######## block 1 ########
**Block 1: local utilization**

The die is cut into 23 by 23 equal tiles; white is low, dark blue is high, 0 to 100% covered.
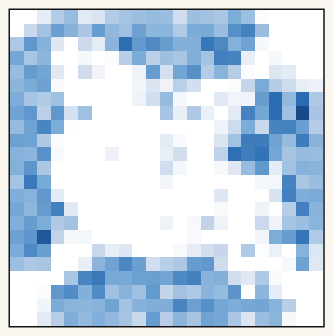
**Block 1: metal 3**

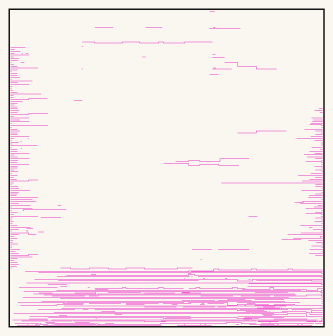
**src/rtl/asic_arb_pkg.sv**
```systemverilog
// Shared types and helpers for the memory request arbiter: FSM states,
// requester IDs and the ID-width helper.
package asic_arb_pkg;

    localparam int ADDR_W = 40;
    localparam int CMD_W  = 5;
    localparam int TYP_W  = 3;

    localparam int REQ_X = 0;
    localparam int REQ_W = 1;
    localparam int REQ_R = 2;

    typedef enum logic [1:0] {
        ARB_IDLE  = 2'd0,
        ARB_ISSUE = 2'd1,
        ARB_WAIT  = 2'd2
    } arb_state_t;

    function automatic int id_width(input int n);
        return (n > 1) ? $clog2(n) : 1;
    endfunction

endpackage

```
**src/rtl/arb_id_fifo.sv**
```systemverilog
// In-order FIFO of requester IDs for outstanding memory requests; the head is
// read combinationally so responses can be routed in the cycle they arrive.
module arb_id_fifo #(
    parameter int DEPTH = 4,
    parameter int IDW   = 2
) (
    input  logic                     clk,
    input  logic                     reset,
    input  logic                     push,
    input  logic [IDW-1:0]           push_id,
    input  logic                     pop,
    output logic [IDW-1:0]           head,
    output logic [$clog2(DEPTH):0]   count,
    output logic                     full,
    output logic                     empty
);
    localparam int PW = $clog2(DEPTH);

    logic [IDW-1:0] mem [DEPTH];
    logic [PW-1:0]  wr_ptr_reg;
    logic [PW-1:0]  rd_ptr_reg;
    logic [PW:0]    count_reg;
    logic           do_push;
    logic           do_pop;

    assign do_push = push && !full;
    assign do_pop  = pop && !empty;

    // Pointers wrap naturally because DEPTH is a power of two.
    always_ff @(posedge clk or negedge reset) begin
        if (!reset) begin
            wr_ptr_reg <= '0;
            rd_ptr_reg <= '0;
            count_reg  <= '0;
        end else begin
            if (do_push) wr_ptr_reg <= wr_ptr_reg + 1'b1;
            if (do_pop)  rd_ptr_reg <= rd_ptr_reg + 1'b1;
            case ({do_push, do_pop})
                2'b10:   count_reg <= count_reg + 1'b1;
                2'b01:   count_reg <= count_reg - 1'b1;
                default: count_reg <= count_reg;
            endcase
        end
    end

    always_ff @(posedge clk) begin
        if (do_push) mem[wr_ptr_reg] <= push_id;
    end

    assign head  = mem[rd_ptr_reg];
    assign count = count_reg;
    assign full  = (count_reg == (PW+1)'(DEPTH));
    assign empty = (count_reg == '0);

endmodule

```
**src/rtl/mem_req_arbiter.sv**
```systemverilog
// Shares one memory request/response port between NREQ requesters.
// Define ARB_ROUND_ROBIN_EN for round-robin arbitration; default is fixed priority.
module mem_req_arbiter
    import asic_arb_pkg::*;
#(
    parameter int NREQ  = 3,
    parameter int XLEN  = 64,
    parameter int DEPTH = 4
) (
    input  logic                   clk,
    input  logic                   reset,
    input  logic [NREQ-1:0]        req_valid_i,
    output logic [NREQ-1:0]        req_ready_o,
    input  logic [NREQ*ADDR_W-1:0] req_addr_i,
    input  logic [NREQ*CMD_W-1:0]  req_cmd_i,
    input  logic [NREQ*TYP_W-1:0]  req_typ_i,
    input  logic [NREQ*XLEN-1:0]   req_data_i,
    output logic [NREQ-1:0]        resp_valid_o,
    output logic [XLEN-1:0]        resp_data_o,
    input  logic                   mem_req_ready_i,
    output logic                   mem_req_valid_o,
    output logic [ADDR_W-1:0]      mem_req_addr_o,
    output logic [CMD_W-1:0]       mem_req_cmd_o,
    output logic [TYP_W-1:0]       mem_req_typ_o,
    output logic [XLEN-1:0]        mem_req_data_o,
    input  logic                   mem_resp_valid_i,
    input  logic [XLEN-1:0]        mem_resp_data_i,
    output logic                   busy_o,
    output logic                   spurious_o
);
    localparam int IDW = id_width(NREQ);
    localparam int CW  = $clog2(DEPTH) + 1;

    logic [ADDR_W-1:0] addr_arr [NREQ];
    logic [CMD_W-1:0]  cmd_arr  [NREQ];
    logic [TYP_W-1:0]  typ_arr  [NREQ];
    logic [XLEN-1:0]   data_arr [NREQ];

    logic [IDW-1:0]    winner;
    logic [ADDR_W-1:0] win_addr;
    logic [CMD_W-1:0]  win_cmd;
    logic [TYP_W-1:0]  win_typ;
    logic [XLEN-1:0]   win_data;

    logic              accept, push, pop, issue_next;
    logic [IDW-1:0]    fifo_head;
    logic [CW-1:0]     fifo_count, count_next;
    logic              fifo_full, fifo_empty;

    logic              issue_valid_reg;
    logic [ADDR_W-1:0] issue_addr_reg;
    logic [CMD_W-1:0]  issue_cmd_reg;
    logic [TYP_W-1:0]  issue_typ_reg;
    logic [XLEN-1:0]   issue_data_reg;
    arb_state_t        state_reg;
    logic              spurious_reg;

    generate
        for (genvar gi = 0; gi < NREQ; gi++) begin : g_req
            assign addr_arr[gi]     = req_addr_i[ADDR_W*gi +: ADDR_W];
            assign cmd_arr[gi]      = req_cmd_i[CMD_W*gi +: CMD_W];
            assign typ_arr[gi]      = req_typ_i[TYP_W*gi +: TYP_W];
            assign data_arr[gi]     = req_data_i[XLEN*gi +: XLEN];
            assign req_ready_o[gi]  = push && (winner == IDW'(gi));
            assign resp_valid_o[gi] = pop && (fifo_head == IDW'(gi));
        end
    endgenerate

`ifdef ARB_ROUND_ROBIN_EN
    logic [IDW-1:0] last_grant_reg;
    logic [IDW-1:0] idx_w;
    logic           found;

    // Search starts one past the last grant and wraps modulo NREQ.
    always_comb begin
        winner = '0;
        found  = 1'b0;
        idx_w  = '0;
        for (int k = 1; k <= NREQ; k++) begin
            idx_w = IDW'((int'(last_grant_reg) + k) % NREQ);
            if (!found && req_valid_i[idx_w]) begin
                winner = idx_w;
                found  = 1'b1;
            end
        end
    end
`else
    always_comb begin
        winner = '0;
        for (int k = NREQ - 1; k >= 0; k--) begin
            if (req_valid_i[k]) winner = IDW'(k);
        end
    end
`endif

    always_comb begin
        win_addr = '0;
        win_cmd  = '0;
        win_typ  = '0;
        win_data = '0;
        for (int k = 0; k < NREQ; k++) begin
            if (winner == IDW'(k)) begin
                win_addr = addr_arr[k];
                win_cmd  = cmd_arr[k];
                win_typ  = typ_arr[k];
                win_data = data_arr[k];
            end
        end
    end

    // A same-cycle response pop deliberately does not open a slot for a push.
    assign accept     = reset && !fifo_full && (!issue_valid_reg || mem_req_ready_i);
    assign push       = accept && (|req_valid_i);
    assign pop        = mem_resp_valid_i && !fifo_empty;
    assign issue_next = push || (issue_valid_reg && !mem_req_ready_i);
    assign count_next = fifo_count + CW'(push) - CW'(pop);

    arb_id_fifo #(.DEPTH(DEPTH), .IDW(IDW)) u_id_fifo (
        .clk     (clk),
        .reset   (reset),
        .push    (push),
        .push_id (winner),
        .pop     (pop),
        .head    (fifo_head),
        .count   (fifo_count),
        .full    (fifo_full),
        .empty   (fifo_empty)
    );

    always_ff @(posedge clk or negedge reset) begin
        if (!reset) begin
            issue_valid_reg <= 1'b0;
            issue_addr_reg  <= '0;
            issue_cmd_reg   <= '0;
            issue_typ_reg   <= '0;
            issue_data_reg  <= '0;
            state_reg       <= ARB_IDLE;
            spurious_reg    <= 1'b0;
`ifdef ARB_ROUND_ROBIN_EN
            last_grant_reg  <= IDW'(NREQ - 1);
`endif
        end else begin
            if (push) begin
                issue_valid_reg <= 1'b1;
                issue_addr_reg  <= win_addr;
                issue_cmd_reg   <= win_cmd;
                issue_typ_reg   <= win_typ;
                issue_data_reg  <= win_data;
            end else if (mem_req_ready_i) begin
                issue_valid_reg <= 1'b0;
            end
            state_reg <= issue_next ? ARB_ISSUE :
                         (count_next != '0) ? ARB_WAIT : ARB_IDLE;
            if (mem_resp_valid_i && fifo_empty) spurious_reg <= 1'b1;
`ifdef ARB_ROUND_ROBIN_EN
            if (push) last_grant_reg <= winner;
`endif
        end
    end

    assign mem_req_valid_o = issue_valid_reg;
    assign mem_req_addr_o  = issue_addr_reg;
    assign mem_req_cmd_o   = issue_cmd_reg;
    assign mem_req_typ_o   = issue_typ_reg;
    assign mem_req_data_o  = issue_data_reg;
    assign resp_data_o     = mem_resp_data_i;
    assign busy_o          = (state_reg != ARB_IDLE);
    assign spurious_o      = spurious_reg;

endmodule

```
**config.mk**
```make
export PLATFORM = sky130hd
export DESIGN_NAME = mem_req_arbiter
export DESIGN_NICKNAME = d
export VERILOG_FILES = /design/src/rtl/asic_arb_pkg.sv /design/src/rtl/arb_id_fifo.sv /design/src/rtl/mem_req_arbiter.sv
export SDC_FILE = /design/constraint.sdc
export NUM_CORES = 1
export LEC_CHECK = 0
export ABC_AREA = 1
export CAP_MARGIN = 20
export CORE_AREA = 2 2 228 230
export DETAILED_ROUTE_END_ITERATION = 10
export DIE_AREA = 0 0 230 232
export HOLD_SLACK_MARGIN = 0.06
export PLACE_DENSITY = 0.54
export REMOVE_ABC_BUFFERS = 1
export SYNTH_ARGS = -nofsm -noshare
export SYNTH_HDL_FRONTEND = slang
export SYNTH_SLANG_ARGS = --single-unit
```
**constraint.sdc**
```tcl
create_clock -name clk -period 2.1 [get_ports clk]
set_input_delay 0.525 -clock clk [delete_from_list [all_inputs] [get_ports clk]]
set_output_delay 0.525 -clock clk [all_outputs]
set_load 0.01 [all_outputs]
```
==> impl_metrics.csv <==
group,metric,value,unit
layout,fin_nets,1975,
logic_synthesis,synth-edff-count,8,
logic_synthesis,ys_cells,1154,
place,place_area,0.0130,mm²
floorplan,coreArea,0.0509,mm²
critical_path,worst_path_largest_cell_delay,380,ps
layout,nClkBuffers,20,
layout,combAreaFraction,0.274,
layout,fin_util,0.272,
layout,clkCellAreaFrac,0.0459,
routing,firstDrtPassIters,5,
layout,comb.multi_input.count,862,
place,dpl.hpwl,34.3,mm
global_route,antenna_found_initial,0,
run_status,violations,"setup timing",
timing,finalHoldViolCount,0,
power,power.share.clock,0.233,
timing,setup_viol,3,
global_route,grt_first_pass_wirelength,61.9,mm
routing,ant_nets,0,
logic_synthesis,top_cells_by_area,"dfrtp_1 39%, nand2_1 28%, nand3_1 15%",
logic_synthesis,ff_type,"dfrtp_1",
place,place.gp.congestion,0.920,
layout,flop_area,0.00332,mm²
critical_path,crit_fanout,3,
global_route,grtUsageMet1,0.165,
power,powerDensity,1030,mW/mm²
critical_path,crit_path_end,"req_ready_o[1]",
logic_synthesis,synth_xor_xnor_area_share,0.00332,
layout,inverters,23,
power,power.clock.total,0.00332,W
layout,final_area,0.0139,mm²
run_status,outcome,"complete, but fails checks",
logic_synthesis,simple_gate_area_frac,0.440,
critical_path,cp.depth,6,
logic_synthesis,yosysTopAreaCellShare,0.389,
critical_path,r2r-end,"u_id_fifo.count[2]$_DFFE_PN0P_",
layout,largest_class,"buffers",
timing,finalCriticalPeriod,2150,ps
floorplan,die_h,232,µm
power,ir_drop,0.000559,V
global_route,grt_max_degree,95,
logic_synthesis,yosys.area_share.adder,0.0161,
routing,wl,43.7,mm
global_route,gr-usage-met2,0.222,
timing,finalWorstSetupSlack,-53.4,ps
routing,wl_met3,8.49,mm
timing,period_used_share,1.03,
clock_network,cts_tree,"done",
global_route,gr-usage-met3,0.155,
power,p_leak,6.29,nW
place,dp.cells,2207,
timing,slew_headroom,0.418,
timing,rsz0062_at_grt,"yes",
logic_synthesis,synthArstFlopShare,0.939,
power,p_sw,0.00502,W
critical_path,end_kind,"output pin",
logic_synthesis,ys_warn_count,0,
About 'local utilization' of block 1:
fullest tile	90%
nearly empty tiles	35%
emptiest ninth of the die	centre
mean over tiles	24%
tiles over 75% full	1.1%

About 'metal 3' of block 1:
main direction	horizontal
share of all routed wire	19%

==> synth_stat cells, types with 3 or more instances <==
library cell / n
buf_4: 75
edfxtp_1: 8
dfrtp_1: 123
buf_1: 4
nor2_1: 11
nand3_1: 232
ha_1: 7
buf_2: 31
clkbuf_1: 28
a21oi_1: 3
nand2_1: 592
inv_1: 21
==> timing repair <==
action	in CTS	in global routing
endpoints found under the hold margin	12	0
buffers inserted	10	2
pin swaps	13	13
hold buffers	1	0
gates resized	58	7
setup endpoints to repair	9	8

######## block 2 ########
`config.mk`:
```
export PLATFORM = sky130hd
export DESIGN_NAME = fetch_stage
export DESIGN_NICKNAME = d
export VERILOG_FILES = /design/src/rtl/fetch_stage_pkg.sv /design/src/rtl/fetch_hold_buf.sv /design/src/rtl/fetch_stage.sv
export SDC_FILE = /design/constraint.sdc
export NUM_CORES = 1
export LEC_CHECK = 0
export CAP_MARGIN = 20
export CORE_MARGIN = 2
export CORE_UTILIZATION = 44
export DETAILED_ROUTE_END_ITERATION = 8
export PLACE_DENSITY = 0.78
export SLEW_MARGIN = 20
export SYNTH_ARGS = -nofsm -noshare
export SYNTH_HDL_FRONTEND = slang
export SYNTH_SLANG_ARGS = --single-unit
```
`constraint.sdc`:
```
create_clock -name clk -period 3.23 [get_ports clk]
set_input_delay 0.646 -clock clk [delete_from_list [all_inputs] [get_ports clk]]
set_output_delay 0.646 -clock clk [all_outputs]
set_load 0.03 [all_outputs]
```
`src/rtl/fetch_stage_pkg.sv`:
```
// ============================================================================
// fetch_stage_pkg : shared state encoding and constants for the fetch stage
// Rev 1.0
// ============================================================================
`default_nettype none

package fetch_stage_pkg;

   typedef enum logic [1:0] {
      ST_FETCH = 2'd0,
      ST_WAIT  = 2'd1,
      ST_HOLD  = 2'd2,
      ST_HALT  = 2'd3
   } fetch_state_t;

   localparam logic [15:0] DEFAULT_NOP_INSTR   = 16'h0800;
   localparam logic [4:0]  DEFAULT_HALT_OPCODE = 5'b00000;

   function automatic logic [15:0] pc_plus2(input logic [15:0] pc);
      return pc + 16'd2;
   endfunction

endpackage

`default_nettype wire

```
`src/rtl/fetch_hold_buf.sv`:
```
// ============================================================================
// fetch_hold_buf : 32-bit {instr, pc} hold register with load and clear
// Rev 1.0
// ============================================================================
`default_nettype none

module fetch_hold_buf (
   input  logic        clk,
   input  logic        rst_n,
   input  logic        load,
   input  logic        clear,
   input  logic [31:0] d,
   output logic [31:0] q
);

   always_ff @(posedge clk or negedge rst_n) begin
      if (!rst_n)
         q <= '0;
      else if (clear)
         q <= '0;
      else if (load)
         q <= d;
   end

endmodule

`default_nettype wire

```
`src/rtl/fetch_stage.sv`:
```
// ============================================================================
// fetch_stage : WISC instruction fetch (PC, hold buffer, imem handshake, HALT)
// Optional macro FETCH_ALIGN_CHK_EN adds err_out for odd-PC fetches.  Rev 1.0
// ============================================================================
`default_nettype none

module fetch_stage
   import fetch_stage_pkg::*;
#(
   parameter logic [15:0] RESET_PC    = 16'h0000,
   parameter logic [15:0] NOP_INSTR   = DEFAULT_NOP_INSTR,
   parameter logic [4:0]  HALT_OPCODE = DEFAULT_HALT_OPCODE
) (
   input  logic        clk,
   input  logic        rst_n,
   input  logic        stall_in,
   input  logic        redirect_in,
   input  logic [15:0] redirect_pc_in,
   output logic        imem_req_out,
   output logic [15:0] imem_addr_out,
   input  logic [15:0] imem_data_in,
   input  logic        imem_rdy_in,
   output logic [15:0] instr_F_out,
   output logic [15:0] inc_PC_F_out,
   output logic        valid_F_out,
   output logic        halted_out
`ifdef FETCH_ALIGN_CHK_EN
   ,output logic       err_out
`endif
);

   fetch_state_t state;
   logic [15:0]  pc;
   logic         kill;
   logic [31:0]  hold_q;
   logic [15:0]  hold_instr;
   logic [15:0]  hold_pc;
   logic [15:0]  pc_inc;
   logic [15:0]  hold_pc_inc;
   logic         align_err;
   logic         fetch_active;
   logic         deliver;
   logic         hold_show;
   logic [15:0]  acc_instr;
   logic         is_halt;

   assign hold_instr  = hold_q[31:16];
   assign hold_pc     = hold_q[15:0];
   assign pc_inc      = pc_plus2(pc);
   assign hold_pc_inc = pc_plus2(hold_pc);

`ifdef FETCH_ALIGN_CHK_EN
   assign align_err = (state == ST_FETCH) && pc[0];
`else
   assign align_err = 1'b0;
`endif

   // Gating with rst_n drops the request the instant reset asserts, even mid-read.
   assign fetch_active = (state == ST_FETCH) && !align_err;
   assign imem_req_out = rst_n && (fetch_active || (state == ST_WAIT));
   assign imem_addr_out = pc;

   assign deliver   = rst_n && !redirect_in && imem_rdy_in &&
                      (fetch_active || ((state == ST_WAIT) && !kill));
   assign hold_show = rst_n && !redirect_in && (state == ST_HOLD);

   assign valid_F_out  = deliver || hold_show;
   assign instr_F_out  = deliver ? imem_data_in : (hold_show ? hold_instr  : NOP_INSTR);
   assign inc_PC_F_out = deliver ? pc_inc       : (hold_show ? hold_pc_inc : 16'h0000);
   assign halted_out   = (state == ST_HALT);

   assign acc_instr = deliver ? imem_data_in : hold_instr;
   assign is_halt   = (acc_instr[15:11] == HALT_OPCODE);

   fetch_hold_buf u_hold_buf (
      .clk   (clk),
      .rst_n (rst_n),
      .load  (deliver && stall_in),
      .clear (redirect_in),
      .d     ({imem_data_in, pc}),
      .q     (hold_q)
   );

   always_ff @(posedge clk or negedge rst_n) begin
      if (!rst_n) begin
         state <= ST_FETCH;
         pc    <= RESET_PC;
         kill  <= 1'b0;
      end else if (redirect_in) begin
         pc <= redirect_pc_in;
         // An in-flight read cannot be aborted; mark it so its data is dropped.
         if ((state == ST_WAIT) && !imem_rdy_in) begin
            state <= ST_WAIT;
            kill  <= 1'b1;
         end else begin
            state <= ST_FETCH;
            kill  <= 1'b0;
         end
      end else begin
         case (state)
            ST_FETCH: begin
               if (align_err)         state <= ST_HALT;
               else if (!imem_rdy_in) state <= ST_WAIT;
               else if (stall_in)     state <= ST_HOLD;
               else if (is_halt)      state <= ST_HALT;
               else                   pc    <= pc_inc;
            end
            ST_WAIT: begin
               if (imem_rdy_in) begin
                  if (kill) begin
                     kill  <= 1'b0;
                     state <= ST_FETCH;
                  end else if (stall_in) begin
                     state <= ST_HOLD;
                  end else if (is_halt) begin
                     state <= ST_HALT;
                  end else begin
                     pc    <= pc_inc;
                     state <= ST_FETCH;
                  end
               end
            end
            ST_HOLD: begin
               if (!stall_in) begin
                  if (is_halt) begin
                     pc    <= hold_pc;
                     state <= ST_HALT;
                  end else begin
                     pc    <= hold_pc_inc;
                     state <= ST_FETCH;
                  end
               end
            end
            ST_HALT: state <= ST_HALT;
            default: state <= ST_FETCH;
         endcase
      end
   end

`ifdef FETCH_ALIGN_CHK_EN
   always_ff @(posedge clk or negedge rst_n) begin
      if (!rst_n)
         err_out <= 1'b0;
      else if (!redirect_in && align_err)
         err_out <= 1'b1;
   end
`endif

endmodule

`default_nettype wire

```
**Block 2: metal 3**

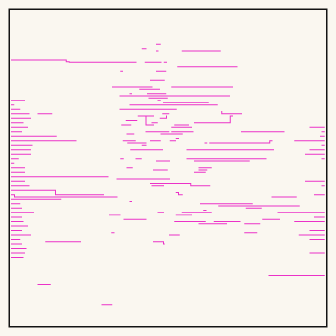
share of all routed wire	8.4%
wire length on this layer	982 µm
main direction	horizontal

==> impl_metrics.csv <==
group,metric,value,unit
logic_synthesis,ys_ff,51,
power,p_leak,1.88,nW
clock_network,clk_pin_slew_worst_paths,90,ps
layout,drive_above_1_share,0.143,
timing,finalCriticalPeriod,3070,ps
layout,comb.multi_input.count,378,
logic_synthesis,syn-num-nets,522,
run_status,outcome,"complete, no violations",
layout,diodes,0,
layout,final_area,0.00480,mm²
power,p_int,0.00165,W
routing,drt_iter0_drc,317,
clock_network,ctsResizeCount,1,
routing,wl_met2,5.38,mm
place,dp.cells,656,
layout,area_growth,29.6,%
critical_path,setup.worst_path.start,"u_hold_buf.q[1]$_DFFE_PN0P_",
power,p_total,0.00303,W
critical_path,crit_fanout,6,
power,powerDensity,631,mW/mm²
timing,final-max-slew-violation-count,0,
global_route,grt.busiest_layer,"met2",
layout,fin_util,0.587,
layout,n_all_buffers,114,
timing,clock_skew,5.39,ps
layout,clkCellAreaFrac,0.0214,
floorplan,die_h,95.7,µm
global_route,grt_max_degree,38,
logic_synthesis,syn-instance-count,478,
timing,max_freq,326,MHz
clock_network,clock.latency.late_pin,310,ps
layout,flops,51,
timing,max_slew.worst_pin.slew,721,ps
==> flip-flops by register name, summed over array words and instances, names as in the netlist <==
register and count:
u_hold_buf.q 32, imem_addr_out 16, state 2, kill 1
==> cells by family after synthesis <==
group,Yosys count,share of synthesized area
and+or+nand+nor,185,0.223
AOI/OAI and AO/OA,152,0.276
DFF,51,0.345
buffers and inverters,49,0.0514
xor gates and xnor gates,33,0.0781
adders and majority gates,7,0.0237
muxes,1,0.00304

######## block 3 ########
===== config.mk =====
export PLATFORM = sky130hd
export DESIGN_NAME = iter_divider
export DESIGN_NICKNAME = d
export VERILOG_FILES = /design/src/rtl/iter_divider.sv
export SDC_FILE = /design/constraint.sdc
export NUM_CORES = 1
export LEC_CHECK = 0
export ABC_AREA = 1
export CAP_MARGIN = 40
export CORE_MARGIN = 2
export CORE_UTILIZATION = 45
export DETAILED_ROUTE_END_ITERATION = 7
export GPL_TIMING_DRIVEN = 1
export PLACE_DENSITY = 0.67
export SYNTH_ARGS = -nofsm -noshare
export SYNTH_HDL_FRONTEND = slang
export SYNTH_SLANG_ARGS = --single-unit

===== constraint.sdc =====
create_clock -name clk -period 5.1 [get_ports clk]
set_input_delay 1.53 -clock clk [delete_from_list [all_inputs] [get_ports clk]]
set_output_delay 1.53 -clock clk [all_outputs]
set_load 0.05 [all_outputs]

===== src/rtl/iter_divider.sv =====
// Restoring iterative divider for RV32M DIV/DIVU/REM/REMU, one subtract per cycle.
// Latency: WIDTH+1 cycles from accept to out_valid; 1 cycle for divide-by-zero and signed overflow.
// Backpressure: result held in DONE until out_ready; in_ready low whenever not IDLE; kill aborts.
module iter_divider #(
  parameter int WIDTH = 32
) (
  input  logic             clk,
  input  logic             rst_n,
  input  logic             in_valid,
  output logic             in_ready,
  input  logic [1:0]       op,
  input  logic [WIDTH-1:0] dividend,
  input  logic [WIDTH-1:0] divisor,
  input  logic             kill,
  output logic             out_valid,
  input  logic             out_ready,
  output logic [WIDTH-1:0] result,
  output logic             busy
);

  localparam int CW = $clog2(WIDTH);

  typedef enum logic [1:0] {
    IDLE = 2'd0,
    CALC = 2'd1,
    DONE = 2'd2
  } state_t;

  // op encoding: bit0 = unsigned, bit1 = remainder
  localparam logic [1:0] OP_DIV = 2'b00;
  localparam logic [1:0] OP_REM = 2'b10;

  state_t           state;
  state_t           state_nxt;

  logic [1:0]       op_q;
  logic             sign_a;
  logic             sign_b;
  logic [WIDTH-1:0] dvs;
  logic [WIDTH-1:0] quo;
  logic [WIDTH-1:0] rem;
  logic [CW-1:0]    cnt;

  // operand conditioning at accept
  logic             signed_op;
  logic             a_neg;
  logic             b_neg;
  logic [WIDTH-1:0] a_mag;
  logic [WIDTH-1:0] b_mag;
  logic             div_zero;
  logic             sovf;
  logic             special;
  logic [WIDTH-1:0] special_res;
  logic             accept;

  // one iteration of the restoring step
  logic [WIDTH:0]   rem_sh;
  logic [WIDTH:0]   diff;
  logic             borrow;
  logic [WIDTH-1:0] rem_nxt;
  logic [WIDTH-1:0] quo_nxt;
  logic [WIDTH-1:0] quo_fix;
  logic [WIDTH-1:0] rem_fix;
  logic             last;

  assign signed_op   = ~op[0];
  assign a_neg       = signed_op & dividend[WIDTH-1];
  assign b_neg       = signed_op & divisor[WIDTH-1];
  assign a_mag       = a_neg ? (~dividend + 1'b1) : dividend;
  assign b_mag       = b_neg ? (~divisor + 1'b1) : divisor;
  assign div_zero    = (divisor == '0);
  assign sovf        = signed_op && (dividend == {1'b1, {(WIDTH-1){1'b0}}}) && (divisor == '1);
  assign special     = div_zero | sovf;
  // div-by-zero: quotient all ones, remainder raw dividend; overflow: quotient dividend, remainder 0
  assign special_res = div_zero ? (op[1] ? dividend : '1) : (op[1] ? '0 : dividend);
  assign accept      = (state == IDLE) && in_valid && !kill;

  // An MSB set in the shifted remainder means it already exceeds any divisor,
  // so only the WIDTH+1-bit difference is needed to detect a borrow.
  assign rem_sh  = {rem, quo[WIDTH-1]};
  assign diff    = rem_sh - {1'b0, dvs};
  assign borrow  = ~rem_sh[WIDTH] & diff[WIDTH];
  assign rem_nxt = borrow ? rem_sh[WIDTH-1:0] : diff[WIDTH-1:0];
  assign quo_nxt = {quo[WIDTH-2:0], ~borrow};
  assign last    = (cnt == CW'(WIDTH - 1));
  assign quo_fix = ((sign_a ^ sign_b) && (op_q == OP_DIV)) ? (~quo_nxt + 1'b1) : quo_nxt;
  assign rem_fix = (sign_a && (op_q == OP_REM)) ? (~rem_nxt + 1'b1) : rem_nxt;

  // state register
  always_ff @(posedge clk or negedge rst_n) begin
    if (!rst_n) begin
      state <= IDLE;
    end else begin
      state <= state_nxt;
    end
  end

  // next-state and status outputs
  always_comb begin
    state_nxt = state;
    in_ready  = 1'b0;
    out_valid = 1'b0;
    busy      = 1'b1;
    case (state)
      IDLE: begin
        in_ready = 1'b1;
        busy     = 1'b0;
        if (in_valid && !kill) begin
          state_nxt = special ? DONE : CALC;
        end
      end
      CALC: begin
        if (kill) begin
          state_nxt = IDLE;
        end else if (last) begin
          state_nxt = DONE;
        end
      end
      DONE: begin
        out_valid = 1'b1;
        if (kill || out_ready) begin
          state_nxt = IDLE;
        end
      end
      default: begin
        state_nxt = IDLE;
      end
    endcase
  end

  // operand capture, iteration datapath and result register
  always_ff @(posedge clk or negedge rst_n) begin
    if (!rst_n) begin
      op_q   <= '0;
      sign_a <= 1'b0;
      sign_b <= 1'b0;
      dvs    <= '0;
      quo    <= '0;
      rem    <= '0;
      cnt    <= '0;
      result <= '0;
    end else if (accept) begin
      op_q   <= op;
      sign_a <= a_neg;
      sign_b <= b_neg;
      dvs    <= b_mag;
      quo    <= a_mag;
      rem    <= '0;
      cnt    <= '0;
      if (special) begin
        result <= special_res;
      end
    end else if ((state == CALC) && !kill) begin
      quo <= quo_nxt;
      rem <= rem_nxt;
      cnt <= cnt + CW'(1);
      if (last) begin
        result <= op_q[1] ? rem_fix : quo_fix;
      end
    end
  end

endmodule

**Block 3: routed clock nets over the placement**

The bar under the picture is 50 µm long.
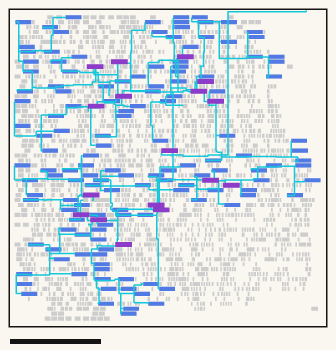
[purple] clock-net drivers | count: 17
[blue] flip-flops | count: 139
[cyan] clock wires | length: 2290 µm
routed clock nets	18

==> synthesized netlist by cell type, drive strengths merged (3+ instances only) <==
library cell	number
or2	8
nand4	29
clkbuf	58
o22ai	22
nor4	12
nand3b	5
ha	39
o21ai	238
dfrtp	139
nor3	36
nor2	231
o21bai	7
o211ai	9
xor2	53
buf	19
a21oi	119
o31ai	3
clkinv	3
a31oi	10
nand3	133
inv	300
nand2	646
xnor2	12
==> impl_metrics.csv <==
group,metric,value,unit
logic_synthesis,ys_warn_count,0,
layout,drive_above_1_share,0.0592,
logic_synthesis,synth_xor_xnor_area_share,0.0438,
routing,drt_iter0_drc,1639,
routing,via_count,14300,
run_status,outcome,"complete, no violations",
layout,nFillCells,3010,
routing,vias_per_cell,5.46,
clock_network,cts-buffers-inserted,17,
layout,largest_class,"logic gates",
timing,finalWorstSetupSlack,645,ps
logic_synthesis,logic_family,"simple AND/OR/NAND/NOR gates",
global_route,grtUsageMet1,0.443,
critical_path,crit_top_cell,"nand2_1",
logic_synthesis,ys_cells,2146,
critical_path,r2r_start,"dvs[11]$_DFFE_PN0P_",

######## block 4 ########
[src/rtl/pulse_meter.sv]
// pulse_meter: measures period and high time of an asynchronous pulse train,
// in clk cycles.
//
// Parameters:
//   CNT_BITS  width of the counters and of period/high_time (4..32)
// Ports:
//   clk        system clock, rising edge
//   rst        asynchronous, active-high reset
//   enable     high = measure; low = return to IDLE (outputs held, no_signal cleared)
//   sig_in     asynchronous pulse input
//   period     cycles between the last two detected rising edges (saturating)
//   high_time  cycles the synchronised input was high within that period
//   valid      one-cycle strobe when period/high_time/overflow update
//   overflow   last measurement saturated in either counter
//   no_signal  no rising edge for 2^CNT_BITS-1 cycles while measuring
module pulse_meter #(
  parameter int unsigned CNT_BITS = 16
) (
  input  logic                clk,
  input  logic                rst,
  input  logic                enable,
  input  logic                sig_in,
  output logic [CNT_BITS-1:0] period,
  output logic [CNT_BITS-1:0] high_time,
  output logic                valid,
  output logic                overflow,
  output logic                no_signal
);

  localparam logic [CNT_BITS-1:0] MAX = '1;
  localparam logic [CNT_BITS-1:0] ONE = CNT_BITS'(1);

  typedef enum logic {
    IDLE,
    MEASURE
  } state_t;

  state_t              state;
  logic                sig_m;
  logic                sig_s;
  logic                sig_d;
  logic                rise;
  logic [CNT_BITS-1:0] pcnt;
  logic [CNT_BITS-1:0] hcnt;
  logic [CNT_BITS-1:0] pcnt_inc;
  logic [CNT_BITS-1:0] hcnt_inc;

  // Two-flop synchroniser plus one delay stage for edge detection.
  // Runs independently of enable.
  always_ff @(posedge clk or posedge rst) begin
    if (rst) begin
      sig_m <= 1'b0;
      sig_s <= 1'b0;
      sig_d <= 1'b0;
    end else begin
      sig_m <= sig_in;
      sig_s <= sig_m;
      sig_d <= sig_s;
    end
  end

  assign rise = sig_s & ~sig_d;

  // Saturating increments: counters stick at MAX and never wrap.
  assign pcnt_inc = (pcnt == MAX) ? MAX : pcnt + ONE;
  assign hcnt_inc = (hcnt == MAX) ? MAX : hcnt + ONE;

  always_ff @(posedge clk or posedge rst) begin
    if (rst) begin
      state     <= IDLE;
      pcnt      <= '0;
      hcnt      <= '0;
      period    <= '0;
      high_time <= '0;
      valid     <= 1'b0;
      overflow  <= 1'b0;
      no_signal <= 1'b0;
    end else if (!enable) begin
      // Measurement results are held; only the live state is cleared.
      state     <= IDLE;
      pcnt      <= '0;
      hcnt      <= '0;
      valid     <= 1'b0;
      no_signal <= 1'b0;
    end else begin
      valid <= 1'b0;
      case (state)
        IDLE: begin
          // First edge only arms the counters; there is no prior edge to
          // measure against, so no strobe.
          if (rise) begin
            state <= MEASURE;
            pcnt  <= ONE;
            hcnt  <= ONE;
          end
        end
        MEASURE: begin
          if (rise) begin
            period    <= pcnt;
            high_time <= hcnt;
            overflow  <= (pcnt == MAX) | (hcnt == MAX);
            valid     <= 1'b1;
            no_signal <= 1'b0;
            pcnt      <= ONE;
            hcnt      <= ONE;
          end else begin
            pcnt <= pcnt_inc;
            if (sig_s) hcnt <= hcnt_inc;
            // Flag in the same cycle the period counter arrives at MAX.
            if (pcnt_inc == MAX) no_signal <= 1'b1;
          end
        end
        default: state <= IDLE;
      endcase
    end
  end

endmodule

[config.mk]
export PLATFORM = sky130hd
export DESIGN_NAME = pulse_meter
export DESIGN_NICKNAME = d
export VERILOG_FILES = /design/src/rtl/pulse_meter.sv
export SDC_FILE = /design/constraint.sdc
export NUM_CORES = 1
export LEC_CHECK = 0
export ABC_CLOCK_PERIOD_IN_PS = 3700
export CAP_MARGIN = 20
export CORE_ASPECT_RATIO = 0.6
export CORE_MARGIN = 4
export CORE_UTILIZATION = 39
export DETAILED_ROUTE_END_ITERATION = 10
export GPL_TIMING_DRIVEN = 0
export PLACE_DENSITY = 0.59
export SLEW_MARGIN = 20
export SYNTH_ARGS = -nofsm -noshare
export SYNTH_HDL_FRONTEND = slang
export SYNTH_SLANG_ARGS = --single-unit
[constraint.sdc]
create_clock -name clk -period 3.7 [get_ports clk]
set_clock_uncertainty 0.15 [all_clocks]
set_input_delay 1.11 -clock clk [delete_from_list [all_inputs] [get_ports clk]]
set_output_delay 1.11 -clock clk [all_outputs]
set_load 0.02 [all_outputs]
**Block 4: metal 3**

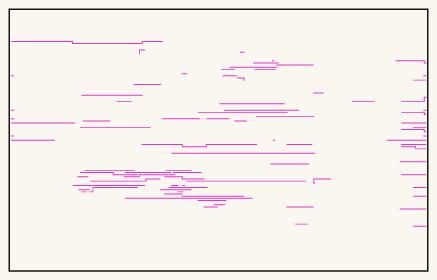
nets with wire on the layer	72
wire length on this layer	874 µm
share of all routed wire	8.9%
main direction	horizontal
longest straight run	45.1 µm

==> impl_metrics.csv <==
group,metric,value,unit
critical_path,end_kind,"output pin",
power,p_leak,1.99,nW
critical_path,cp.depth,1,
layout,fin_nets,463,
critical_path,reg2reg_slack,1400,ps
clock_network,clockBufferDepth,2,
logic_synthesis,ys_warn_count,0,
floorplan,taps,112,
logic_synthesis,ys_sh_mux,0.00592,
logic_synthesis,ys_area,0.00359,mm²
timing,finalSetupTns,0,ps
global_route,track_usage,0.191,
routing,via_count,3242,
power,p_total,0.00173,W
layout,inverters,9,
place,dpl.hpwl,6.82,mm
global_route,overflow,0,
logic_synthesis,top_cells_by_count,"110 x nand2_1, 71 x dfrtp_1, 27 x o21ai_0, 18 x nor2_1, 17 x a21oi_1",
clock_network,ctsResizeCount,0,
layout,n_all_buffers,67,
worst_hold_path,hold_path.startpoint,"sig_m$_DFF_PP0_",
run_status,outcome,"complete, no violations",
global_route,grt_first_pass_wirelength,16.2,mm
logic_synthesis,synthMostInstantiatedCell,"nand2_1",
logic_synthesis,netlist_area,0.00359,mm²
layout,fin_util,0.505,
place,pre_cts_slack,1040,ps
global_route,antenna_found_initial,0,
timing,whs,208,ps
place,place_area,0.00414,mm²
layout,layout_top_cells,"110 x nand2_1, 71 x dfrtp_1, 37 x clkdlybuf4s50_1",
timing,setup_viol,0,
clock_network,cts_tree,"done",
global_route,gr-usage-met3,0.0593,
routing,firstDrtPassIters,5,
timing,finalWorstSetupSlack,1100,ps
critical_path,crit_slowest_cell,"clkdlybuf4s50_1",
run,maxCapViolCount,0,
logic_synthesis,yosysTopAreaCellShare,0.494,
timing,max_freq,384,MHz
floorplan,coreArea,0.00875,mm²
timing,period_used_share,0.703,
logic_synthesis,synth-edff-count,0,
**Block 4: local utilization**

The die is cut into 13 by 8 equal tiles; white is low, dark blue is high, 0 to 100% covered.
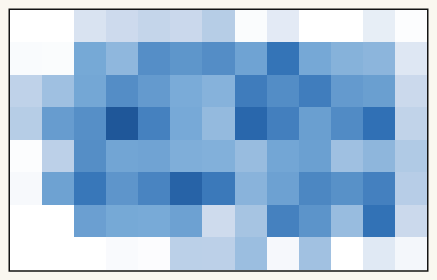
fullest tile	84%
tiles over 75% full	2.9%
nearly empty tiles	13%

-- sequential cells by signal (all words and copies together) (netlist names) --
| register | cells |
|---|---|
| overflow | 1 |
| period | 16 |
| hcnt | 16 |
| sig_d | 1 |
| pcnt | 16 |
| state | 1 |
| valid | 1 |
| sig_m | 1 |
| no_signal | 1 |
| sig_s | 1 |
| high_time | 16 |
-- metal layers --
layer  share of wire  vias up  wire, µm
li1                -     1539         -
met2            0.38      146      3720
met5               0        -         0
met3           0.089       16       873
met1            0.52     1541      5070
met4           0.014        0       141

######## block 5 ########
**Block 5: I/O pins on the die edge**

Pins as bars across the die edge, other pins in grey.
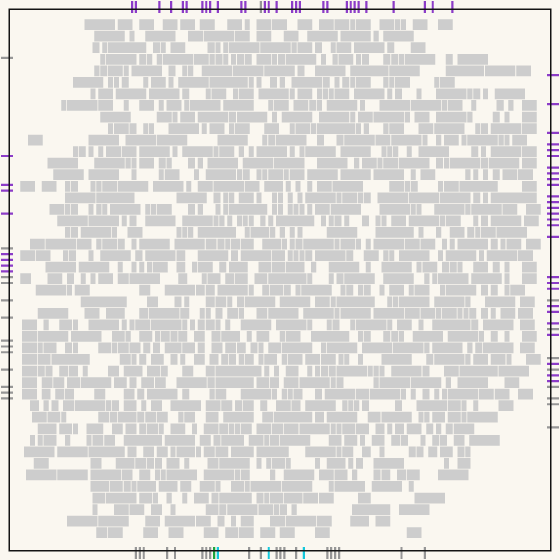
**Block 5: cell outlines without signal wires**

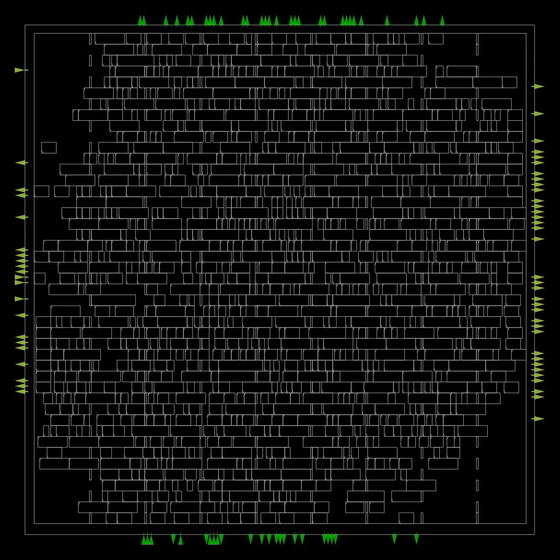
**Block 5: routed clock nets over the placement**

The bar under the picture is 50 µm long.
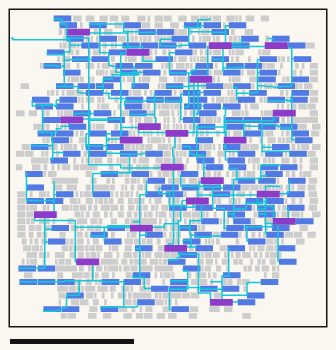
--- src/rtl/uart_cmd_pkg.sv ---
// uart_cmd_pkg
// Shared definitions for the host UART command parser: frame header bytes,
// parser state encoding, error codes and a saturating counter helper.
// No ports (package).
package uart_cmd_pkg;

    localparam logic [7:0] HDR0 = 8'h55;
    localparam logic [7:0] HDR1 = 8'hAA;

    typedef enum logic [2:0] {
        ST_HUNT = 3'd0,
        ST_HDR2 = 3'd1,
        ST_CMD  = 3'd2,
        ST_LEN  = 3'd3,
        ST_DATA = 3'd4,
        ST_CHK  = 3'd5
    } state_t;

    localparam logic [1:0] ERR_NONE = 2'b00;
    localparam logic [1:0] ERR_CHK  = 2'b01;
    localparam logic [1:0] ERR_LEN  = 2'b10;
    localparam logic [1:0] ERR_TMO  = 2'b11;

    // Increment that sticks at 255 instead of wrapping.
    function automatic logic [7:0] sat_inc(input logic [7:0] v);
        return (v == 8'hFF) ? v : v + 8'd1;
    endfunction

endpackage

--- src/rtl/uart_byte_timeout.sv ---
// uart_byte_timeout
// Inter-byte idle counter. Counts clocks while enabled and no byte arrives;
// pulses expire on the cycle whose clock edge brings the count to TIMEOUT_CYC.
// Ports:
//   clk, reset : system clock, synchronous active-high reset
//   enable     : counting allowed (parser is inside a frame)
//   clear      : byte arrived this cycle; restarts the count and wins over expiry
//   expire     : one-cycle expiry indication (combinational, registered by user)
module uart_byte_timeout #(
    parameter int TIMEOUT_CYC = 20000
) (
    input  logic clk,
    input  logic reset,
    input  logic enable,
    input  logic clear,
    output logic expire
);

    localparam logic [15:0] LIMIT = 16'(TIMEOUT_CYC);
    localparam logic [15:0] LAST  = 16'(TIMEOUT_CYC - 1);

    logic [15:0] cnt;

    always_ff @(posedge clk) begin
        if (reset || clear || !enable) begin
            cnt <= '0;
        end else if (cnt != LIMIT) begin
            cnt <= cnt + 16'd1;
        end
    end

    // Asserted while the count is one short of the limit, so the consumer's
    // register and the counter reach their final values on the same edge.
    assign expire = enable && !clear && (cnt == LAST);

endmodule

--- src/rtl/uart_cmd_parser.sv ---
// uart_cmd_parser
// Recovers 55 AA CMD LEN payload CHK command frames from the UART receiver
// byte stream and presents good frames as a one-cycle strobe with held fields.
// Ports:
//   clk, reset   : system clock, synchronous active-high reset
//   rx_data      : received byte, valid while rx_en is high
//   rx_en        : one-cycle byte-valid pulse
//   cmd_valid    : one-cycle pulse, good frame accepted
//   cmd_id       : command byte of the last good frame
//   cmd_len      : payload length of the last good frame
//   cmd_payload  : payload of the last good frame, byte 0 in [7:0], unused zero
//   frame_err    : one-cycle pulse, frame rejected
//   err_code     : reason for the most recent rejection (held)
//   ok_cnt       : saturating good-frame count
//   err_cnt      : saturating rejected-frame count
//   state        : current parser state (observation only)
//
// Handshake: rx_en is a valid-only strobe with no ready; every byte presented
// with rx_en=1 is consumed in that cycle, there is no back-pressure.
module uart_cmd_parser
    import uart_cmd_pkg::*;
#(
    parameter int MAX_LEN     = 8,
    parameter int TIMEOUT_CYC = 20000
) (
    input  logic                   clk,
    input  logic                   reset,
    input  logic [7:0]             rx_data,
    input  logic                   rx_en,
    output logic                   cmd_valid,
    output logic [7:0]             cmd_id,
    output logic [3:0]             cmd_len,
    output logic [8*MAX_LEN-1:0]   cmd_payload,
    output logic                   frame_err,
    output logic [1:0]             err_code,
    output logic [7:0]             ok_cnt,
    output logic [7:0]             err_cnt,
    output state_t                 state
);

    // Shadow copy of the frame in flight; only copied out on a good checksum.
    logic [7:0]           sh_id;
    logic [3:0]           sh_len;
    logic [8*MAX_LEN-1:0] sh_payload;
    logic [7:0]           sum;
    logic [3:0]           idx;

    logic tmo_enable;
    logic tmo_expire;

    // Header hunting is open-ended; only a frame body can time out.
    assign tmo_enable = (state != ST_HUNT) && (state != ST_HDR2);

    uart_byte_timeout #(
        .TIMEOUT_CYC (TIMEOUT_CYC)
    ) u_timeout (
        .clk    (clk),
        .reset  (reset),
        .enable (tmo_enable),
        .clear  (rx_en),
        .expire (tmo_expire)
    );

    always_ff @(posedge clk) begin
        if (reset) begin
            state       <= ST_HUNT;
            cmd_valid   <= 1'b0;
            cmd_id      <= '0;
            cmd_len     <= '0;
            cmd_payload <= '0;
            frame_err   <= 1'b0;
            err_code    <= ERR_NONE;
            ok_cnt      <= '0;
            err_cnt     <= '0;
            sh_id       <= '0;
            sh_len      <= '0;
            sh_payload  <= '0;
            sum         <= '0;
            idx         <= '0;
        end else begin
            cmd_valid <= 1'b0;
            frame_err <= 1'b0;
            if (rx_en) begin
                unique case (state)
                    ST_HUNT: begin
                        if (rx_data == HDR0) state <= ST_HDR2;
                    end
                    ST_HDR2: begin
                        // A repeated 0x55 may itself be the real first header byte.
                        if (rx_data == HDR1)      state <= ST_CMD;
                        else if (rx_data != HDR0) state <= ST_HUNT;
                    end
                    ST_CMD: begin
                        sh_id      <= rx_data;
                        sum        <= rx_data;
                        sh_payload <= '0;
                        state      <= ST_LEN;
                    end
                    ST_LEN: begin
                        sh_len <= rx_data[3:0];
                        sum    <= sum + rx_data;
                        idx    <= '0;
                        // Full 8-bit compare so e.g. 0x13 is not mistaken for 3.
                        if (rx_data > 8'(MAX_LEN)) begin
                            frame_err <= 1'b1;
                            err_code  <= ERR_LEN;
                            err_cnt   <= sat_inc(err_cnt);
                            state     <= ST_HUNT;
                        end else if (rx_data == 8'd0) begin
                            state <= ST_CHK;
                        end else begin
                            state <= ST_DATA;
                        end
                    end
                    ST_DATA: begin
                        for (int i = 0; i < MAX_LEN; i++) begin
                            if (idx == 4'(i)) sh_payload[i*8 +: 8] <= rx_data;
                        end
                        sum <= sum + rx_data;
                        idx <= idx + 4'd1;
                        if (idx == sh_len - 4'd1) state <= ST_CHK;
                    end
                    ST_CHK: begin
                        if (rx_data == sum) begin
                            cmd_valid   <= 1'b1;
                            cmd_id      <= sh_id;
                            cmd_len     <= sh_len;
                            cmd_payload <= sh_payload;
                            ok_cnt      <= sat_inc(ok_cnt);
                        end else begin
                            frame_err <= 1'b1;
                            err_code  <= ERR_CHK;
                            err_cnt   <= sat_inc(err_cnt);
                        end
                        state <= ST_HUNT;
                    end
                    default: state <= ST_HUNT;
                endcase
            end else if (tmo_expire) begin
                // Expiry is suppressed by the timer whenever a byte is present.
                frame_err <= 1'b1;
                err_code  <= ERR_TMO;
                err_cnt   <= sat_inc(err_cnt);
                state     <= ST_HUNT;
            end
        end
    end

endmodule

--- config.mk ---
export PLATFORM = sky130hd
export DESIGN_NAME = uart_cmd_parser
export DESIGN_NICKNAME = d
export VERILOG_FILES = /design/src/rtl/uart_cmd_pkg.sv /design/src/rtl/uart_byte_timeout.sv /design/src/rtl/uart_cmd_parser.sv
export SDC_FILE = /design/constraint.sdc
export NUM_CORES = 1
export LEC_CHECK = 0
export CAP_MARGIN = 15
export CORE_MARGIN = 2
export CORE_UTILIZATION = 55
export CTS_BUF_LIST = sky130_fd_sc_hd__clkbuf_16
export DETAILED_ROUTE_END_ITERATION = 6
export PLACE_DENSITY = 0.81
export SYNTH_ARGS = -nofsm -noshare
export SYNTH_HDL_FRONTEND = slang
export SYNTH_SLANG_ARGS = --single-unit
--- constraint.sdc ---
create_clock -name clk -period 2.6 [get_ports clk]
set_input_delay 0.52 -clock clk [delete_from_list [all_inputs] [get_ports clk]]
set_output_delay 0.52 -clock clk [all_outputs]
set_load 0.02 [all_outputs]
==> impl_metrics.csv <==
group,metric,value,unit
place,pre_cts_slack,-201,ps
routing,via_count,6981,
critical_path,end_kind,"register",
critical_path,crit_fanout,3,
timing,finalSetupTns,0,ps
worst_hold_path,whs_path_depth,2,
clock_network,clock.latency.late_pin,490,ps
run,maxCapViolCount,0,
timing,finalWorstSetupSlack,222,ps
timing,period_used_share,0.915,
logic_synthesis,netlist_area,0.00835,mm²
clock_network,root_buffer,"clkbuf_16",
power,p_seq,0.00312,W
global_route,grt_first_pass_wirelength,32.0,mm
routing,wl_met2,9.31,mm
logic_synthesis,simple_gate_area_frac,0.226,
clock_network,cts_tree,"done",
clock_network,clk_pin_slew_worst_paths,60,ps
power,swShare,0.209,
critical_path,startpoint_type,"primary input",
logic_synthesis,yosysTopAreaCellShare,0.487,
critical_path,cp_top_family,"AND-OR/OR-AND gates",
run_status,outcome,"complete, no violations",
global_route,track_usage,0.239,
layout,fin_nets,1105,
logic_synthesis,syn-instance-count,970,
power,p_total,0.00626,W
critical_path,setup.worst_path.start,"rx_data[1]",
logic_synthesis,ys_warn_count,0,
global_route,overflow,0,
place,dp.cells,1242,
timing,max_slew.worst_pin.slew,735,ps
timing,whs,450,ps
floorplan,fp_util,0.555,
logic_synthesis,ys_seq_frac,0.487,
logic_synthesis,synthArstFlopShare,0,
Notes on 'I/O pins on the die edge' of block 5 above:
colour	port	pins	direction	edge
purple	cmd_payload	64	output	29 top, 27 right, 8 left
green	rx_en	1	input	bottom
cyan	state	3	output	bottom

Notes on 'cell outlines without signal wires' of block 5 above:
FFs & Latches: 203
Core Box Area: 0.0150 mm²
Layout fillers: 1197
Post-Route Utilization: 0.693

Notes on 'routed clock nets over the placement' of block 5 above:
[cyan] clock wires | length: 2200 µm
[blue] flip-flops | count: 203
[purple] clock-net drivers | count: 21
routed clock nets	22
flops lie	widely spread

area by class of cell:
type                       instances  area share
clock buffer                      21      0.0504
clock inverter                    17      0.0149
inverter                          13     0.00468
multi-input combinational        693       0.383
sequential                       203       0.390
tap                              188      0.0226
timing repair buffer             145       0.135
registers in the layout, indices dropped and copies added (netlist names):
signal and cells:
u_timeout.cnt 16, sum 8, cmd_payload 64, sh_payload 64, cmd_id 8, ok_cnt 8, sh_len 4, idx 4
err_cnt 8, err_code 2, sh_id 8, cmd_valid 1, frame_err 1, cmd_len 4, state 3

######## block 6 ########
File: config.mk
export PLATFORM = sky130hd
export DESIGN_NAME = reg_desc_issuer
export DESIGN_NICKNAME = d
export VERILOG_FILES = /design/src/rtl/reg_desc_issuer_pkg.sv /design/src/rtl/reg_desc_issuer.sv
export SDC_FILE = /design/constraint.sdc
export NUM_CORES = 1
export LEC_CHECK = 0
export CAP_MARGIN = 20
export CORE_AREA = 5 5 180 182
export CTS_BUF_LIST = sky130_fd_sc_hd__clkbuf_4 sky130_fd_sc_hd__clkbuf_8 sky130_fd_sc_hd__clkbuf_16
export DETAILED_ROUTE_END_ITERATION = 10
export DIE_AREA = 0 0 185 187
export PLACE_DENSITY = 0.86
export SLEW_MARGIN = 20
export SYNTH_ARGS = -nofsm -noshare
export SYNTH_HDL_FRONTEND = slang
export SYNTH_SLANG_ARGS = --single-unit
File: constraint.sdc
create_clock -name clk_i -period 1.9 [get_ports clk_i]
set_input_delay 0.19 -clock clk_i [delete_from_list [all_inputs] [get_ports clk_i]]
set_output_delay 0.19 -clock clk_i [all_outputs]
set_load 0.005 [all_outputs]
File: src/rtl/reg_desc_issuer_pkg.sv
// Shared types and register map for the descriptor issuer that programs the DMA frontend.
package reg_desc_issuer_pkg;

  typedef enum logic [2:0] {
    ST_IDLE,
    ST_WR_SRC,
    ST_WR_DST,
    ST_WR_LEN,
    ST_RD_ID,
    ST_POLL,
    ST_REPORT
  } state_e;

  // Byte offsets from the frontend register base.
  localparam logic [7:0] OFF_SRC     = 8'h00;
  localparam logic [7:0] OFF_DST     = 8'h08;
  localparam logic [7:0] OFF_LEN     = 8'h10;
  localparam logic [7:0] OFF_NEXT_ID = 8'h28;
  localparam logic [7:0] OFF_DONE    = 8'h30;

endpackage

File: src/rtl/reg_desc_issuer.sv
// Issues one DMA descriptor as SRC/DST/LEN register writes, reads the launch ID, polls DONE and reports.
// Optional build macro REG_DESC_ISSUER_TIMEOUT_EN bounds the DONE poll to PollLimit reads.
module reg_desc_issuer
  import reg_desc_issuer_pkg::*;
#(
  parameter int unsigned              AxiDataWidth = 64,
  parameter int unsigned              AxiAddrWidth = 64,
  parameter logic [AxiAddrWidth-1:0]  RegBase      = '0,
  parameter int unsigned              PollLimit    = 1024
) (
  input  logic                        clk_i,
  input  logic                        rst_i,
  input  logic [AxiAddrWidth-1:0]     desc_src_i,
  input  logic [AxiAddrWidth-1:0]     desc_dst_i,
  input  logic [AxiAddrWidth-1:0]     desc_len_i,
  input  logic                        desc_valid_i,
  output logic                        desc_ready_o,
  output logic [AxiAddrWidth-1:0]     reg_req_addr,
  output logic                        reg_req_write,
  output logic [AxiDataWidth-1:0]     reg_req_wdata,
  output logic [AxiDataWidth/8-1:0]   reg_req_wstrb,
  output logic                        reg_req_valid,
  input  logic [AxiDataWidth-1:0]     reg_rsp_rdata,
  input  logic                        reg_rsp_error,
  input  logic                        reg_rsp_ready,
  output logic                        done_valid_o,
  input  logic                        done_ready_i,
  output logic                        done_error_o,
  output logic [AxiDataWidth-1:0]     done_id_o
);

  state_e                  state_q, state_d;
  logic [AxiAddrWidth-1:0] src_q, src_d;
  logic [AxiAddrWidth-1:0] dst_q, dst_d;
  logic [AxiAddrWidth-1:0] len_q, len_d;
  logic [AxiDataWidth-1:0] id_q, id_d;
  logic                    err_q, err_d;
  logic                    req_hs;
  logic                    desc_accept;

`ifdef REG_DESC_ISSUER_TIMEOUT_EN
  localparam int unsigned PollCntW = $clog2(PollLimit + 1);
  logic [PollCntW-1:0] poll_cnt_q, poll_cnt_d;
`endif

  assign req_hs      = reg_req_valid && reg_rsp_ready;
  assign desc_accept = desc_valid_i && desc_ready_o;

  // NOTE: sequential state uses non-blocking assignments so every flop samples pre-edge values.
  always_ff @(posedge clk_i) begin
    if (rst_i) begin
      state_q <= ST_IDLE;
      src_q   <= '0;
      dst_q   <= '0;
      len_q   <= '0;
      id_q    <= '0;
      err_q   <= 1'b0;
`ifdef REG_DESC_ISSUER_TIMEOUT_EN
      poll_cnt_q <= '0;
`endif
    end else begin
      state_q <= state_d;
      src_q   <= src_d;
      dst_q   <= dst_d;
      len_q   <= len_d;
      id_q    <= id_d;
      err_q   <= err_d;
`ifdef REG_DESC_ISSUER_TIMEOUT_EN
      poll_cnt_q <= poll_cnt_d;
`endif
    end
  end

  // NOTE: every variable gets a default first so no path through the block can infer a latch.
  always_comb begin
    state_d = state_q;
    src_d   = src_q;
    dst_d   = dst_q;
    len_d   = len_q;
    id_d    = id_q;
    err_d   = err_q;
`ifdef REG_DESC_ISSUER_TIMEOUT_EN
    poll_cnt_d = poll_cnt_q;
`endif
    unique case (state_q)
      ST_IDLE: begin
        if (desc_accept) begin
          src_d   = desc_src_i;
          dst_d   = desc_dst_i;
          len_d   = desc_len_i;
          id_d    = '0;
          err_d   = 1'b0;
          state_d = (desc_len_i == '0) ? ST_REPORT : ST_WR_SRC;
        end
      end
      ST_WR_SRC: if (req_hs) state_d = ST_WR_DST;
      ST_WR_DST: if (req_hs) state_d = ST_WR_LEN;
      ST_WR_LEN: if (req_hs) state_d = ST_RD_ID;
      ST_RD_ID: begin
        if (req_hs) begin
          id_d    = reg_rsp_rdata;
          state_d = ST_POLL;
`ifdef REG_DESC_ISSUER_TIMEOUT_EN
          poll_cnt_d = '0;
`endif
        end
      end
      ST_POLL: begin
        if (req_hs) begin
          if (reg_rsp_rdata == id_q) begin
            state_d = ST_REPORT;
          end
`ifdef REG_DESC_ISSUER_TIMEOUT_EN
          else if (poll_cnt_q == PollCntW'(PollLimit - 1)) begin
            state_d = ST_REPORT;
            err_d   = 1'b1;
          end
          poll_cnt_d = poll_cnt_q + 1'b1;
`endif
        end
      end
      ST_REPORT: if (done_ready_i) state_d = ST_IDLE;
      default:   state_d = ST_IDLE;
    endcase

    // A slave error ends the descriptor regardless of which transaction it hit.
    if (req_hs && reg_rsp_error) begin
      state_d = ST_REPORT;
      err_d   = 1'b1;
      id_d    = id_q;
    end
  end

  always_comb begin
    reg_req_valid = 1'b0;
    reg_req_write = 1'b0;
    reg_req_addr  = '0;
    reg_req_wdata = '0;
    reg_req_wstrb = '0;
    case (state_q)
      ST_WR_SRC: begin
        reg_req_valid = 1'b1;
        reg_req_write = 1'b1;
        reg_req_addr  = RegBase + AxiAddrWidth'(OFF_SRC);
        reg_req_wdata = AxiDataWidth'(src_q);
        reg_req_wstrb = '1;
      end
      ST_WR_DST: begin
        reg_req_valid = 1'b1;
        reg_req_write = 1'b1;
        reg_req_addr  = RegBase + AxiAddrWidth'(OFF_DST);
        reg_req_wdata = AxiDataWidth'(dst_q);
        reg_req_wstrb = '1;
      end
      ST_WR_LEN: begin
        reg_req_valid = 1'b1;
        reg_req_write = 1'b1;
        reg_req_addr  = RegBase + AxiAddrWidth'(OFF_LEN);
        reg_req_wdata = AxiDataWidth'(len_q);
        reg_req_wstrb = '1;
      end
      ST_RD_ID: begin
        reg_req_valid = 1'b1;
        reg_req_addr  = RegBase + AxiAddrWidth'(OFF_NEXT_ID);
      end
      ST_POLL: begin
        reg_req_valid = 1'b1;
        reg_req_addr  = RegBase + AxiAddrWidth'(OFF_DONE);
      end
      default: ;
    endcase
  end

  assign desc_ready_o = (state_q == ST_IDLE) && !rst_i;
  assign done_valid_o = (state_q == ST_REPORT);
  assign done_error_o = (state_q == ST_REPORT) && err_q;
  assign done_id_o    = (state_q == ST_REPORT) ? id_q : '0;

endmodule

**Block 6: metal 3**

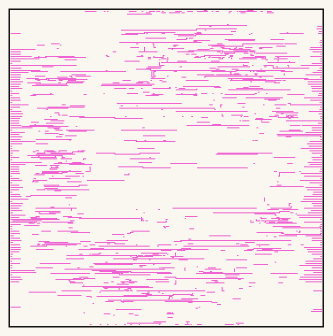
main direction	horizontal
longest straight run	65.3 µm
nets with wire on the layer	586
wire length on this layer	6970 µm
share of all routed wire	10%

==> impl_metrics.csv <==
group,metric,value,unit
timing,finalWorstSetupSlack,-438,ps
worst_hold_path,whs_path_depth,3,
routing,drc,0,
run_status,outcome,"complete, but fails checks",
logic_synthesis,compound_area_frac,0.0722,
global_route,grt_pass1_vias,14100,
logic_synthesis,synthMostInstantiatedCell,"nand2_1",
critical_path,crit_path_cell_trace,"buf_12 > buf_12 > buf_8 > buf_6 > mux2_4 > a22oi_2 > nor2_1 > buf_2",
global_route,antenna_found_initial,10,
critical_path,path_buffers,5,
logic_synthesis,ys_sh_mux,0.0550,
clock_network,clock.latency.late_pin,550,ps
critical_path,r2r_start,"state_q[1]$_SDFFE_PP0P_",
layout,inverters,3,
critical_path,r2r-end,"id_q[23]$_SDFFE_PP0P_",
power,ir_drop,0.000826,V
timing,setup_viol,403,
routing,wl,69.0,mm
critical_path,cp_top_family,"buffers and inverters",
layout,nFillCells,1833,
logic_synthesis,top_cells_by_count,"455 x nand2_1, 260 x dfxtp_1, 193 x nand3b_1, 96 x clkbuf_1, 74 x nor2_1",
power,p_total,0.0245,W
run_status,violations,"setup timing",
[metal layers]
| layer | GRT usage | part of all wire | up-vias |
|---|---|---|---|
| met5 | 0 | 0 | - |
| met4 | 0.170 | 0.088 | 0 |
| met3 | 0.0531 | 0.10 | 425 |
| met2 | 0.463 | 0.46 | 1274 |
| met1 | 0.347 | 0.35 | 7422 |
| li1 | - | - | 6602 |

######## block 7 ########
**Block 7: I/O pins on the die edge**

Pins as bars across the die edge, other pins in grey.
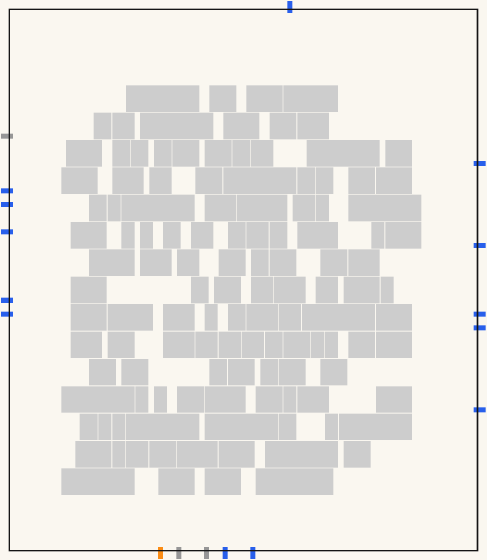
## src/rtl/ppc_pkg.sv

```systemverilog
// rtl/ppc_pkg.sv - shared types and defaults for the pulse period checker
// Purpose: state encoding, default parameter values and a width helper used
//          by pulse_period_checker and ppc_interval_counter.
// Ports:   none (package).
package ppc_pkg;

  typedef enum logic [1:0] {
    HUNT   = 2'd0,
    SYNC   = 2'd1,
    LOCKED = 2'd2,
    FAULT  = 2'd3
  } ppc_state_e;

  localparam int PPC_PERIOD_DEFAULT   = 5001;
  localparam int PPC_TOL_DEFAULT      = 0;
  localparam int PPC_CBITS_DEFAULT    = 13;
  localparam int PPC_LOCK_CNT_DEFAULT = 2;

  // Bits needed to hold values 0..max_val, never less than one.
  function automatic int ppc_cnt_bits(input int max_val);
    return (max_val < 2) ? 1 : $clog2(max_val + 1);
  endfunction

endpackage

```

## src/rtl/ppc_interval_counter.sv

```systemverilog
// rtl/ppc_interval_counter.sv - saturating pulse interval counter with late detect
// Purpose: counts cycles since the last sig_in pulse and flags the cycle on
//          which the count reaches LATE_AT without a pulse, once per interval.
// Ports:
//   clk          in   rising-edge clock
//   rst          in   synchronous active-high reset
//   sig_in_i     in   pulse under check; restarts the interval
//   cnt_o        out  registered interval count (0 after reset, 1 after a pulse)
//   late_hit_o   out  combinational: count == LATE_AT with no pulse this cycle
module ppc_interval_counter
  import ppc_pkg::*;
#(
  parameter int               CBITS   = PPC_CBITS_DEFAULT,
  parameter logic [CBITS-1:0] LATE_AT = CBITS'(PPC_PERIOD_DEFAULT + PPC_TOL_DEFAULT)
) (
  input  logic             clk,
  input  logic             rst,
  input  logic             sig_in_i,
  output logic [CBITS-1:0] cnt_o,
  output logic             late_hit_o
);

  localparam logic [CBITS-1:0] CNT_MAX = '1;

  logic [CBITS-1:0] cnt_q, cnt_d;
  // Remembers that late already fired this interval, so a count parked at
  // LATE_AT (when LATE_AT equals the saturation value) cannot re-trigger it.
  logic             fired_q, fired_d;

  always_comb begin
    cnt_d      = cnt_q;
    fired_d    = fired_q;
    late_hit_o = 1'b0;
    if (sig_in_i) begin
      cnt_d   = CBITS'(1);
      fired_d = 1'b0;
    end else begin
      if (cnt_q != CNT_MAX) begin
        cnt_d = cnt_q + CBITS'(1);
      end
      if ((cnt_q == LATE_AT) && !fired_q) begin
        late_hit_o = 1'b1;
        fired_d    = 1'b1;
      end
    end
  end

  always_ff @(posedge clk) begin
    if (rst) begin
      cnt_q   <= '0;
      fired_q <= 1'b0;
    end else begin
      cnt_q   <= cnt_d;
      fired_q <= fired_d;
    end
  end

  assign cnt_o = cnt_q;

endmodule

```

## config.mk

```make
export PLATFORM = sky130hd
export DESIGN_NAME = ppc_interval_counter
export DESIGN_NICKNAME = d
export VERILOG_FILES = /design/src/rtl/ppc_pkg.sv /design/src/rtl/ppc_interval_counter.sv
export SDC_FILE = /design/constraint.sdc
export NUM_CORES = 1
export LEC_CHECK = 0
export CAP_MARGIN = 30
export CORE_ASPECT_RATIO = 1.2
export CORE_MARGIN = 5
export CORE_UTILIZATION = 45
export DETAILED_ROUTE_END_ITERATION = 10
export PLACE_DENSITY = 0.74
export SYNTH_ARGS = -nofsm -noshare
export SYNTH_HDL_FRONTEND = slang
export SYNTH_SLANG_ARGS = --single-unit
```

## constraint.sdc

```tcl
create_clock -name clk -period 2.4 [get_ports clk]
set_input_delay 0.72 -clock clk [delete_from_list [all_inputs] [get_ports clk]]
set_output_delay 0.72 -clock clk [all_outputs]
set_load 0.02 [all_outputs]
```

==> impl_metrics.csv <==
group,metric,value,unit
layout,n_all_buffers,33,
logic_synthesis,synth-edff-count,0,
worst_hold_path,hold_end,"fired_q$_SDFFE_PP0P_",
critical_path,crit_path_cell_trace,"or4_1 > or4_4 > nor2_4 > buf_6",
timing,finalWorstSetupSlack,-159,ps
timing,finalSetupTns,-159,ps
global_route,gr-usage-met2,0.310,
power,p_seq,0.000236,W
global_route,grt.busiest_layer,"met2",
global_route,gr-usage-met3,0.0602,
run_status,outcome,"complete, but fails checks",
clock_network,clk_pin_slew_worst_paths,90,ps
logic_synthesis,netlist_area,716,µm²
clock_network,cts-buffers-inserted,3,
global_route,overflow,0,
critical_path,r2r-end,"cnt_o[10]$_SDFFE_PP0P_",
logic_synthesis,top_cells_by_area,"dfxtp_1 39%, a21oi_1 5.6%, nand3_1 4.9%",
logic_synthesis,ys_area,716,µm²
layout,flop_area,282,µm²
power,power.clock.total,0.000172,W
timing,clock_skew,5.60,ps
power,p_int,0.000341,W
routing,ant_nets,0,
timing,setup_viol,1,
logic_synthesis,ys_types,30,
logic_synthesis,logic_family,"simple AND/OR/NAND/NOR gates",
place,dp.cells,133,
floorplan,rows,15,
clock_network,cts_tree,"done",
run,maxCapViolCount,0,
routing,wl,1.90,mm
layout,diodes,0,
timing,max_freq,391,MHz
run_status,violations,"setup timing",
global_route,antenna_found_initial,0,
power,power_leader,"sequential cells",
power,p_total,0.000439,W
routing,via_count,801,
global_route,grt_first_pass_wirelength,3.28,mm
logic_synthesis,synth_xor_xnor_area_share,0.0367,
critical_path,r2r_start,"cnt_o[0]$_SDFFE_PP0P_",
routing,drc,0,
layout,area_growth,49.8,%
place,place_area,0.00101,mm²
clock_network,clockBufferDepth,2,
layout,largest_reg_flops,13,
logic_synthesis,ys_seq_frac,0.392,
place,dpl.hpwl,1.42,mm
layout,seq-cell-share,0.263,
layout,inverters,6,
run,tool_warnings,29,
routing,routedWlPerCell,13.7,µm
timing,max_slew.worst_pin.slew,448,ps
floorplan,die_h,53.7,µm
critical_path,ff2ff_path_depth,6,
timing,final-max-slew-violation-count,0,
logic_synthesis,ys_warn_count,0,
Notes on 'I/O pins on the die edge' of block 7 above:
colour	port	pins	direction	edge
orange	rst	1	input	bottom
blue	cnt_o	13	output	5 left, 5 right, 2 bottom, 1 top
all pins by edge	6 left, 5 right, 5 bottom, 1 top

## layout by cell type (no fill, tap or decap), drive strengths merged
cell type and instances:
nand3 7, and4 2, or2 2, o41ai 2, dfxtp 14, xor2 1
a21oi 8, nand2 5, buf 18, a31oi 1, clkdlybuf4s50 15, xnor2 2
and3 1, or4 2, clkbuf 4, o311ai 3, nor2 6, a41o 1
nand2b 1, o21ai 3, a211oi 2, nand4 4, a21bo 1, nor3 1
nor4b 1, a31o 1, inv 6, ha 2, or3 3, nor4 2
## metal layers
layer  vias up  part of all wire
met5         -                 0
met2        31              0.48
met3         7             0.062
met1       368              0.43
li1        395                 -
met4         0             0.024

######## block 8 ########
$ cat config.mk
export PLATFORM = sky130hd
export DESIGN_NAME = mem_access_ctrl
export DESIGN_NICKNAME = d
export VERILOG_FILES = /design/src/rtl/mem_access_ctrl.sv
export SDC_FILE = /design/constraint.sdc
export NUM_CORES = 1
export LEC_CHECK = 0
export ABC_AREA = 0
export CAP_MARGIN = 5
export CORE_ASPECT_RATIO = 0.9
export CORE_UTILIZATION = 42
export DETAILED_ROUTE_END_ITERATION = 12
export MAX_ROUTING_LAYER = met4
export PLACE_DENSITY = 0.82
export RECOVER_POWER = 25
export SYNTH_ARGS = -nofsm -noshare
export SYNTH_HDL_FRONTEND = slang
export SYNTH_SLANG_ARGS = --single-unit
$ cat constraint.sdc
create_clock -name clk -period 2 [get_ports clk]
set_input_delay 0.6 -clock clk [delete_from_list [all_inputs] [get_ports clk]]
set_output_delay 0.6 -clock clk [all_outputs]
set_load 0.01 [all_outputs]
$ cat src/rtl/mem_access_ctrl.sv
// Bus initiator between the CPU pipeline and the MMU: arbitrates fetch vs data
// requests and sequences SRAM-safe read/write strobes with a ready pulse per access.
module mem_access_ctrl #(
    parameter int unsigned WAIT_CYCLES = 2
) (
    input  logic        clk,
    input  logic        rst_n,
    input  logic        if_req,
    input  logic [31:0] if_addr,
    output logic        if_ready,
    output logic [31:0] if_inst,
    input  logic        mem_rd,
    input  logic        mem_wr,
    input  logic        mem_byte,
    input  logic [31:0] mem_addr,
    input  logic [31:0] mem_wdata,
    output logic        mem_ready,
    output logic [31:0] mem_rdata,
    output logic        stall,
    output logic        mmu_read,
    output logic        mmu_write,
    output logic [31:0] mmu_addr,
    output logic [31:0] mmu_wdata,
    output logic        mmu_bytemode,
    input  logic [31:0] mmu_rdata
);

    typedef enum logic [2:0] {IDLE, RD, WR_SETUP, WR, WR_HOLD, DONE} state_e;

    localparam logic [3:0] LAST_CNT = 4'(WAIT_CYCLES - 1);

    state_e      state_q, state_d;
    logic [3:0]  cnt_q, cnt_d;
    logic        port_q, port_d;        // 1 = data port, 0 = fetch port
    logic [31:0] addr_q, addr_d;
    logic [31:0] wdata_q, wdata_d;
    logic        byte_q, byte_d;
    logic [31:0] if_inst_q, if_inst_d;
    logic [31:0] mem_rdata_q, mem_rdata_d;

    logic [7:0]  rd_lane;
    logic [31:0] rd_fmt;

    always_comb begin
        rd_lane = mmu_rdata[{addr_q[1:0], 3'b000} +: 8];
        rd_fmt  = byte_q ? {{24{rd_lane[7]}}, rd_lane} : mmu_rdata;
    end

    // NOTE: every next-state variable gets its hold value first, so no path can infer a latch.
    always_comb begin
        state_d     = state_q;
        cnt_d       = cnt_q;
        port_d      = port_q;
        addr_d      = addr_q;
        wdata_d     = wdata_q;
        byte_d      = byte_q;
        if_inst_d   = if_inst_q;
        mem_rdata_d = mem_rdata_q;

        unique case (state_q)
            IDLE: begin
                if (mem_wr || mem_rd) begin
                    port_d  = 1'b1;
                    addr_d  = mem_addr;
                    byte_d  = mem_byte;
                    wdata_d = mem_byte ? {4{mem_wdata[7:0]}} : mem_wdata;
                    cnt_d   = '0;
                    state_d = mem_wr ? WR_SETUP : RD;
                end else if (if_req) begin
                    port_d  = 1'b0;
                    addr_d  = if_addr;
                    byte_d  = 1'b0;
                    cnt_d   = '0;
                    state_d = RD;
                end
            end
            RD: begin
                if (cnt_q == LAST_CNT) begin
                    state_d = DONE;
                    if (port_q) mem_rdata_d = rd_fmt;
                    else        if_inst_d   = mmu_rdata;
                end else begin
                    cnt_d = cnt_q + 4'd1;
                end
            end
            WR_SETUP: begin
                cnt_d   = '0;
                state_d = WR;
            end
            WR: begin
                if (cnt_q == LAST_CNT) state_d = WR_HOLD;
                else                   cnt_d   = cnt_q + 4'd1;
            end
            WR_HOLD: state_d = DONE;
            DONE:    state_d = IDLE;
            default: state_d = IDLE;
        endcase
    end

    // NOTE: sequential state uses non-blocking assignments so all registers update together.
    always_ff @(posedge clk) begin
        if (!rst_n) begin
            state_q     <= IDLE;
            cnt_q       <= '0;
            port_q      <= 1'b0;
            addr_q      <= '0;
            wdata_q     <= '0;
            byte_q      <= 1'b0;
            if_inst_q   <= '0;
            mem_rdata_q <= '0;
        end else begin
            state_q     <= state_d;
            cnt_q       <= cnt_d;
            port_q      <= port_d;
            addr_q      <= addr_d;
            wdata_q     <= wdata_d;
            byte_q      <= byte_d;
            if_inst_q   <= if_inst_d;
            mem_rdata_q <= mem_rdata_d;
        end
    end

    // Strobes decode straight from state, so they can never overlap or leak into IDLE/DONE.
    assign mmu_read     = (state_q == RD);
    assign mmu_write    = (state_q == WR);
    assign mmu_addr     = addr_q;
    assign mmu_wdata    = wdata_q;
    assign mmu_bytemode = byte_q;

    assign if_ready  = (state_q == DONE) && !port_q;
    assign mem_ready = (state_q == DONE) &&  port_q;
    assign if_inst   = if_inst_q;
    assign mem_rdata = mem_rdata_q;

    assign stall = (if_req & ~if_ready) | ((mem_rd | mem_wr) & ~mem_ready);

endmodule

**Block 8: routed clock nets over the placement**

The bar under the picture is 50 µm long.
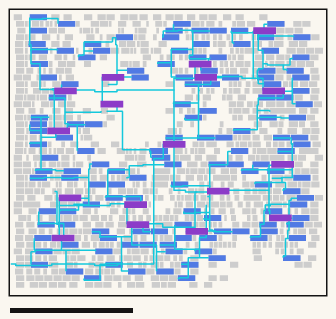
[blue] flip-flops | count: 137
[cyan] clock wires | length: 1710 µm
[purple] clock-net drivers | count: 17
routed clock nets	18
flops lie	widely spread

==> impl_metrics.csv <==
group,metric,value,unit
worst_hold_path,hp-class,"reg2reg",
run_status,outcome,"complete, but fails checks",
place,pre_cts_slack,-615,ps
critical_path,r2r_start,"port_q$_SDFFE_PN0P_",
logic_synthesis,ys_ff,137,
routing,via_count,6612,
layout,nClkBuffers,21,
critical_path,cp_top_family,"buffers and inverters",
run_status,violations,"setup timing",
timing,whs,474,ps
critical_path,reg2reg_slack,60,ps
critical_path,path_buffers,2,
logic_synthesis,ys_sh_mux,0.0600,
clock_network,cts_hold_buf,0,
logic_synthesis,syn-num-nets,819,
clock_network,cts.sinks,137,
timing,setup_viol,41,
timing,finalWorstSetupSlack,-170,ps
timing,period_used_share,1.08,
timing,finalCriticalPeriod,2170,ps
-- worst reg2reg max path, delay by kind of cell, from the launching register on --
kind,cells,cell delay (ps)
buffers and inverters,1,210
AND/OR/NAND/NOR,1,430
flip-flops,1,440
AND-OR/OR-AND,2,740
-- Yosys cell counts, drive strengths merged, types with 2 or more instances --
master	n
dfxtp	137
a21oi	106
nand2	69
clkbuf	53
o21ai	45
nand3	42
a311oi	34
mux2i	34
nor2b	27
a211oi	25
o221a	25
buf	22
nor2	9
a2111oi	7
nor4	7
o2bb2ai	7
or3	5
nor3	4
inv	3
nand2b	3
ha	2
or3b	2

######## block 9 ########
**Block 9: routed clock nets over the placement**

The bar under the picture is 50 µm long.
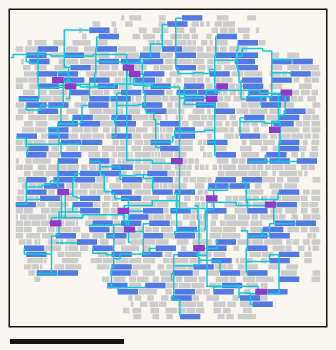
## src/rtl/ccp_evict_wb_buffer.sv

```systemverilog
// Eviction writeback buffer: in-order FIFO of victim lines with a line match port.
// Optional zero-latency bypass when CCP_EVICT_WB_BYPASS_EN is defined.
module ccp_evict_wb_buffer #(
  parameter int ADDRESS_W           = 40,
  parameter int CACHE_LINE_OFFSET_W = 6,
  parameter int DEPTH               = 4,
  parameter int PTR_W               = $clog2(DEPTH),
  parameter int CNT_W               = $clog2(DEPTH+1)
) (
  input  logic                 clk,
  input  logic                 reset_n,
  input  logic                 evict_valid,
  output logic                 evict_ready,
  input  logic [ADDRESS_W-1:0] evict_address,
  input  logic                 evict_dirty,
  output logic                 wb_req_valid,
  input  logic                 wb_req_ready,
  output logic [ADDRESS_W-1:0] wb_req_addr,
  output logic                 wb_req_dirty,
  input  logic [ADDRESS_W-1:0] lookup_addr,
  output logic                 lookup_hit,
  output logic [CNT_W-1:0]     occupancy,
  output logic                 full,
  output logic                 empty
);

  localparam int TAG_W = ADDRESS_W - CACHE_LINE_OFFSET_W;
  localparam logic [ADDRESS_W-1:0] LINE_MASK =
    {{TAG_W{1'b1}}, {CACHE_LINE_OFFSET_W{1'b0}}};

  logic [ADDRESS_W-1:0] addr_q [DEPTH];
  logic                 dirty_q [DEPTH];
  logic [DEPTH-1:0]     vld_q;
  logic [PTR_W-1:0]     wptr;
  logic [PTR_W-1:0]     rptr;
  logic [CNT_W-1:0]     cnt;
  logic                 push;
  logic                 pop;
  logic                 head_valid;

  function automatic logic line_eq(
    input logic [ADDRESS_W-1:0] a,
    input logic [ADDRESS_W-1:0] b
  );
    return ((a ^ b) & LINE_MASK) == '0;
  endfunction

  assign full        = cnt == CNT_W'(DEPTH);
  assign empty       = cnt == '0;
  assign occupancy   = cnt;
  assign evict_ready = !full;
  assign head_valid  = !empty;

`ifdef CCP_EVICT_WB_BYPASS_EN
  logic byp;
  assign byp          = empty & evict_valid;
  assign wb_req_valid = head_valid | byp;
  assign pop          = head_valid & wb_req_ready;
  assign push         = evict_valid & evict_ready
                      & !(byp & wb_req_ready);

  // Head entry, or the live eviction when bypassing an empty buffer
  always_comb begin
    wb_req_addr  = '0;
    wb_req_dirty = 1'b0;
    if (byp) begin
      wb_req_addr  = evict_address;
      wb_req_dirty = evict_dirty;
    end else if (head_valid) begin
      wb_req_addr  = addr_q[rptr];
      wb_req_dirty = dirty_q[rptr];
    end
  end

  // Line match over stored entries plus the bypassed eviction
  always_comb begin
    lookup_hit = byp & line_eq(evict_address, lookup_addr);
    for (int i = 0; i < DEPTH; i++)
      if (vld_q[i] && line_eq(addr_q[i], lookup_addr))
        lookup_hit = 1'b1;
  end
`else
  assign wb_req_valid = head_valid;
  assign pop          = head_valid & wb_req_ready;
  assign push         = evict_valid & evict_ready;

  // Head entry drives the request; zeros when nothing is pending
  always_comb begin
    wb_req_addr  = '0;
    wb_req_dirty = 1'b0;
    if (head_valid) begin
      wb_req_addr  = addr_q[rptr];
      wb_req_dirty = dirty_q[rptr];
    end
  end

  // Line match over stored entries only
  always_comb begin
    lookup_hit = 1'b0;
    for (int i = 0; i < DEPTH; i++)
      if (vld_q[i] && line_eq(addr_q[i], lookup_addr))
        lookup_hit = 1'b1;
  end
`endif

  // Entry storage, valid bits, pointers and occupancy
  always_ff @(posedge clk or negedge reset_n) begin
    if (!reset_n) begin
      wptr  <= '0;
      rptr  <= '0;
      cnt   <= '0;
      vld_q <= '0;
      for (int i = 0; i < DEPTH; i++) begin
        addr_q[i]  <= '0;
        dirty_q[i] <= 1'b0;
      end
    end else begin
      if (pop) begin
        vld_q[rptr] <= 1'b0;
        rptr        <= rptr + 1'b1;
      end
      if (push) begin
        addr_q[wptr]  <= evict_address;
        dirty_q[wptr] <= evict_dirty;
        vld_q[wptr]   <= 1'b1;
        wptr          <= wptr + 1'b1;
      end
      unique case ({push, pop})
        2'b10:   cnt <= cnt + 1'b1;
        2'b01:   cnt <= cnt - 1'b1;
        default: cnt <= cnt;
      endcase
    end
  end

endmodule
```

## config.mk

```make
export PLATFORM = sky130hd
export DESIGN_NAME = ccp_evict_wb_buffer
export DESIGN_NICKNAME = d
export VERILOG_FILES = /design/src/rtl/ccp_evict_wb_buffer.sv
export SDC_FILE = /design/constraint.sdc
export NUM_CORES = 1
export LEC_CHECK = 0
export CAP_MARGIN = 20
export CORE_MARGIN = 2
export CORE_UTILIZATION = 58
export CTS_BUF_LIST = sky130_fd_sc_hd__clkbuf_4 sky130_fd_sc_hd__clkbuf_8
export CTS_CLUSTER_SIZE = 16
export DETAILED_ROUTE_END_ITERATION = 12
export PLACE_DENSITY = 0.87
export SLEW_MARGIN = 20
export SYNTH_ARGS = -nofsm -noshare
export SYNTH_HDL_FRONTEND = slang
export SYNTH_SLANG_ARGS = --single-unit
```

## constraint.sdc

```tcl
create_clock -name clk -period 2.6 [get_ports clk]
set_clock_uncertainty 0.05 [all_clocks]
set_input_delay 0.52 -clock clk [delete_from_list [all_inputs] [get_ports clk]]
set_output_delay 0.52 -clock clk [all_outputs]
set_load 0.01 [all_outputs]
```

==> impl_metrics.csv <==
group,metric,value,unit
routing,ant_nets,0,
run_status,violations,"setup timing",
floorplan,rows,49,
logic_synthesis,yosys.area_share.adder,0.0127,
place,dpl.hpwl,18.5,mm
clock_network,cts_tree,"done",
layout,drive_above_1_share,0.484,
logic_synthesis,synth_xor_xnor_area_share,0.118,
logic_synthesis,simple_gate_area_frac,0.0699,
global_route,gr-usage-met3,0.0769,
critical_path,crit_slowest_cell,"dfrtp_1",
layout,buffer_area_frac,0.147,
floorplan,fp_util,0.586,
layout,layout_top_cell,"dfrtp_1",
global_route,gr-usage-met2,0.505,
routing,met1_length,11.4,mm
routing,drt_iter0_drc,561,
routing,routed.top_layer,"met4",
critical_path,setup.worst_path.start,"addr_q[136]$_DFFE_PN0P_",
worst_hold_path,hp-class,"reg2reg",
timing,finalWorstSetupSlack,-108,ps
routing,wl_met3,2.05,mm
layout,fin_nets,957,
clock_network,cts-buffers-inserted,17,
power,powerDensity,1440,mW/mm²
logic_synthesis,syn-num-nets,817,
clock_network,cts.sinks,175,
layout,clkCellAreaFrac,0.0316,
critical_path,arrival,2140,ps
timing,setup_viol,22,
layout,area_growth,23.6,%
place,place_area,0.0118,mm²
run_status,outcome,"complete, but fails checks",
critical_path,r2r-end,"occupancy[2]$_DFFE_PN0P_",
clock_network,clockBufferDepth,2,
critical_path,end_kind,"output pin",
logic_synthesis,synthArstFlopShare,1.00,
clock_network,clock.latency.late_pin,480,ps
logic_synthesis,ys_sh_mux,0.323,
routing,via_count,6652,
layout,combAreaFraction,0.456,
routing,routedWlPerCell,26.0,µm
logic_synthesis,ys_cells,722,
## Picture notes: 'routed clock nets over the placement' of block 9
[blue] flip-flops | count: 175
[purple] clock-net drivers | count: 17
[cyan] clock wires | length: 2110 µm
routed clock nets	18
flops lie	widely spread

[flip-flops by register name (all words and copies together) (netlist names)]
| register | flops |
|---|---|
| rptr | 2 |
| addr_q | 160 |
| wptr | 2 |
| occupancy | 3 |
| vld_q | 4 |
| dirty_q | 4 |
[what timing repair did]
| item | in CTS | in global routing |
|---|---|---|
| gates cloned | 6 | 1 |
| hold buffers | 1 | 0 |
| pin swaps | 35 | 7 |
| setup buffers | 12 | 2 |
| endpoints found under the hold margin | 2 | 0 |
| endpoints found under the setup margin | 44 | 42 |
| gates resized | 285 | 44 |

######## block 10 ########
===== src/rtl/instr_decode_stage_if.sv =====
// ---------------------------------------------------------------------------
// instr_decode_stage_if
// Bundles the upstream handshake (fetch side) and the downstream decoded
// entry (signal generator side) of the decode stage.
//   Upstream   : in_valid, in_ready, instr[31:0], pc_in[31:0], flush
//   Downstream : out_valid, out_ready, one-hot flags (addu..jr, nop, illegal),
//                rs/rt/rd[4:0], imm16[15:0], instr_out/pc_out[31:0],
//                decode_count[CNT_W-1:0], illegal_seen
// Modports:
//   slave  - the decode stage's view
//   master - the view of whoever drives instructions and consumes entries
// ---------------------------------------------------------------------------
interface instr_decode_stage_if #(
  parameter int CNT_W = 16
);

  logic             in_valid;
  logic             in_ready;
  logic [31:0]      instr;
  logic [31:0]      pc_in;
  logic             flush;

  logic             out_valid;
  logic             out_ready;
  logic             addu;
  logic             subu;
  logic             ori;
  logic             lw;
  logic             sw;
  logic             beq;
  logic             lui;
  logic             jal;
  logic             jr;
  logic             nop;
  logic             illegal;
  logic [4:0]       rs;
  logic [4:0]       rt;
  logic [4:0]       rd;
  logic [15:0]      imm16;
  logic [31:0]      instr_out;
  logic [31:0]      pc_out;
  logic [CNT_W-1:0] decode_count;
  logic             illegal_seen;

  modport slave (
    input  in_valid, instr, pc_in, flush, out_ready,
    output in_ready, out_valid,
    output addu, subu, ori, lw, sw, beq, lui, jal, jr, nop, illegal,
    output rs, rt, rd, imm16, instr_out, pc_out, decode_count, illegal_seen
  );

  modport master (
    output in_valid, instr, pc_in, flush, out_ready,
    input  in_ready, out_valid,
    input  addu, subu, ori, lw, sw, beq, lui, jal, jr, nop, illegal,
    input  rs, rt, rd, imm16, instr_out, pc_out, decode_count, illegal_seen
  );

endinterface


===== src/rtl/instr_decode_stage.sv =====
// ---------------------------------------------------------------------------
// instr_decode_stage
// Registered MIPS decode stage. A fetched word and its PC are taken in over
// a valid/ready handshake, classified into one-hot instruction flags, and
// held together with the register fields and immediate in a one-entry output
// register until the control signal generator consumes it.
// Ports:
//   clk    - rising-edge clock
//   reset  - asynchronous, active-high reset
//   bus    - instr_decode_stage_if.slave (handshakes, decoded entry,
//            accepted-instruction counter and sticky illegal flag)
// Parameters:
//   CNT_W     - width of decode_count (wraps modulo 2^CNT_W)
//   ALLOW_NOP - 1: the all-zero word decodes as nop; 0: it is illegal
// ---------------------------------------------------------------------------
module instr_decode_stage #(
  parameter int CNT_W     = 16,
  parameter bit ALLOW_NOP = 1'b1
) (
  input logic                clk,
  input logic                reset,
  instr_decode_stage_if.slave bus
);

  // Bit positions inside the one-hot flag vector.
  localparam int F_ADDU    = 0;
  localparam int F_SUBU    = 1;
  localparam int F_ORI     = 2;
  localparam int F_LW      = 3;
  localparam int F_SW      = 4;
  localparam int F_BEQ     = 5;
  localparam int F_LUI     = 6;
  localparam int F_JAL     = 7;
  localparam int F_JR      = 8;
  localparam int F_NOP     = 9;
  localparam int F_ILLEGAL = 10;
  localparam int NFLAGS    = 11;

  // Primary opcodes (instr[31:26]).
  localparam logic [5:0] OP_RTYPE = 6'b000000;
  localparam logic [5:0] OP_ORI   = 6'b001101;
  localparam logic [5:0] OP_LW    = 6'b100011;
  localparam logic [5:0] OP_SW    = 6'b101011;
  localparam logic [5:0] OP_BEQ   = 6'b000100;
  localparam logic [5:0] OP_LUI   = 6'b001111;
  localparam logic [5:0] OP_JAL   = 6'b000011;

  // R-type function codes (instr[5:0]).
  localparam logic [5:0] FN_ADDU  = 6'b100001;
  localparam logic [5:0] FN_SUBU  = 6'b100011;
  localparam logic [5:0] FN_JR    = 6'b001000;

  logic                r_outValid;
  logic [NFLAGS-1:0]   r_flags;
  logic [31:0]         r_instr;
  logic [31:0]         r_pc;
  logic [CNT_W-1:0]    r_decodeCount;
  logic                r_illegalSeen;

  logic                w_inReady;
  logic                w_accept;
  logic [5:0]          w_op;
  logic [5:0]          w_fn;
  logic                w_isNop;
  logic [NFLAGS-1:0]   w_decFlags;

  // The stage can take a word when it is empty or its entry leaves this
  // cycle; a flush blocks any same-cycle input so nothing slips past it.
  assign w_inReady = !bus.flush && (!r_outValid || bus.out_ready);
  assign w_accept  = bus.in_valid && w_inReady;

  assign w_op = bus.instr[31:26];
  assign w_fn = bus.instr[5:0];

  // The all-zero word would otherwise look like an R-type with a zero
  // function code, so it is recognised before the R-type table.
  assign w_isNop = ALLOW_NOP && (bus.instr == 32'h0000_0000);

  // Classify the incoming word; anything not in the table is illegal, which
  // guarantees exactly one bit of w_decFlags is set for every word.
  always_comb begin
    w_decFlags = '0;
    if (w_isNop) begin
      w_decFlags[F_NOP] = 1'b1;
    end else begin
      unique case (w_op)
        OP_RTYPE: begin
          unique case (w_fn)
            FN_ADDU: w_decFlags[F_ADDU]    = 1'b1;
            FN_SUBU: w_decFlags[F_SUBU]    = 1'b1;
            FN_JR:   w_decFlags[F_JR]      = 1'b1;
            default: w_decFlags[F_ILLEGAL] = 1'b1;
          endcase
        end
        OP_ORI:  w_decFlags[F_ORI]     = 1'b1;
        OP_LW:   w_decFlags[F_LW]      = 1'b1;
        OP_SW:   w_decFlags[F_SW]      = 1'b1;
        OP_BEQ:  w_decFlags[F_BEQ]     = 1'b1;
        OP_LUI:  w_decFlags[F_LUI]     = 1'b1;
        OP_JAL:  w_decFlags[F_JAL]     = 1'b1;
        default: w_decFlags[F_ILLEGAL] = 1'b1;
      endcase
    end
  end

  // Output entry register. Flush wins over everything, then a new word
  // replaces the entry (covers the full-throughput case where the old entry
  // leaves in the same cycle), then a consumed entry empties the stage.
  // Otherwise the entry holds (stall). Flags are cleared whenever the entry
  // is dropped so they read zero while out_valid is low; the word and PC
  // simply keep their last value.
  always_ff @(posedge clk or posedge reset) begin
    if (reset) begin
      r_outValid    <= 1'b0;
      r_flags       <= '0;
      r_instr       <= '0;
      r_pc          <= '0;
      r_decodeCount <= '0;
      r_illegalSeen <= 1'b0;
    end else if (bus.flush) begin
      r_outValid <= 1'b0;
      r_flags    <= '0;
    end else if (w_accept) begin
      r_outValid    <= 1'b1;
      r_flags       <= w_decFlags;
      r_instr       <= bus.instr;
      r_pc          <= bus.pc_in;
      r_decodeCount <= r_decodeCount + 1'b1;
      if (w_decFlags[F_ILLEGAL]) begin
        r_illegalSeen <= 1'b1;
      end
    end else if (bus.out_ready) begin
      r_outValid <= 1'b0;
      r_flags    <= '0;
    end
  end

  assign bus.in_ready     = w_inReady;
  assign bus.out_valid    = r_outValid;

  assign bus.addu         = r_flags[F_ADDU];
  assign bus.subu         = r_flags[F_SUBU];
  assign bus.ori          = r_flags[F_ORI];
  assign bus.lw           = r_flags[F_LW];
  assign bus.sw           = r_flags[F_SW];
  assign bus.beq          = r_flags[F_BEQ];
  assign bus.lui          = r_flags[F_LUI];
  assign bus.jal          = r_flags[F_JAL];
  assign bus.jr           = r_flags[F_JR];
  assign bus.nop          = r_flags[F_NOP];
  assign bus.illegal      = r_flags[F_ILLEGAL];

  // Fields are sliced from the held word whatever its type; the signal
  // generator decides which of them are meaningful.
  assign bus.rs           = r_instr[25:21];
  assign bus.rt           = r_instr[20:16];
  assign bus.rd           = r_instr[15:11];
  assign bus.imm16        = r_instr[15:0];
  assign bus.instr_out    = r_instr;
  assign bus.pc_out       = r_pc;
  assign bus.decode_count = r_decodeCount;
  assign bus.illegal_seen = r_illegalSeen;

endmodule

===== src/flat_wrapper.sv =====
// flat-port wrapper written by rule: the top's interface ports become plain ports
module instr_decode_stage_flat 
#(
  parameter int CNT_W     = 16,
  parameter bit ALLOW_NOP = 1'b1
)
  (clk, reset, bus_in_valid, bus_instr, bus_pc_in, bus_flush, bus_out_ready, bus_in_ready, bus_out_valid, bus_addu, bus_subu, bus_ori, bus_lw, bus_sw, bus_beq, bus_lui, bus_jal, bus_jr, bus_nop, bus_illegal, bus_rs, bus_rt, bus_rd, bus_imm16, bus_instr_out, bus_pc_out, bus_decode_count, bus_illegal_seen);
  instr_decode_stage_if #(.CNT_W(CNT_W)) bus_i ();
  input logic clk;
  input logic reset;
  input wire logic [$bits(bus_i.in_valid)-1:0] bus_in_valid;
  input wire logic [$bits(bus_i.instr)-1:0] bus_instr;
  input wire logic [$bits(bus_i.pc_in)-1:0] bus_pc_in;
  input wire logic [$bits(bus_i.flush)-1:0] bus_flush;
  input wire logic [$bits(bus_i.out_ready)-1:0] bus_out_ready;
  output wire logic [$bits(bus_i.in_ready)-1:0] bus_in_ready;
  output wire logic [$bits(bus_i.out_valid)-1:0] bus_out_valid;
  output wire logic [$bits(bus_i.addu)-1:0] bus_addu;
  output wire logic [$bits(bus_i.subu)-1:0] bus_subu;
  output wire logic [$bits(bus_i.ori)-1:0] bus_ori;
  output wire logic [$bits(bus_i.lw)-1:0] bus_lw;
  output wire logic [$bits(bus_i.sw)-1:0] bus_sw;
  output wire logic [$bits(bus_i.beq)-1:0] bus_beq;
  output wire logic [$bits(bus_i.lui)-1:0] bus_lui;
  output wire logic [$bits(bus_i.jal)-1:0] bus_jal;
  output wire logic [$bits(bus_i.jr)-1:0] bus_jr;
  output wire logic [$bits(bus_i.nop)-1:0] bus_nop;
  output wire logic [$bits(bus_i.illegal)-1:0] bus_illegal;
  output wire logic [$bits(bus_i.rs)-1:0] bus_rs;
  output wire logic [$bits(bus_i.rt)-1:0] bus_rt;
  output wire logic [$bits(bus_i.rd)-1:0] bus_rd;
  output wire logic [$bits(bus_i.imm16)-1:0] bus_imm16;
  output wire logic [$bits(bus_i.instr_out)-1:0] bus_instr_out;
  output wire logic [$bits(bus_i.pc_out)-1:0] bus_pc_out;
  output wire logic [$bits(bus_i.decode_count)-1:0] bus_decode_count;
  output wire logic [$bits(bus_i.illegal_seen)-1:0] bus_illegal_seen;
  assign bus_i.in_valid = bus_in_valid;
  assign bus_i.instr = bus_instr;
  assign bus_i.pc_in = bus_pc_in;
  assign bus_i.flush = bus_flush;
  assign bus_i.out_ready = bus_out_ready;
  assign bus_in_ready = bus_i.in_ready;
  assign bus_out_valid = bus_i.out_valid;
  assign bus_addu = bus_i.addu;
  assign bus_subu = bus_i.subu;
  assign bus_ori = bus_i.ori;
  assign bus_lw = bus_i.lw;
  assign bus_sw = bus_i.sw;
  assign bus_beq = bus_i.beq;
  assign bus_lui = bus_i.lui;
  assign bus_jal = bus_i.jal;
  assign bus_jr = bus_i.jr;
  assign bus_nop = bus_i.nop;
  assign bus_illegal = bus_i.illegal;
  assign bus_rs = bus_i.rs;
  assign bus_rt = bus_i.rt;
  assign bus_rd = bus_i.rd;
  assign bus_imm16 = bus_i.imm16;
  assign bus_instr_out = bus_i.instr_out;
  assign bus_pc_out = bus_i.pc_out;
  assign bus_decode_count = bus_i.decode_count;
  assign bus_illegal_seen = bus_i.illegal_seen;
  instr_decode_stage #(.CNT_W(CNT_W), .ALLOW_NOP(ALLOW_NOP)) u_core (.clk(clk), .reset(reset), .bus(bus_i));
endmodule

===== config.mk =====
export PLATFORM = sky130hd
export DESIGN_NAME = instr_decode_stage_flat
export DESIGN_NICKNAME = d
export VERILOG_FILES = /design/src/rtl/instr_decode_stage_if.sv /design/src/rtl/instr_decode_stage.sv /design/src/flat_wrapper.sv
export SDC_FILE = /design/constraint.sdc
export NUM_CORES = 1
export LEC_CHECK = 0
export ABC_AREA = 0
export ABC_CLOCK_PERIOD_IN_PS = 4400
export CAP_MARGIN = 20
export CORE_ASPECT_RATIO = 1.25
export CORE_UTILIZATION = 40
export DETAILED_ROUTE_END_ITERATION = 10
export GPL_ROUTABILITY_DRIVEN = 0
export GPL_TIMING_DRIVEN = 0
export PLACE_DENSITY = 0.8
export SLEW_MARGIN = 30
export SYNTH_ARGS = -nofsm -noshare
export SYNTH_HDL_FRONTEND = slang
export SYNTH_SLANG_ARGS = --single-unit

===== constraint.sdc =====
create_clock -name clk -period 4.4 [get_ports clk]
set_clock_uncertainty 0.2 [all_clocks]
set_input_delay 0.88 -clock clk [delete_from_list [all_inputs] [get_ports clk]]
set_output_delay 0.88 -clock clk [all_outputs]
set_load 0.1 [all_outputs]

**Block 10: metal 3**

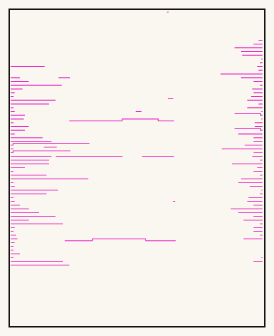
share of all routed wire	8.0%
nets with wire on the layer	111
main direction	horizontal
longest straight run	27.8 µm

**Block 10: cell outlines without signal wires**

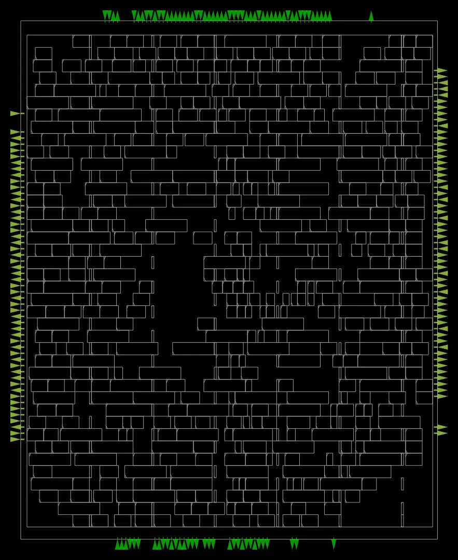
row count: 40
FFs & Latches: 93
Layout fillers: 778
flop share of the area: 0.360

==> impl_metrics.csv <==
group,metric,value,unit
run_status,outcome,"complete, no violations",
place,place_area,0.00618,mm²
place,dp.cells,627,
global_route,grt_max_degree,49,
critical_path,crit_fanout,5,
timing,finalWorstSetupSlack,459,ps
logic_synthesis,netlist_area,0.00406,mm²
place,pre_cts_slack,451,ps
routing,wl_met3,782,µm
clock_network,htreeDepth,3,
critical_path,startpoint_type,"primary input",
routing,wl,9.81,mm
critical_path,path_buffers,2,
clock_network,root_buffer,"clkbuf_16",
clock_network,cts_hold_buf,0,
critical_path,r2r_start,"u_core.bus.out_valid$_DFFE_PP0P_",
routing,drc,0,
layout,area_growth,59.2,%
critical_path,ff2ff_path_depth,5,
power,p_comb_frac,0.528,
layout,logic_area,0.00143,mm²
global_route,grt.busiest_layer,"met2",
critical_path,required,3320,ps
clock_network,cts_setup_buffers,0,
clock_network,cts.sinks,93,
power,power.share.clock,0.193,
critical_path,crit_path_end,"bus_in_ready",
floorplan,ioPinCount,194,
logic_synthesis,syn-num-nets,378,
floorplan,taps,126,
clock_network,cts_tree,"done",
logic_synthesis,ys_warn_count,0,
power,powerDensity,606,mW/mm²
critical_path,crit_slowest_cell,"clkdlybuf4s50_1",
logic_synthesis,ys_ff,93,
floorplan,die_w,92.2,µm
power,swShare,0.500,
power,p_sw,0.00196,W
global_route,grt_first_pass_wirelength,16.2,mm
clock_network,clockBufferDepth,2,
floorplan,coreArea,0.00976,mm²
routing,routed.top_layer,"met4",
power,p_leak,2.70,nW
global_route,gr-usage-met2,0.348,
logic_synthesis,ys_area,0.00406,mm²
run,maxCapViolCount,0,
global_route,grt_pass1_vias,3351,
logic_synthesis,yosys.area_share.adder,0.00308,
[synth_stat cells, drive strengths merged (2+ instances only)]
master	n	area (µm²)
and3	2	12.5
mux2	65	732
inv	4	15.0
xor2	7	61.3
nand2	21	78.8
dfrtp	93	2330
xnor2	8	70.1
and4	2	17.5
o21ai	8	40.0
nand3	8	40.0
nor2b	5	38.8
nor4b	3	41.3
nand2b	2	12.5
nor2	8	30.0
nor3	5	35.0
buf	40	297
o2111ai	2	17.5
nand4	7	43.8
nor4	7	43.8

######## block 11 ########
**Block 11: metal 3**

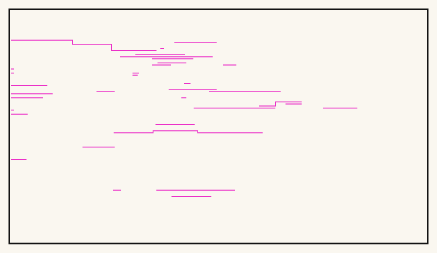
**Block 11: I/O pins on the die edge**

Pins as bars across the die edge, other pins in grey.
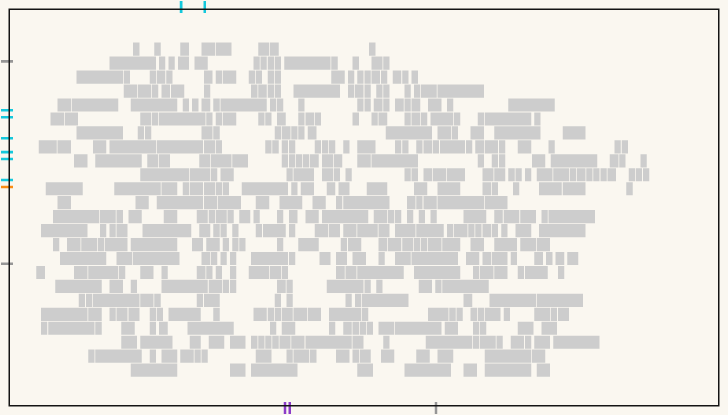
$ cat src/rtl/led_pattern_gen.sv
// led_pattern_gen: prescaled LED pattern engine (binary, scan, breathe, off).
// Define LED_ACTIVE_LOW_EN to invert the leds output for active-low boards.
module led_pattern_gen #(
  parameter int NUM_LEDS   = 8,
  parameter int PRESCALE_W = 18,
  parameter int PWM_W      = 4
) (
  input  logic                hwclk,
  input  logic                rst,
  input  logic [1:0]          mode,
  input  logic                pause,
  output logic [NUM_LEDS-1:0] leds,
  output logic                step
);

  localparam int POS_W = (NUM_LEDS > 1) ? $clog2(NUM_LEDS) : 1;
  localparam logic [POS_W-1:0] POS_LAST = POS_W'(NUM_LEDS - 1);
  localparam logic [PWM_W-1:0] DUTY_MAX = '1;

  localparam logic [1:0] M_BIN  = 2'b00;
  localparam logic [1:0] M_SCAN = 2'b01;
  localparam logic [1:0] M_BRTH = 2'b10;
  localparam logic [1:0] M_OFF  = 2'b11;

  typedef enum logic {
    UP   = 1'b0,
    DOWN = 1'b1
  } dir_t;

  logic [PRESCALE_W-1:0] presc, presc_nxt;
  logic [1:0]            mode_q, mode_nxt;
  logic [NUM_LEDS-1:0]   count, count_nxt;
  logic [POS_W-1:0]      pos, pos_nxt;
  dir_t                  dir, dir_nxt;
  logic [PWM_W-1:0]      duty, duty_nxt;
  dir_t                  ramp, ramp_nxt;
  logic [PWM_W-1:0]      pwm_cnt, pwm_nxt;
  logic [NUM_LEDS-1:0]   leds_q, leds_d;
  logic                  step_q;
  logic                  tick, load, adv;

  always_ff @(posedge hwclk or posedge rst) begin
    if (rst) begin
      presc   <= '0;
      mode_q  <= M_OFF;
      count   <= '0;
      pos     <= '0;
      dir     <= UP;
      duty    <= '0;
      ramp    <= UP;
      pwm_cnt <= '0;
      leds_q  <= '0;
      step_q  <= 1'b0;
    end else begin
      presc   <= presc_nxt;
      mode_q  <= mode_nxt;
      count   <= count_nxt;
      pos     <= pos_nxt;
      dir     <= dir_nxt;
      duty    <= duty_nxt;
      ramp    <= ramp_nxt;
      pwm_cnt <= pwm_nxt;
      leds_q  <= leds_d;
      step_q  <= adv;
    end
  end

  always_comb begin
    tick      = (&presc) && !pause;
    load      = tick && (mode != mode_q);
    adv       = tick && (mode == mode_q);
    presc_nxt = pause ? presc : presc + 1'b1;
    pwm_nxt   = pause ? pwm_cnt : pwm_cnt + 1'b1;
    mode_nxt  = mode_q;
    count_nxt = count;
    pos_nxt   = pos;
    dir_nxt   = dir;
    duty_nxt  = duty;
    ramp_nxt  = ramp;

    if (load) begin
      mode_nxt  = mode;
      count_nxt = '0;
      pos_nxt   = '0;
      dir_nxt   = UP;
      duty_nxt  = '0;
      ramp_nxt  = UP;
    end else if (adv) begin
      unique case (mode_q)
        M_BIN: count_nxt = count + 1'b1;
        M_SCAN: begin
          // endpoints flip direction on arrival so they dwell one step only
          if (NUM_LEDS > 1) begin
            unique case (dir)
              UP: begin
                pos_nxt = pos + 1'b1;
                if (pos_nxt == POS_LAST) dir_nxt = DOWN;
              end
              DOWN: begin
                pos_nxt = pos - 1'b1;
                if (pos_nxt == '0) dir_nxt = UP;
              end
            endcase
          end
        end
        M_BRTH: begin
          unique case (ramp)
            UP: begin
              duty_nxt = duty + 1'b1;
              if (duty_nxt == DUTY_MAX) ramp_nxt = DOWN;
            end
            DOWN: begin
              duty_nxt = duty - 1'b1;
              if (duty_nxt == '0) ramp_nxt = UP;
            end
          endcase
        end
        default: ;
      endcase
    end

    // leds register is fed from next-state so it changes with step
    leds_d = '0;
    unique case (mode_nxt)
      M_BIN:  leds_d = count_nxt;
      M_SCAN: leds_d[pos_nxt] = 1'b1;
      M_BRTH: leds_d = {NUM_LEDS{pwm_nxt < duty_nxt}};
      default: leds_d = '0;
    endcase
  end

`ifdef LED_ACTIVE_LOW_EN
  assign leds = ~leds_q;
`else
  assign leds = leds_q;
`endif
  assign step = step_q;

endmodule
$ cat config.mk
export PLATFORM = sky130hd
export DESIGN_NAME = led_pattern_gen
export DESIGN_NICKNAME = d
export VERILOG_FILES = /design/src/rtl/led_pattern_gen.sv
export SDC_FILE = /design/constraint.sdc
export NUM_CORES = 1
export LEC_CHECK = 0
export ABC_AREA = 1
export CAP_MARGIN = 0
export CORE_AREA = 5 5 133 72
export DETAILED_ROUTE_END_ITERATION = 8
export DIE_AREA = 0 0 138 77
export HOLD_SLACK_MARGIN = 0.02
export PLACE_DENSITY = 0.54
export SLEW_MARGIN = 20
export SYNTH_ARGS = -nofsm -noshare
export SYNTH_HDL_FRONTEND = slang
export SYNTH_SLANG_ARGS = --single-unit
$ cat constraint.sdc
create_clock -name hwclk -period 2.4 [get_ports hwclk]
set_clock_uncertainty 0.2 [all_clocks]
set_input_delay 0.6 -clock hwclk [delete_from_list [all_inputs] [get_ports hwclk]]
set_output_delay 0.6 -clock hwclk [all_outputs]
set_load 0.1 [all_outputs]
==> impl_metrics.csv <==
group,metric,value,unit
logic_synthesis,ff_type,"dfrtp_1",
layout,nFillCells,847,
global_route,track_usage,0.156,
logic_synthesis,ys_cells,420,
layout,final_area,0.00415,mm²
power,p_leak,2.21,nW
run_status,outcome,"complete, no violations",
logic_synthesis,syn-num-nets,439,
logic_synthesis,syn-instance-count,420,
logic_synthesis,top_area_cell,"dfrtp_1",
floorplan,rows,24,
clock_network,root_buffer,"clkbuf_16",
worst_hold_path,hold_path.startpoint,"presc[14]$_DFFE_PP0N_",
global_route,overflow,0,
worst_hold_path,hp-class,"reg2reg",
layout,top_register,"presc",
critical_path,path_buffers,2,
logic_synthesis,ys_sh_mux,0,
floorplan,coreArea,0.00835,mm²
power,p_total,0.00318,W
layout,fin_nets,519,
power,power_leader,"combinational cells",
critical_path,crit_path_end,"leds[6]$_DFF_PP0_",
layout,drive_above_1_share,0.270,
timing,period_used_share,0.998,
routing,via_count,2756,
layout,layout_top_cells,"112 x nand2_1, 70 x buf_4, 69 x inv_1",
critical_path,reg2reg_slack,5,ps
worst_hold_path,hold_end,"presc[14]$_DFFE_PP0N_",
critical_path,arrival,2420,ps
timing,finalHoldViolCount,0,
timing,max_slew.worst_pin.slew,403,ps
critical_path,end_kind,"register",
routing,firstDrtPassIters,5,
global_route,antenna_found_initial,0,
routing,ant_nets,0,
logic_synthesis,ys_area,0.00319,mm²
critical_path,r2r-end,"leds[6]$_DFF_PP0_",
clock_network,htreeDepth,2,
About 'metal 3' of block 11:
share of all routed wire	5.2%
longest straight run	30.4 µm
nets with wire on the layer	29

About 'I/O pins on the die edge' of block 11:
colour	port	pins	direction	edge
orange	rst	1	input	left
purple	mode	2	input	bottom
cyan	leds	8	output	6 left, 2 top

==> per-layer routing <==
metal  GRT usage  up-vias  part of all wire
met5           0        -                 0
met2       0.192       56              0.35
met1       0.265     1244              0.59
met3      0.0342        5             0.052
met4      0.0266        0            0.0053
li1            -     1451                 -
==> area by class of cell <==
class / instances / area share
Inverter: 77 / 0.0733
Timing Repair Buffer: 77 / 0.145
Tap cell: 117 / 0.0353
Sequential cell: 50 / 0.302
Clock buffer: 7 / 0.0344
Multi-Input combinational cell: 289 / 0.410

######## block 12 ########
--- src/rtl/cpu_pkg.sv ---
// cpu_pkg: shared register-file widths and write-arbiter FSM states
package cpu_pkg;
    localparam int REG_AW = 5;
    localparam int DW = 32;
    typedef enum logic {ARB_IDLE, ARB_FORCE} arb_state_e;
endpackage

--- src/rtl/rf_wbuf.sv ---
// rf_wbuf: circular buffer of pending MDU register writes with per-entry live bits
//   clk_i, rst_ni          clock, asynchronous active-low reset
//   push_*_i               enqueue {addr, data} at the tail (entry starts live)
//   pop_i                  retire the head entry
//   kill_i, kill_addr_i    clear live on every entry whose addr matches
//   rs_i, rt_i             decode read addresses compared against live entries
//   head_*_o               head entry contents
//   count_o                occupied slots
//   match_o                per-slot live destination match against rs_i/rt_i
module rf_wbuf import cpu_pkg::*; #(
    parameter int DEPTH = 2,
    parameter int DW = cpu_pkg::DW
) (
    input  logic                      clk_i,
    input  logic                      rst_ni,
    input  logic                      push_i,
    input  logic [REG_AW-1:0]         push_addr_i,
    input  logic [DW-1:0]             push_data_i,
    input  logic                      pop_i,
    input  logic                      kill_i,
    input  logic [REG_AW-1:0]         kill_addr_i,
    input  logic [REG_AW-1:0]         rs_i,
    input  logic [REG_AW-1:0]         rt_i,
    output logic                      head_live_o,
    output logic [REG_AW-1:0]         head_addr_o,
    output logic [DW-1:0]             head_data_o,
    output logic [$clog2(DEPTH):0]    count_o,
    output logic [DEPTH-1:0]          match_o
);
    localparam int AW = $clog2(DEPTH);

    logic [DEPTH-1:0]  live_q, live_d;
    logic [REG_AW-1:0] addr_q [DEPTH];
    logic [DW-1:0]     data_q [DEPTH];
    logic [AW-1:0]     wptr_q, rptr_q;
    logic [AW:0]       count_q;

    // Kill first, then retire the head, then mark the new tail live, so a
    // same-cycle kill never reaches the entry being pushed. Push and pop can
    // only coincide when 0 < count < DEPTH, so the two slots always differ.
    always_comb begin
        live_d = live_q;
        for (int i = 0; i < DEPTH; i++)
            if (kill_i && addr_q[i] == kill_addr_i) live_d[i] = 1'b0;
        if (pop_i) live_d[rptr_q] = 1'b0;
        if (push_i) live_d[wptr_q] = 1'b1;
    end

    always_ff @(posedge clk_i or negedge rst_ni) begin
        if (!rst_ni) begin
            live_q  <= '0;
            wptr_q  <= '0;
            rptr_q  <= '0;
            count_q <= '0;
            for (int i = 0; i < DEPTH; i++) begin
                addr_q[i] <= '0;
                data_q[i] <= '0;
            end
        end else begin
            live_q  <= live_d;
            count_q <= count_q + (AW+1)'(push_i) - (AW+1)'(pop_i);
            if (push_i) begin
                addr_q[wptr_q] <= push_addr_i;
                data_q[wptr_q] <= push_data_i;
                wptr_q         <= wptr_q + AW'(1);
            end
            if (pop_i) rptr_q <= rptr_q + AW'(1);
        end
    end

    // Retired slots have live cleared, so live alone marks real pending writes.
    always_comb begin
        match_o = '0;
        for (int i = 0; i < DEPTH; i++)
            match_o[i] = live_q[i] && addr_q[i] != '0 && (addr_q[i] == rs_i || addr_q[i] == rt_i);
    end

    assign head_live_o = live_q[rptr_q];
    assign head_addr_o = addr_q[rptr_q];
    assign head_data_o = data_q[rptr_q];
    assign count_o     = count_q;
endmodule

--- src/rtl/rf_write_arbiter.sv ---
// rf_write_arbiter: shares the register-file write port between WB (priority) and buffered MDU results
//   CLK, RST                        clock, asynchronous active-low reset
//   wb_valid/wb_addr/wb_data        write-back request; wb_stall tells WB to hold it
//   mdu_valid/mdu_addr/mdu_data     MDU result offer; mdu_ready accepts it
//   rs, rt, hazard                  decode read addresses and pending-write hazard flag
//   RegWre, write, writeData        register-file write port
//   buf_count                       occupied MDU buffer slots
module rf_write_arbiter import cpu_pkg::*; #(
    parameter int DEPTH = 2,
    parameter int STARVE_LIMIT = 4,
    parameter int DW = cpu_pkg::DW
) (
    input  logic                   CLK,
    input  logic                   RST,
    input  logic                   wb_valid,
    input  logic [REG_AW-1:0]      wb_addr,
    input  logic [DW-1:0]          wb_data,
    output logic                   wb_stall,
    input  logic                   mdu_valid,
    output logic                   mdu_ready,
    input  logic [REG_AW-1:0]      mdu_addr,
    input  logic [DW-1:0]          mdu_data,
    input  logic [REG_AW-1:0]      rs,
    input  logic [REG_AW-1:0]      rt,
    output logic                   hazard,
    output logic                   RegWre,
    output logic [REG_AW-1:0]      write,
    output logic [DW-1:0]          writeData,
    output logic [$clog2(DEPTH):0] buf_count
);
    localparam int AW = $clog2(DEPTH);
    localparam int GW = $clog2(STARVE_LIMIT + 1);
    localparam logic [AW:0]   FULL     = (AW+1)'(DEPTH);
    localparam logic [GW-1:0] AGE_MAX  = GW'(STARVE_LIMIT);
    localparam logic [GW-1:0] AGE_TRIP = GW'(STARVE_LIMIT - 1);

    arb_state_e        state_q, state_d;
    logic [GW-1:0]     age_q, age_d;
    logic              non_empty, wb_req, grant_wb, pop, push;
    logic              head_live;
    logic [REG_AW-1:0] head_addr;
    logic [DW-1:0]     head_data;
    logic [DEPTH-1:0]  match;

    // Gating with RST keeps the write port quiet while reset is held.
    assign non_empty = buf_count != '0;
    assign wb_req    = RST && wb_valid && wb_addr != '0;
    // A same-cycle pop does not open a slot for a push into a full buffer.
    assign mdu_ready = RST && buf_count < FULL;
    assign push      = mdu_valid && mdu_ready && mdu_addr != '0;
    assign hazard    = |match;

    rf_wbuf #(.DEPTH(DEPTH), .DW(DW)) u_wbuf (
        .clk_i       (CLK),
        .rst_ni      (RST),
        .push_i      (push),
        .push_addr_i (mdu_addr),
        .push_data_i (mdu_data),
        .pop_i       (pop),
        .kill_i      (grant_wb),
        .kill_addr_i (wb_addr),
        .rs_i        (rs),
        .rt_i        (rt),
        .head_live_o (head_live),
        .head_addr_o (head_addr),
        .head_data_o (head_data),
        .count_o     (buf_count),
        .match_o     (match)
    );

    // FORCE drains the head while WB holds its request; in IDLE WB wins and
    // the head only drains on cycles WB leaves free.
    always_comb begin
        state_d  = ARB_IDLE;
        wb_stall = 1'b0;
        grant_wb = 1'b0;
        pop      = 1'b0;
        if (state_q == ARB_FORCE) begin
            wb_stall = 1'b1;
            pop      = non_empty;
        end else begin
            grant_wb = wb_req;
            pop      = non_empty && !wb_req;
            if (non_empty && !pop && age_q == AGE_TRIP) state_d = ARB_FORCE;
        end
        RegWre    = grant_wb || (pop && head_live);
        write     = grant_wb ? wb_addr : pop ? head_addr : '0;
        writeData = grant_wb ? wb_data : pop ? head_data : '0;
    end

    assign age_d = (!non_empty || pop) ? '0 : (age_q == AGE_MAX) ? age_q : age_q + GW'(1);

    always_ff @(posedge CLK or negedge RST) begin
        if (!RST) begin
            state_q <= ARB_IDLE;
            age_q   <= '0;
        end else begin
            state_q <= state_d;
            age_q   <= age_d;
        end
    end
endmodule

--- config.mk ---
export PLATFORM = sky130hd
export DESIGN_NAME = rf_write_arbiter
export DESIGN_NICKNAME = d
export VERILOG_FILES = /design/src/rtl/cpu_pkg.sv /design/src/rtl/rf_wbuf.sv /design/src/rtl/rf_write_arbiter.sv
export SDC_FILE = /design/constraint.sdc
export NUM_CORES = 1
export LEC_CHECK = 0
export ABC_AREA = 1
export CORE_MARGIN = 8
export CORE_UTILIZATION = 49
export DETAILED_ROUTE_END_ITERATION = 7
export PLACE_DENSITY = 0.91
export REMOVE_ABC_BUFFERS = 1
export SLEW_MARGIN = 0
export SYNTH_ARGS = -nofsm -noshare
export SYNTH_HDL_FRONTEND = slang
export SYNTH_SLANG_ARGS = --single-unit
--- constraint.sdc ---
create_clock -name CLK -period 2.45 [get_ports CLK]
set_clock_uncertainty 0.15 [all_clocks]
set_input_delay 0.49 -clock CLK [delete_from_list [all_inputs] [get_ports CLK]]
set_output_delay 0.49 -clock CLK [all_outputs]
set_load 0.1 [all_outputs]
**Block 12: local utilization**

The die is cut into 11 by 11 equal tiles; white is low, dark blue is high, 0 to 100% covered.
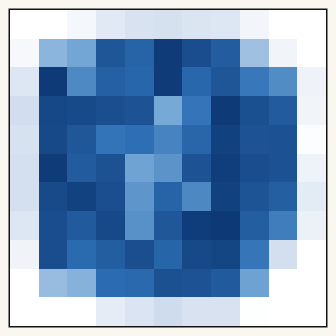
nearly empty tiles	13%
tiles over 75% full	47%
mean over tiles	54%

**Block 12: metal 3**

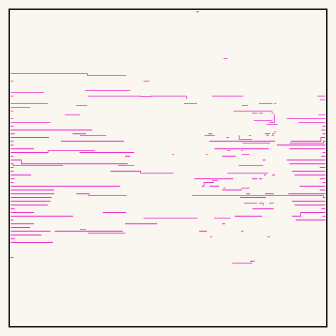
main direction	horizontal
nets with wire on the layer	127
share of all routed wire	8.2%
wire length on this layer	1210 µm
longest straight run	47.6 µm

==> layout by cell type, fill, tap and decap left out, types with 3 or more instances in the layout <==
master / count
xor2_1: 6
nand2_4: 28
dlymetal6s2s_1: 5
dlygate4sd2_1: 3
inv_2: 3
buf_12: 45
buf_8: 3
clkdlybuf4s50_1: 73
nor2_1: 21
nand3_1: 11
clkbuf_2: 4
nand2_2: 39
inv_1: 65
dfrtp_1: 83
a21oi_1: 3
ha_1: 5
buf_4: 20
o21ai_0: 49
xnor2_1: 12
clkbuf_8: 10
buf_6: 4
o21ai_1: 33
nand2_1: 279
clkbuf_16: 3
==> impl_metrics.csv <==
group,metric,value,unit
critical_path,worst_path_largest_cell_delay,250,ps
logic_synthesis,top_area_cell,"dfrtp_1",
layout,final_area,0.00726,mm²
power,p_total,0.0108,W
layout,largest_class,"logic gates",
routing,wl_met2,7.40,mm
critical_path,end_kind,"output pin",
power,power_leader,"combinational cells",
power,p_seq,0.00252,W
logic_synthesis,syn-instance-count,685,
logic_synthesis,netlist_area,0.00476,mm²
place,pre_cts_slack,-222,ps
logic_synthesis,simple_gate_area_frac,0.314,
power,ir_drop,0.00114,V
clock_network,htreeDepth,3,
layout,area_growth,52.6,%
critical_path,crit_top_cell,"nand2_4",
layout,largest_registers,"u_wbuf.data_q x64, u_wbuf.addr_q x10, age_q x3",
routing,drt_iter0_drc,355,
timing,finalCriticalPeriod,2420,ps
floorplan,fp_util,0.496,
layout,largest_reg_flops,64,
run_status,outcome,"complete, no violations",
logic_synthesis,logic_family,"simple AND/OR/NAND/NOR gates",
place,numPortBuffers,130,
power,seq_power_share,0.232,
floorplan,die_w,115,µm
floorplan,rows,36,
timing,final-max-slew-violation-count,0,
logic_synthesis,synth-edff-count,0,
timing,slew_headroom,0.307,
layout,top_register,"u_wbuf.data_q",
layout,buffer_area_frac,0.284,
logic_synthesis,ys_warn_count,0,
logic_synthesis,synthArstFlopShare,1.00,
global_route,track_usage,0.212,
global_route,grt_max_degree,85,
routing,firstDrtPassIters,5,
global_route,antenna_found_initial,0,
critical_path,ff2ff_path_depth,12,
global_route,overflow,0,
timing,finalWorstSetupSlack,30.0,ps
power,power.share.clock,0.086,


==> screenshots <==
Cell outlines without signal wires.
shot_01.png
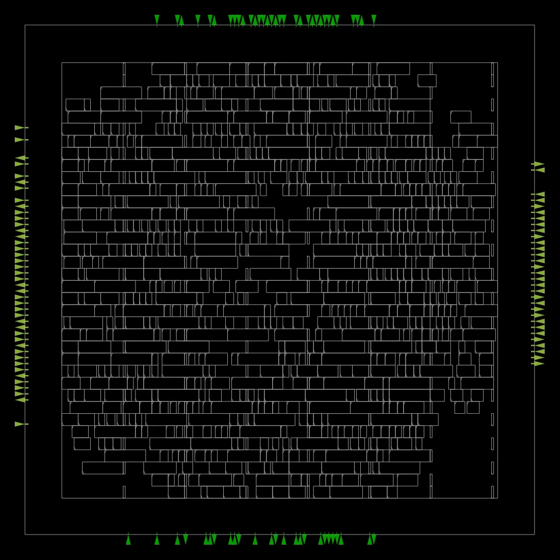
shot_02.png
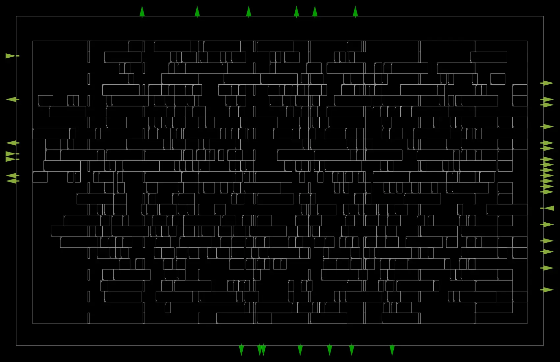
shot_03.png
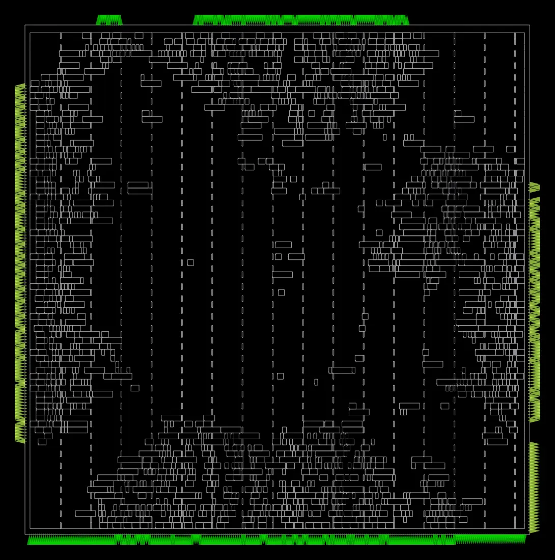
shot_04.png
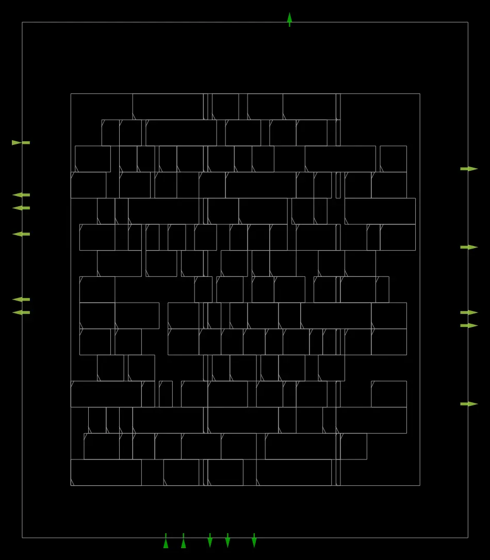
shot_05.png
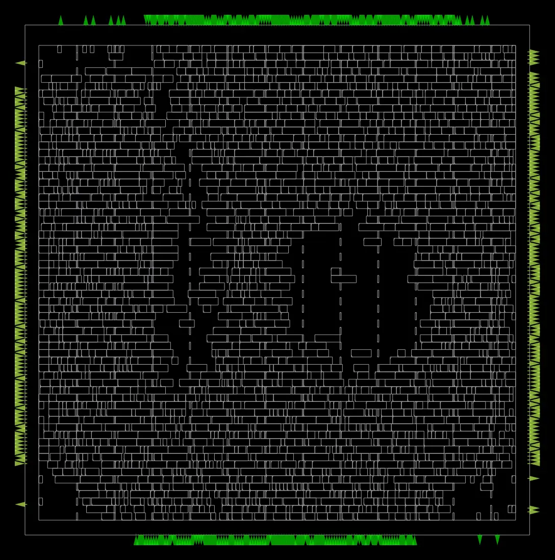
shot_06.png
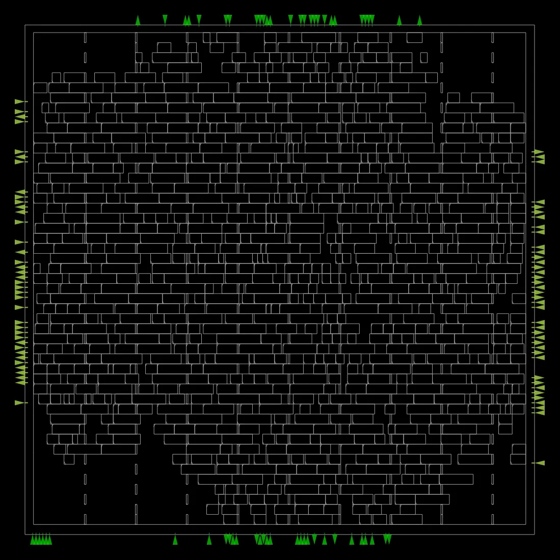
| picture | from |
|---|---|
| shot_06.png | block 9 |
| shot_02.png | block 4 |
| shot_04.png | block 7 |
| shot_05.png | block 6 |
| shot_03.png | block 1 |
| shot_01.png | block 12 |
Of these, fewest cells: shot_04.png
Of these, most cells: shot_05.png


## Gallery

Routed clock nets over the placement.
panel A
The bar under the picture is 20 µm long.
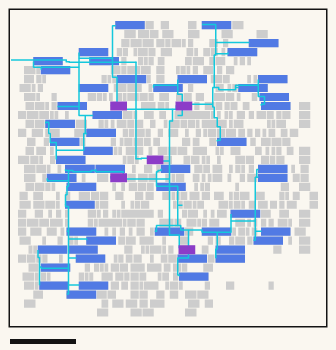
panel B
The bar under the picture is 50 µm long.
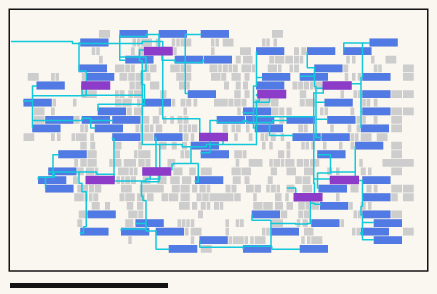
panel C
The bar under the picture is 20 µm long.
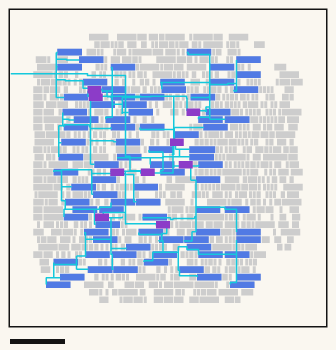
panel D
The bar under the picture is 20 µm long.
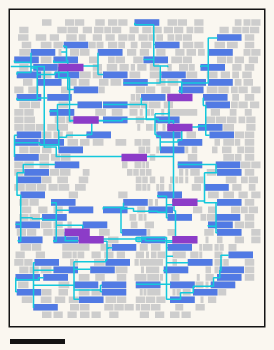
panel E
The bar under the picture is 50 µm long.
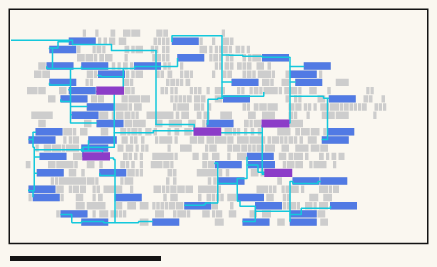
panel F
The bar under the picture is 10 µm long.
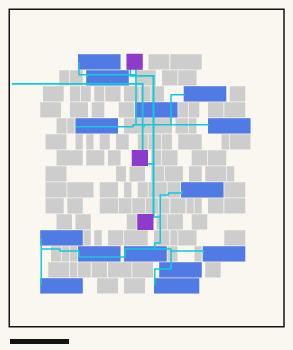
| picture | from |
|---|---|
| panel B | block 4 |
| panel A | block 2 |
| panel D | block 10 |
| panel C | block 12 |
| panel F | block 7 |
| panel E | block 11 |
- largest die: panel C
- fewest sequential cells: panel F

Key to panel F:
[blue] flip-flops | count: 14
[purple] clock-net drivers | count: 3
[cyan] clock wires | length: 188 µm
routed clock nets	4

Power figures rest on the tool's default switching activity, not on a simulated workload.
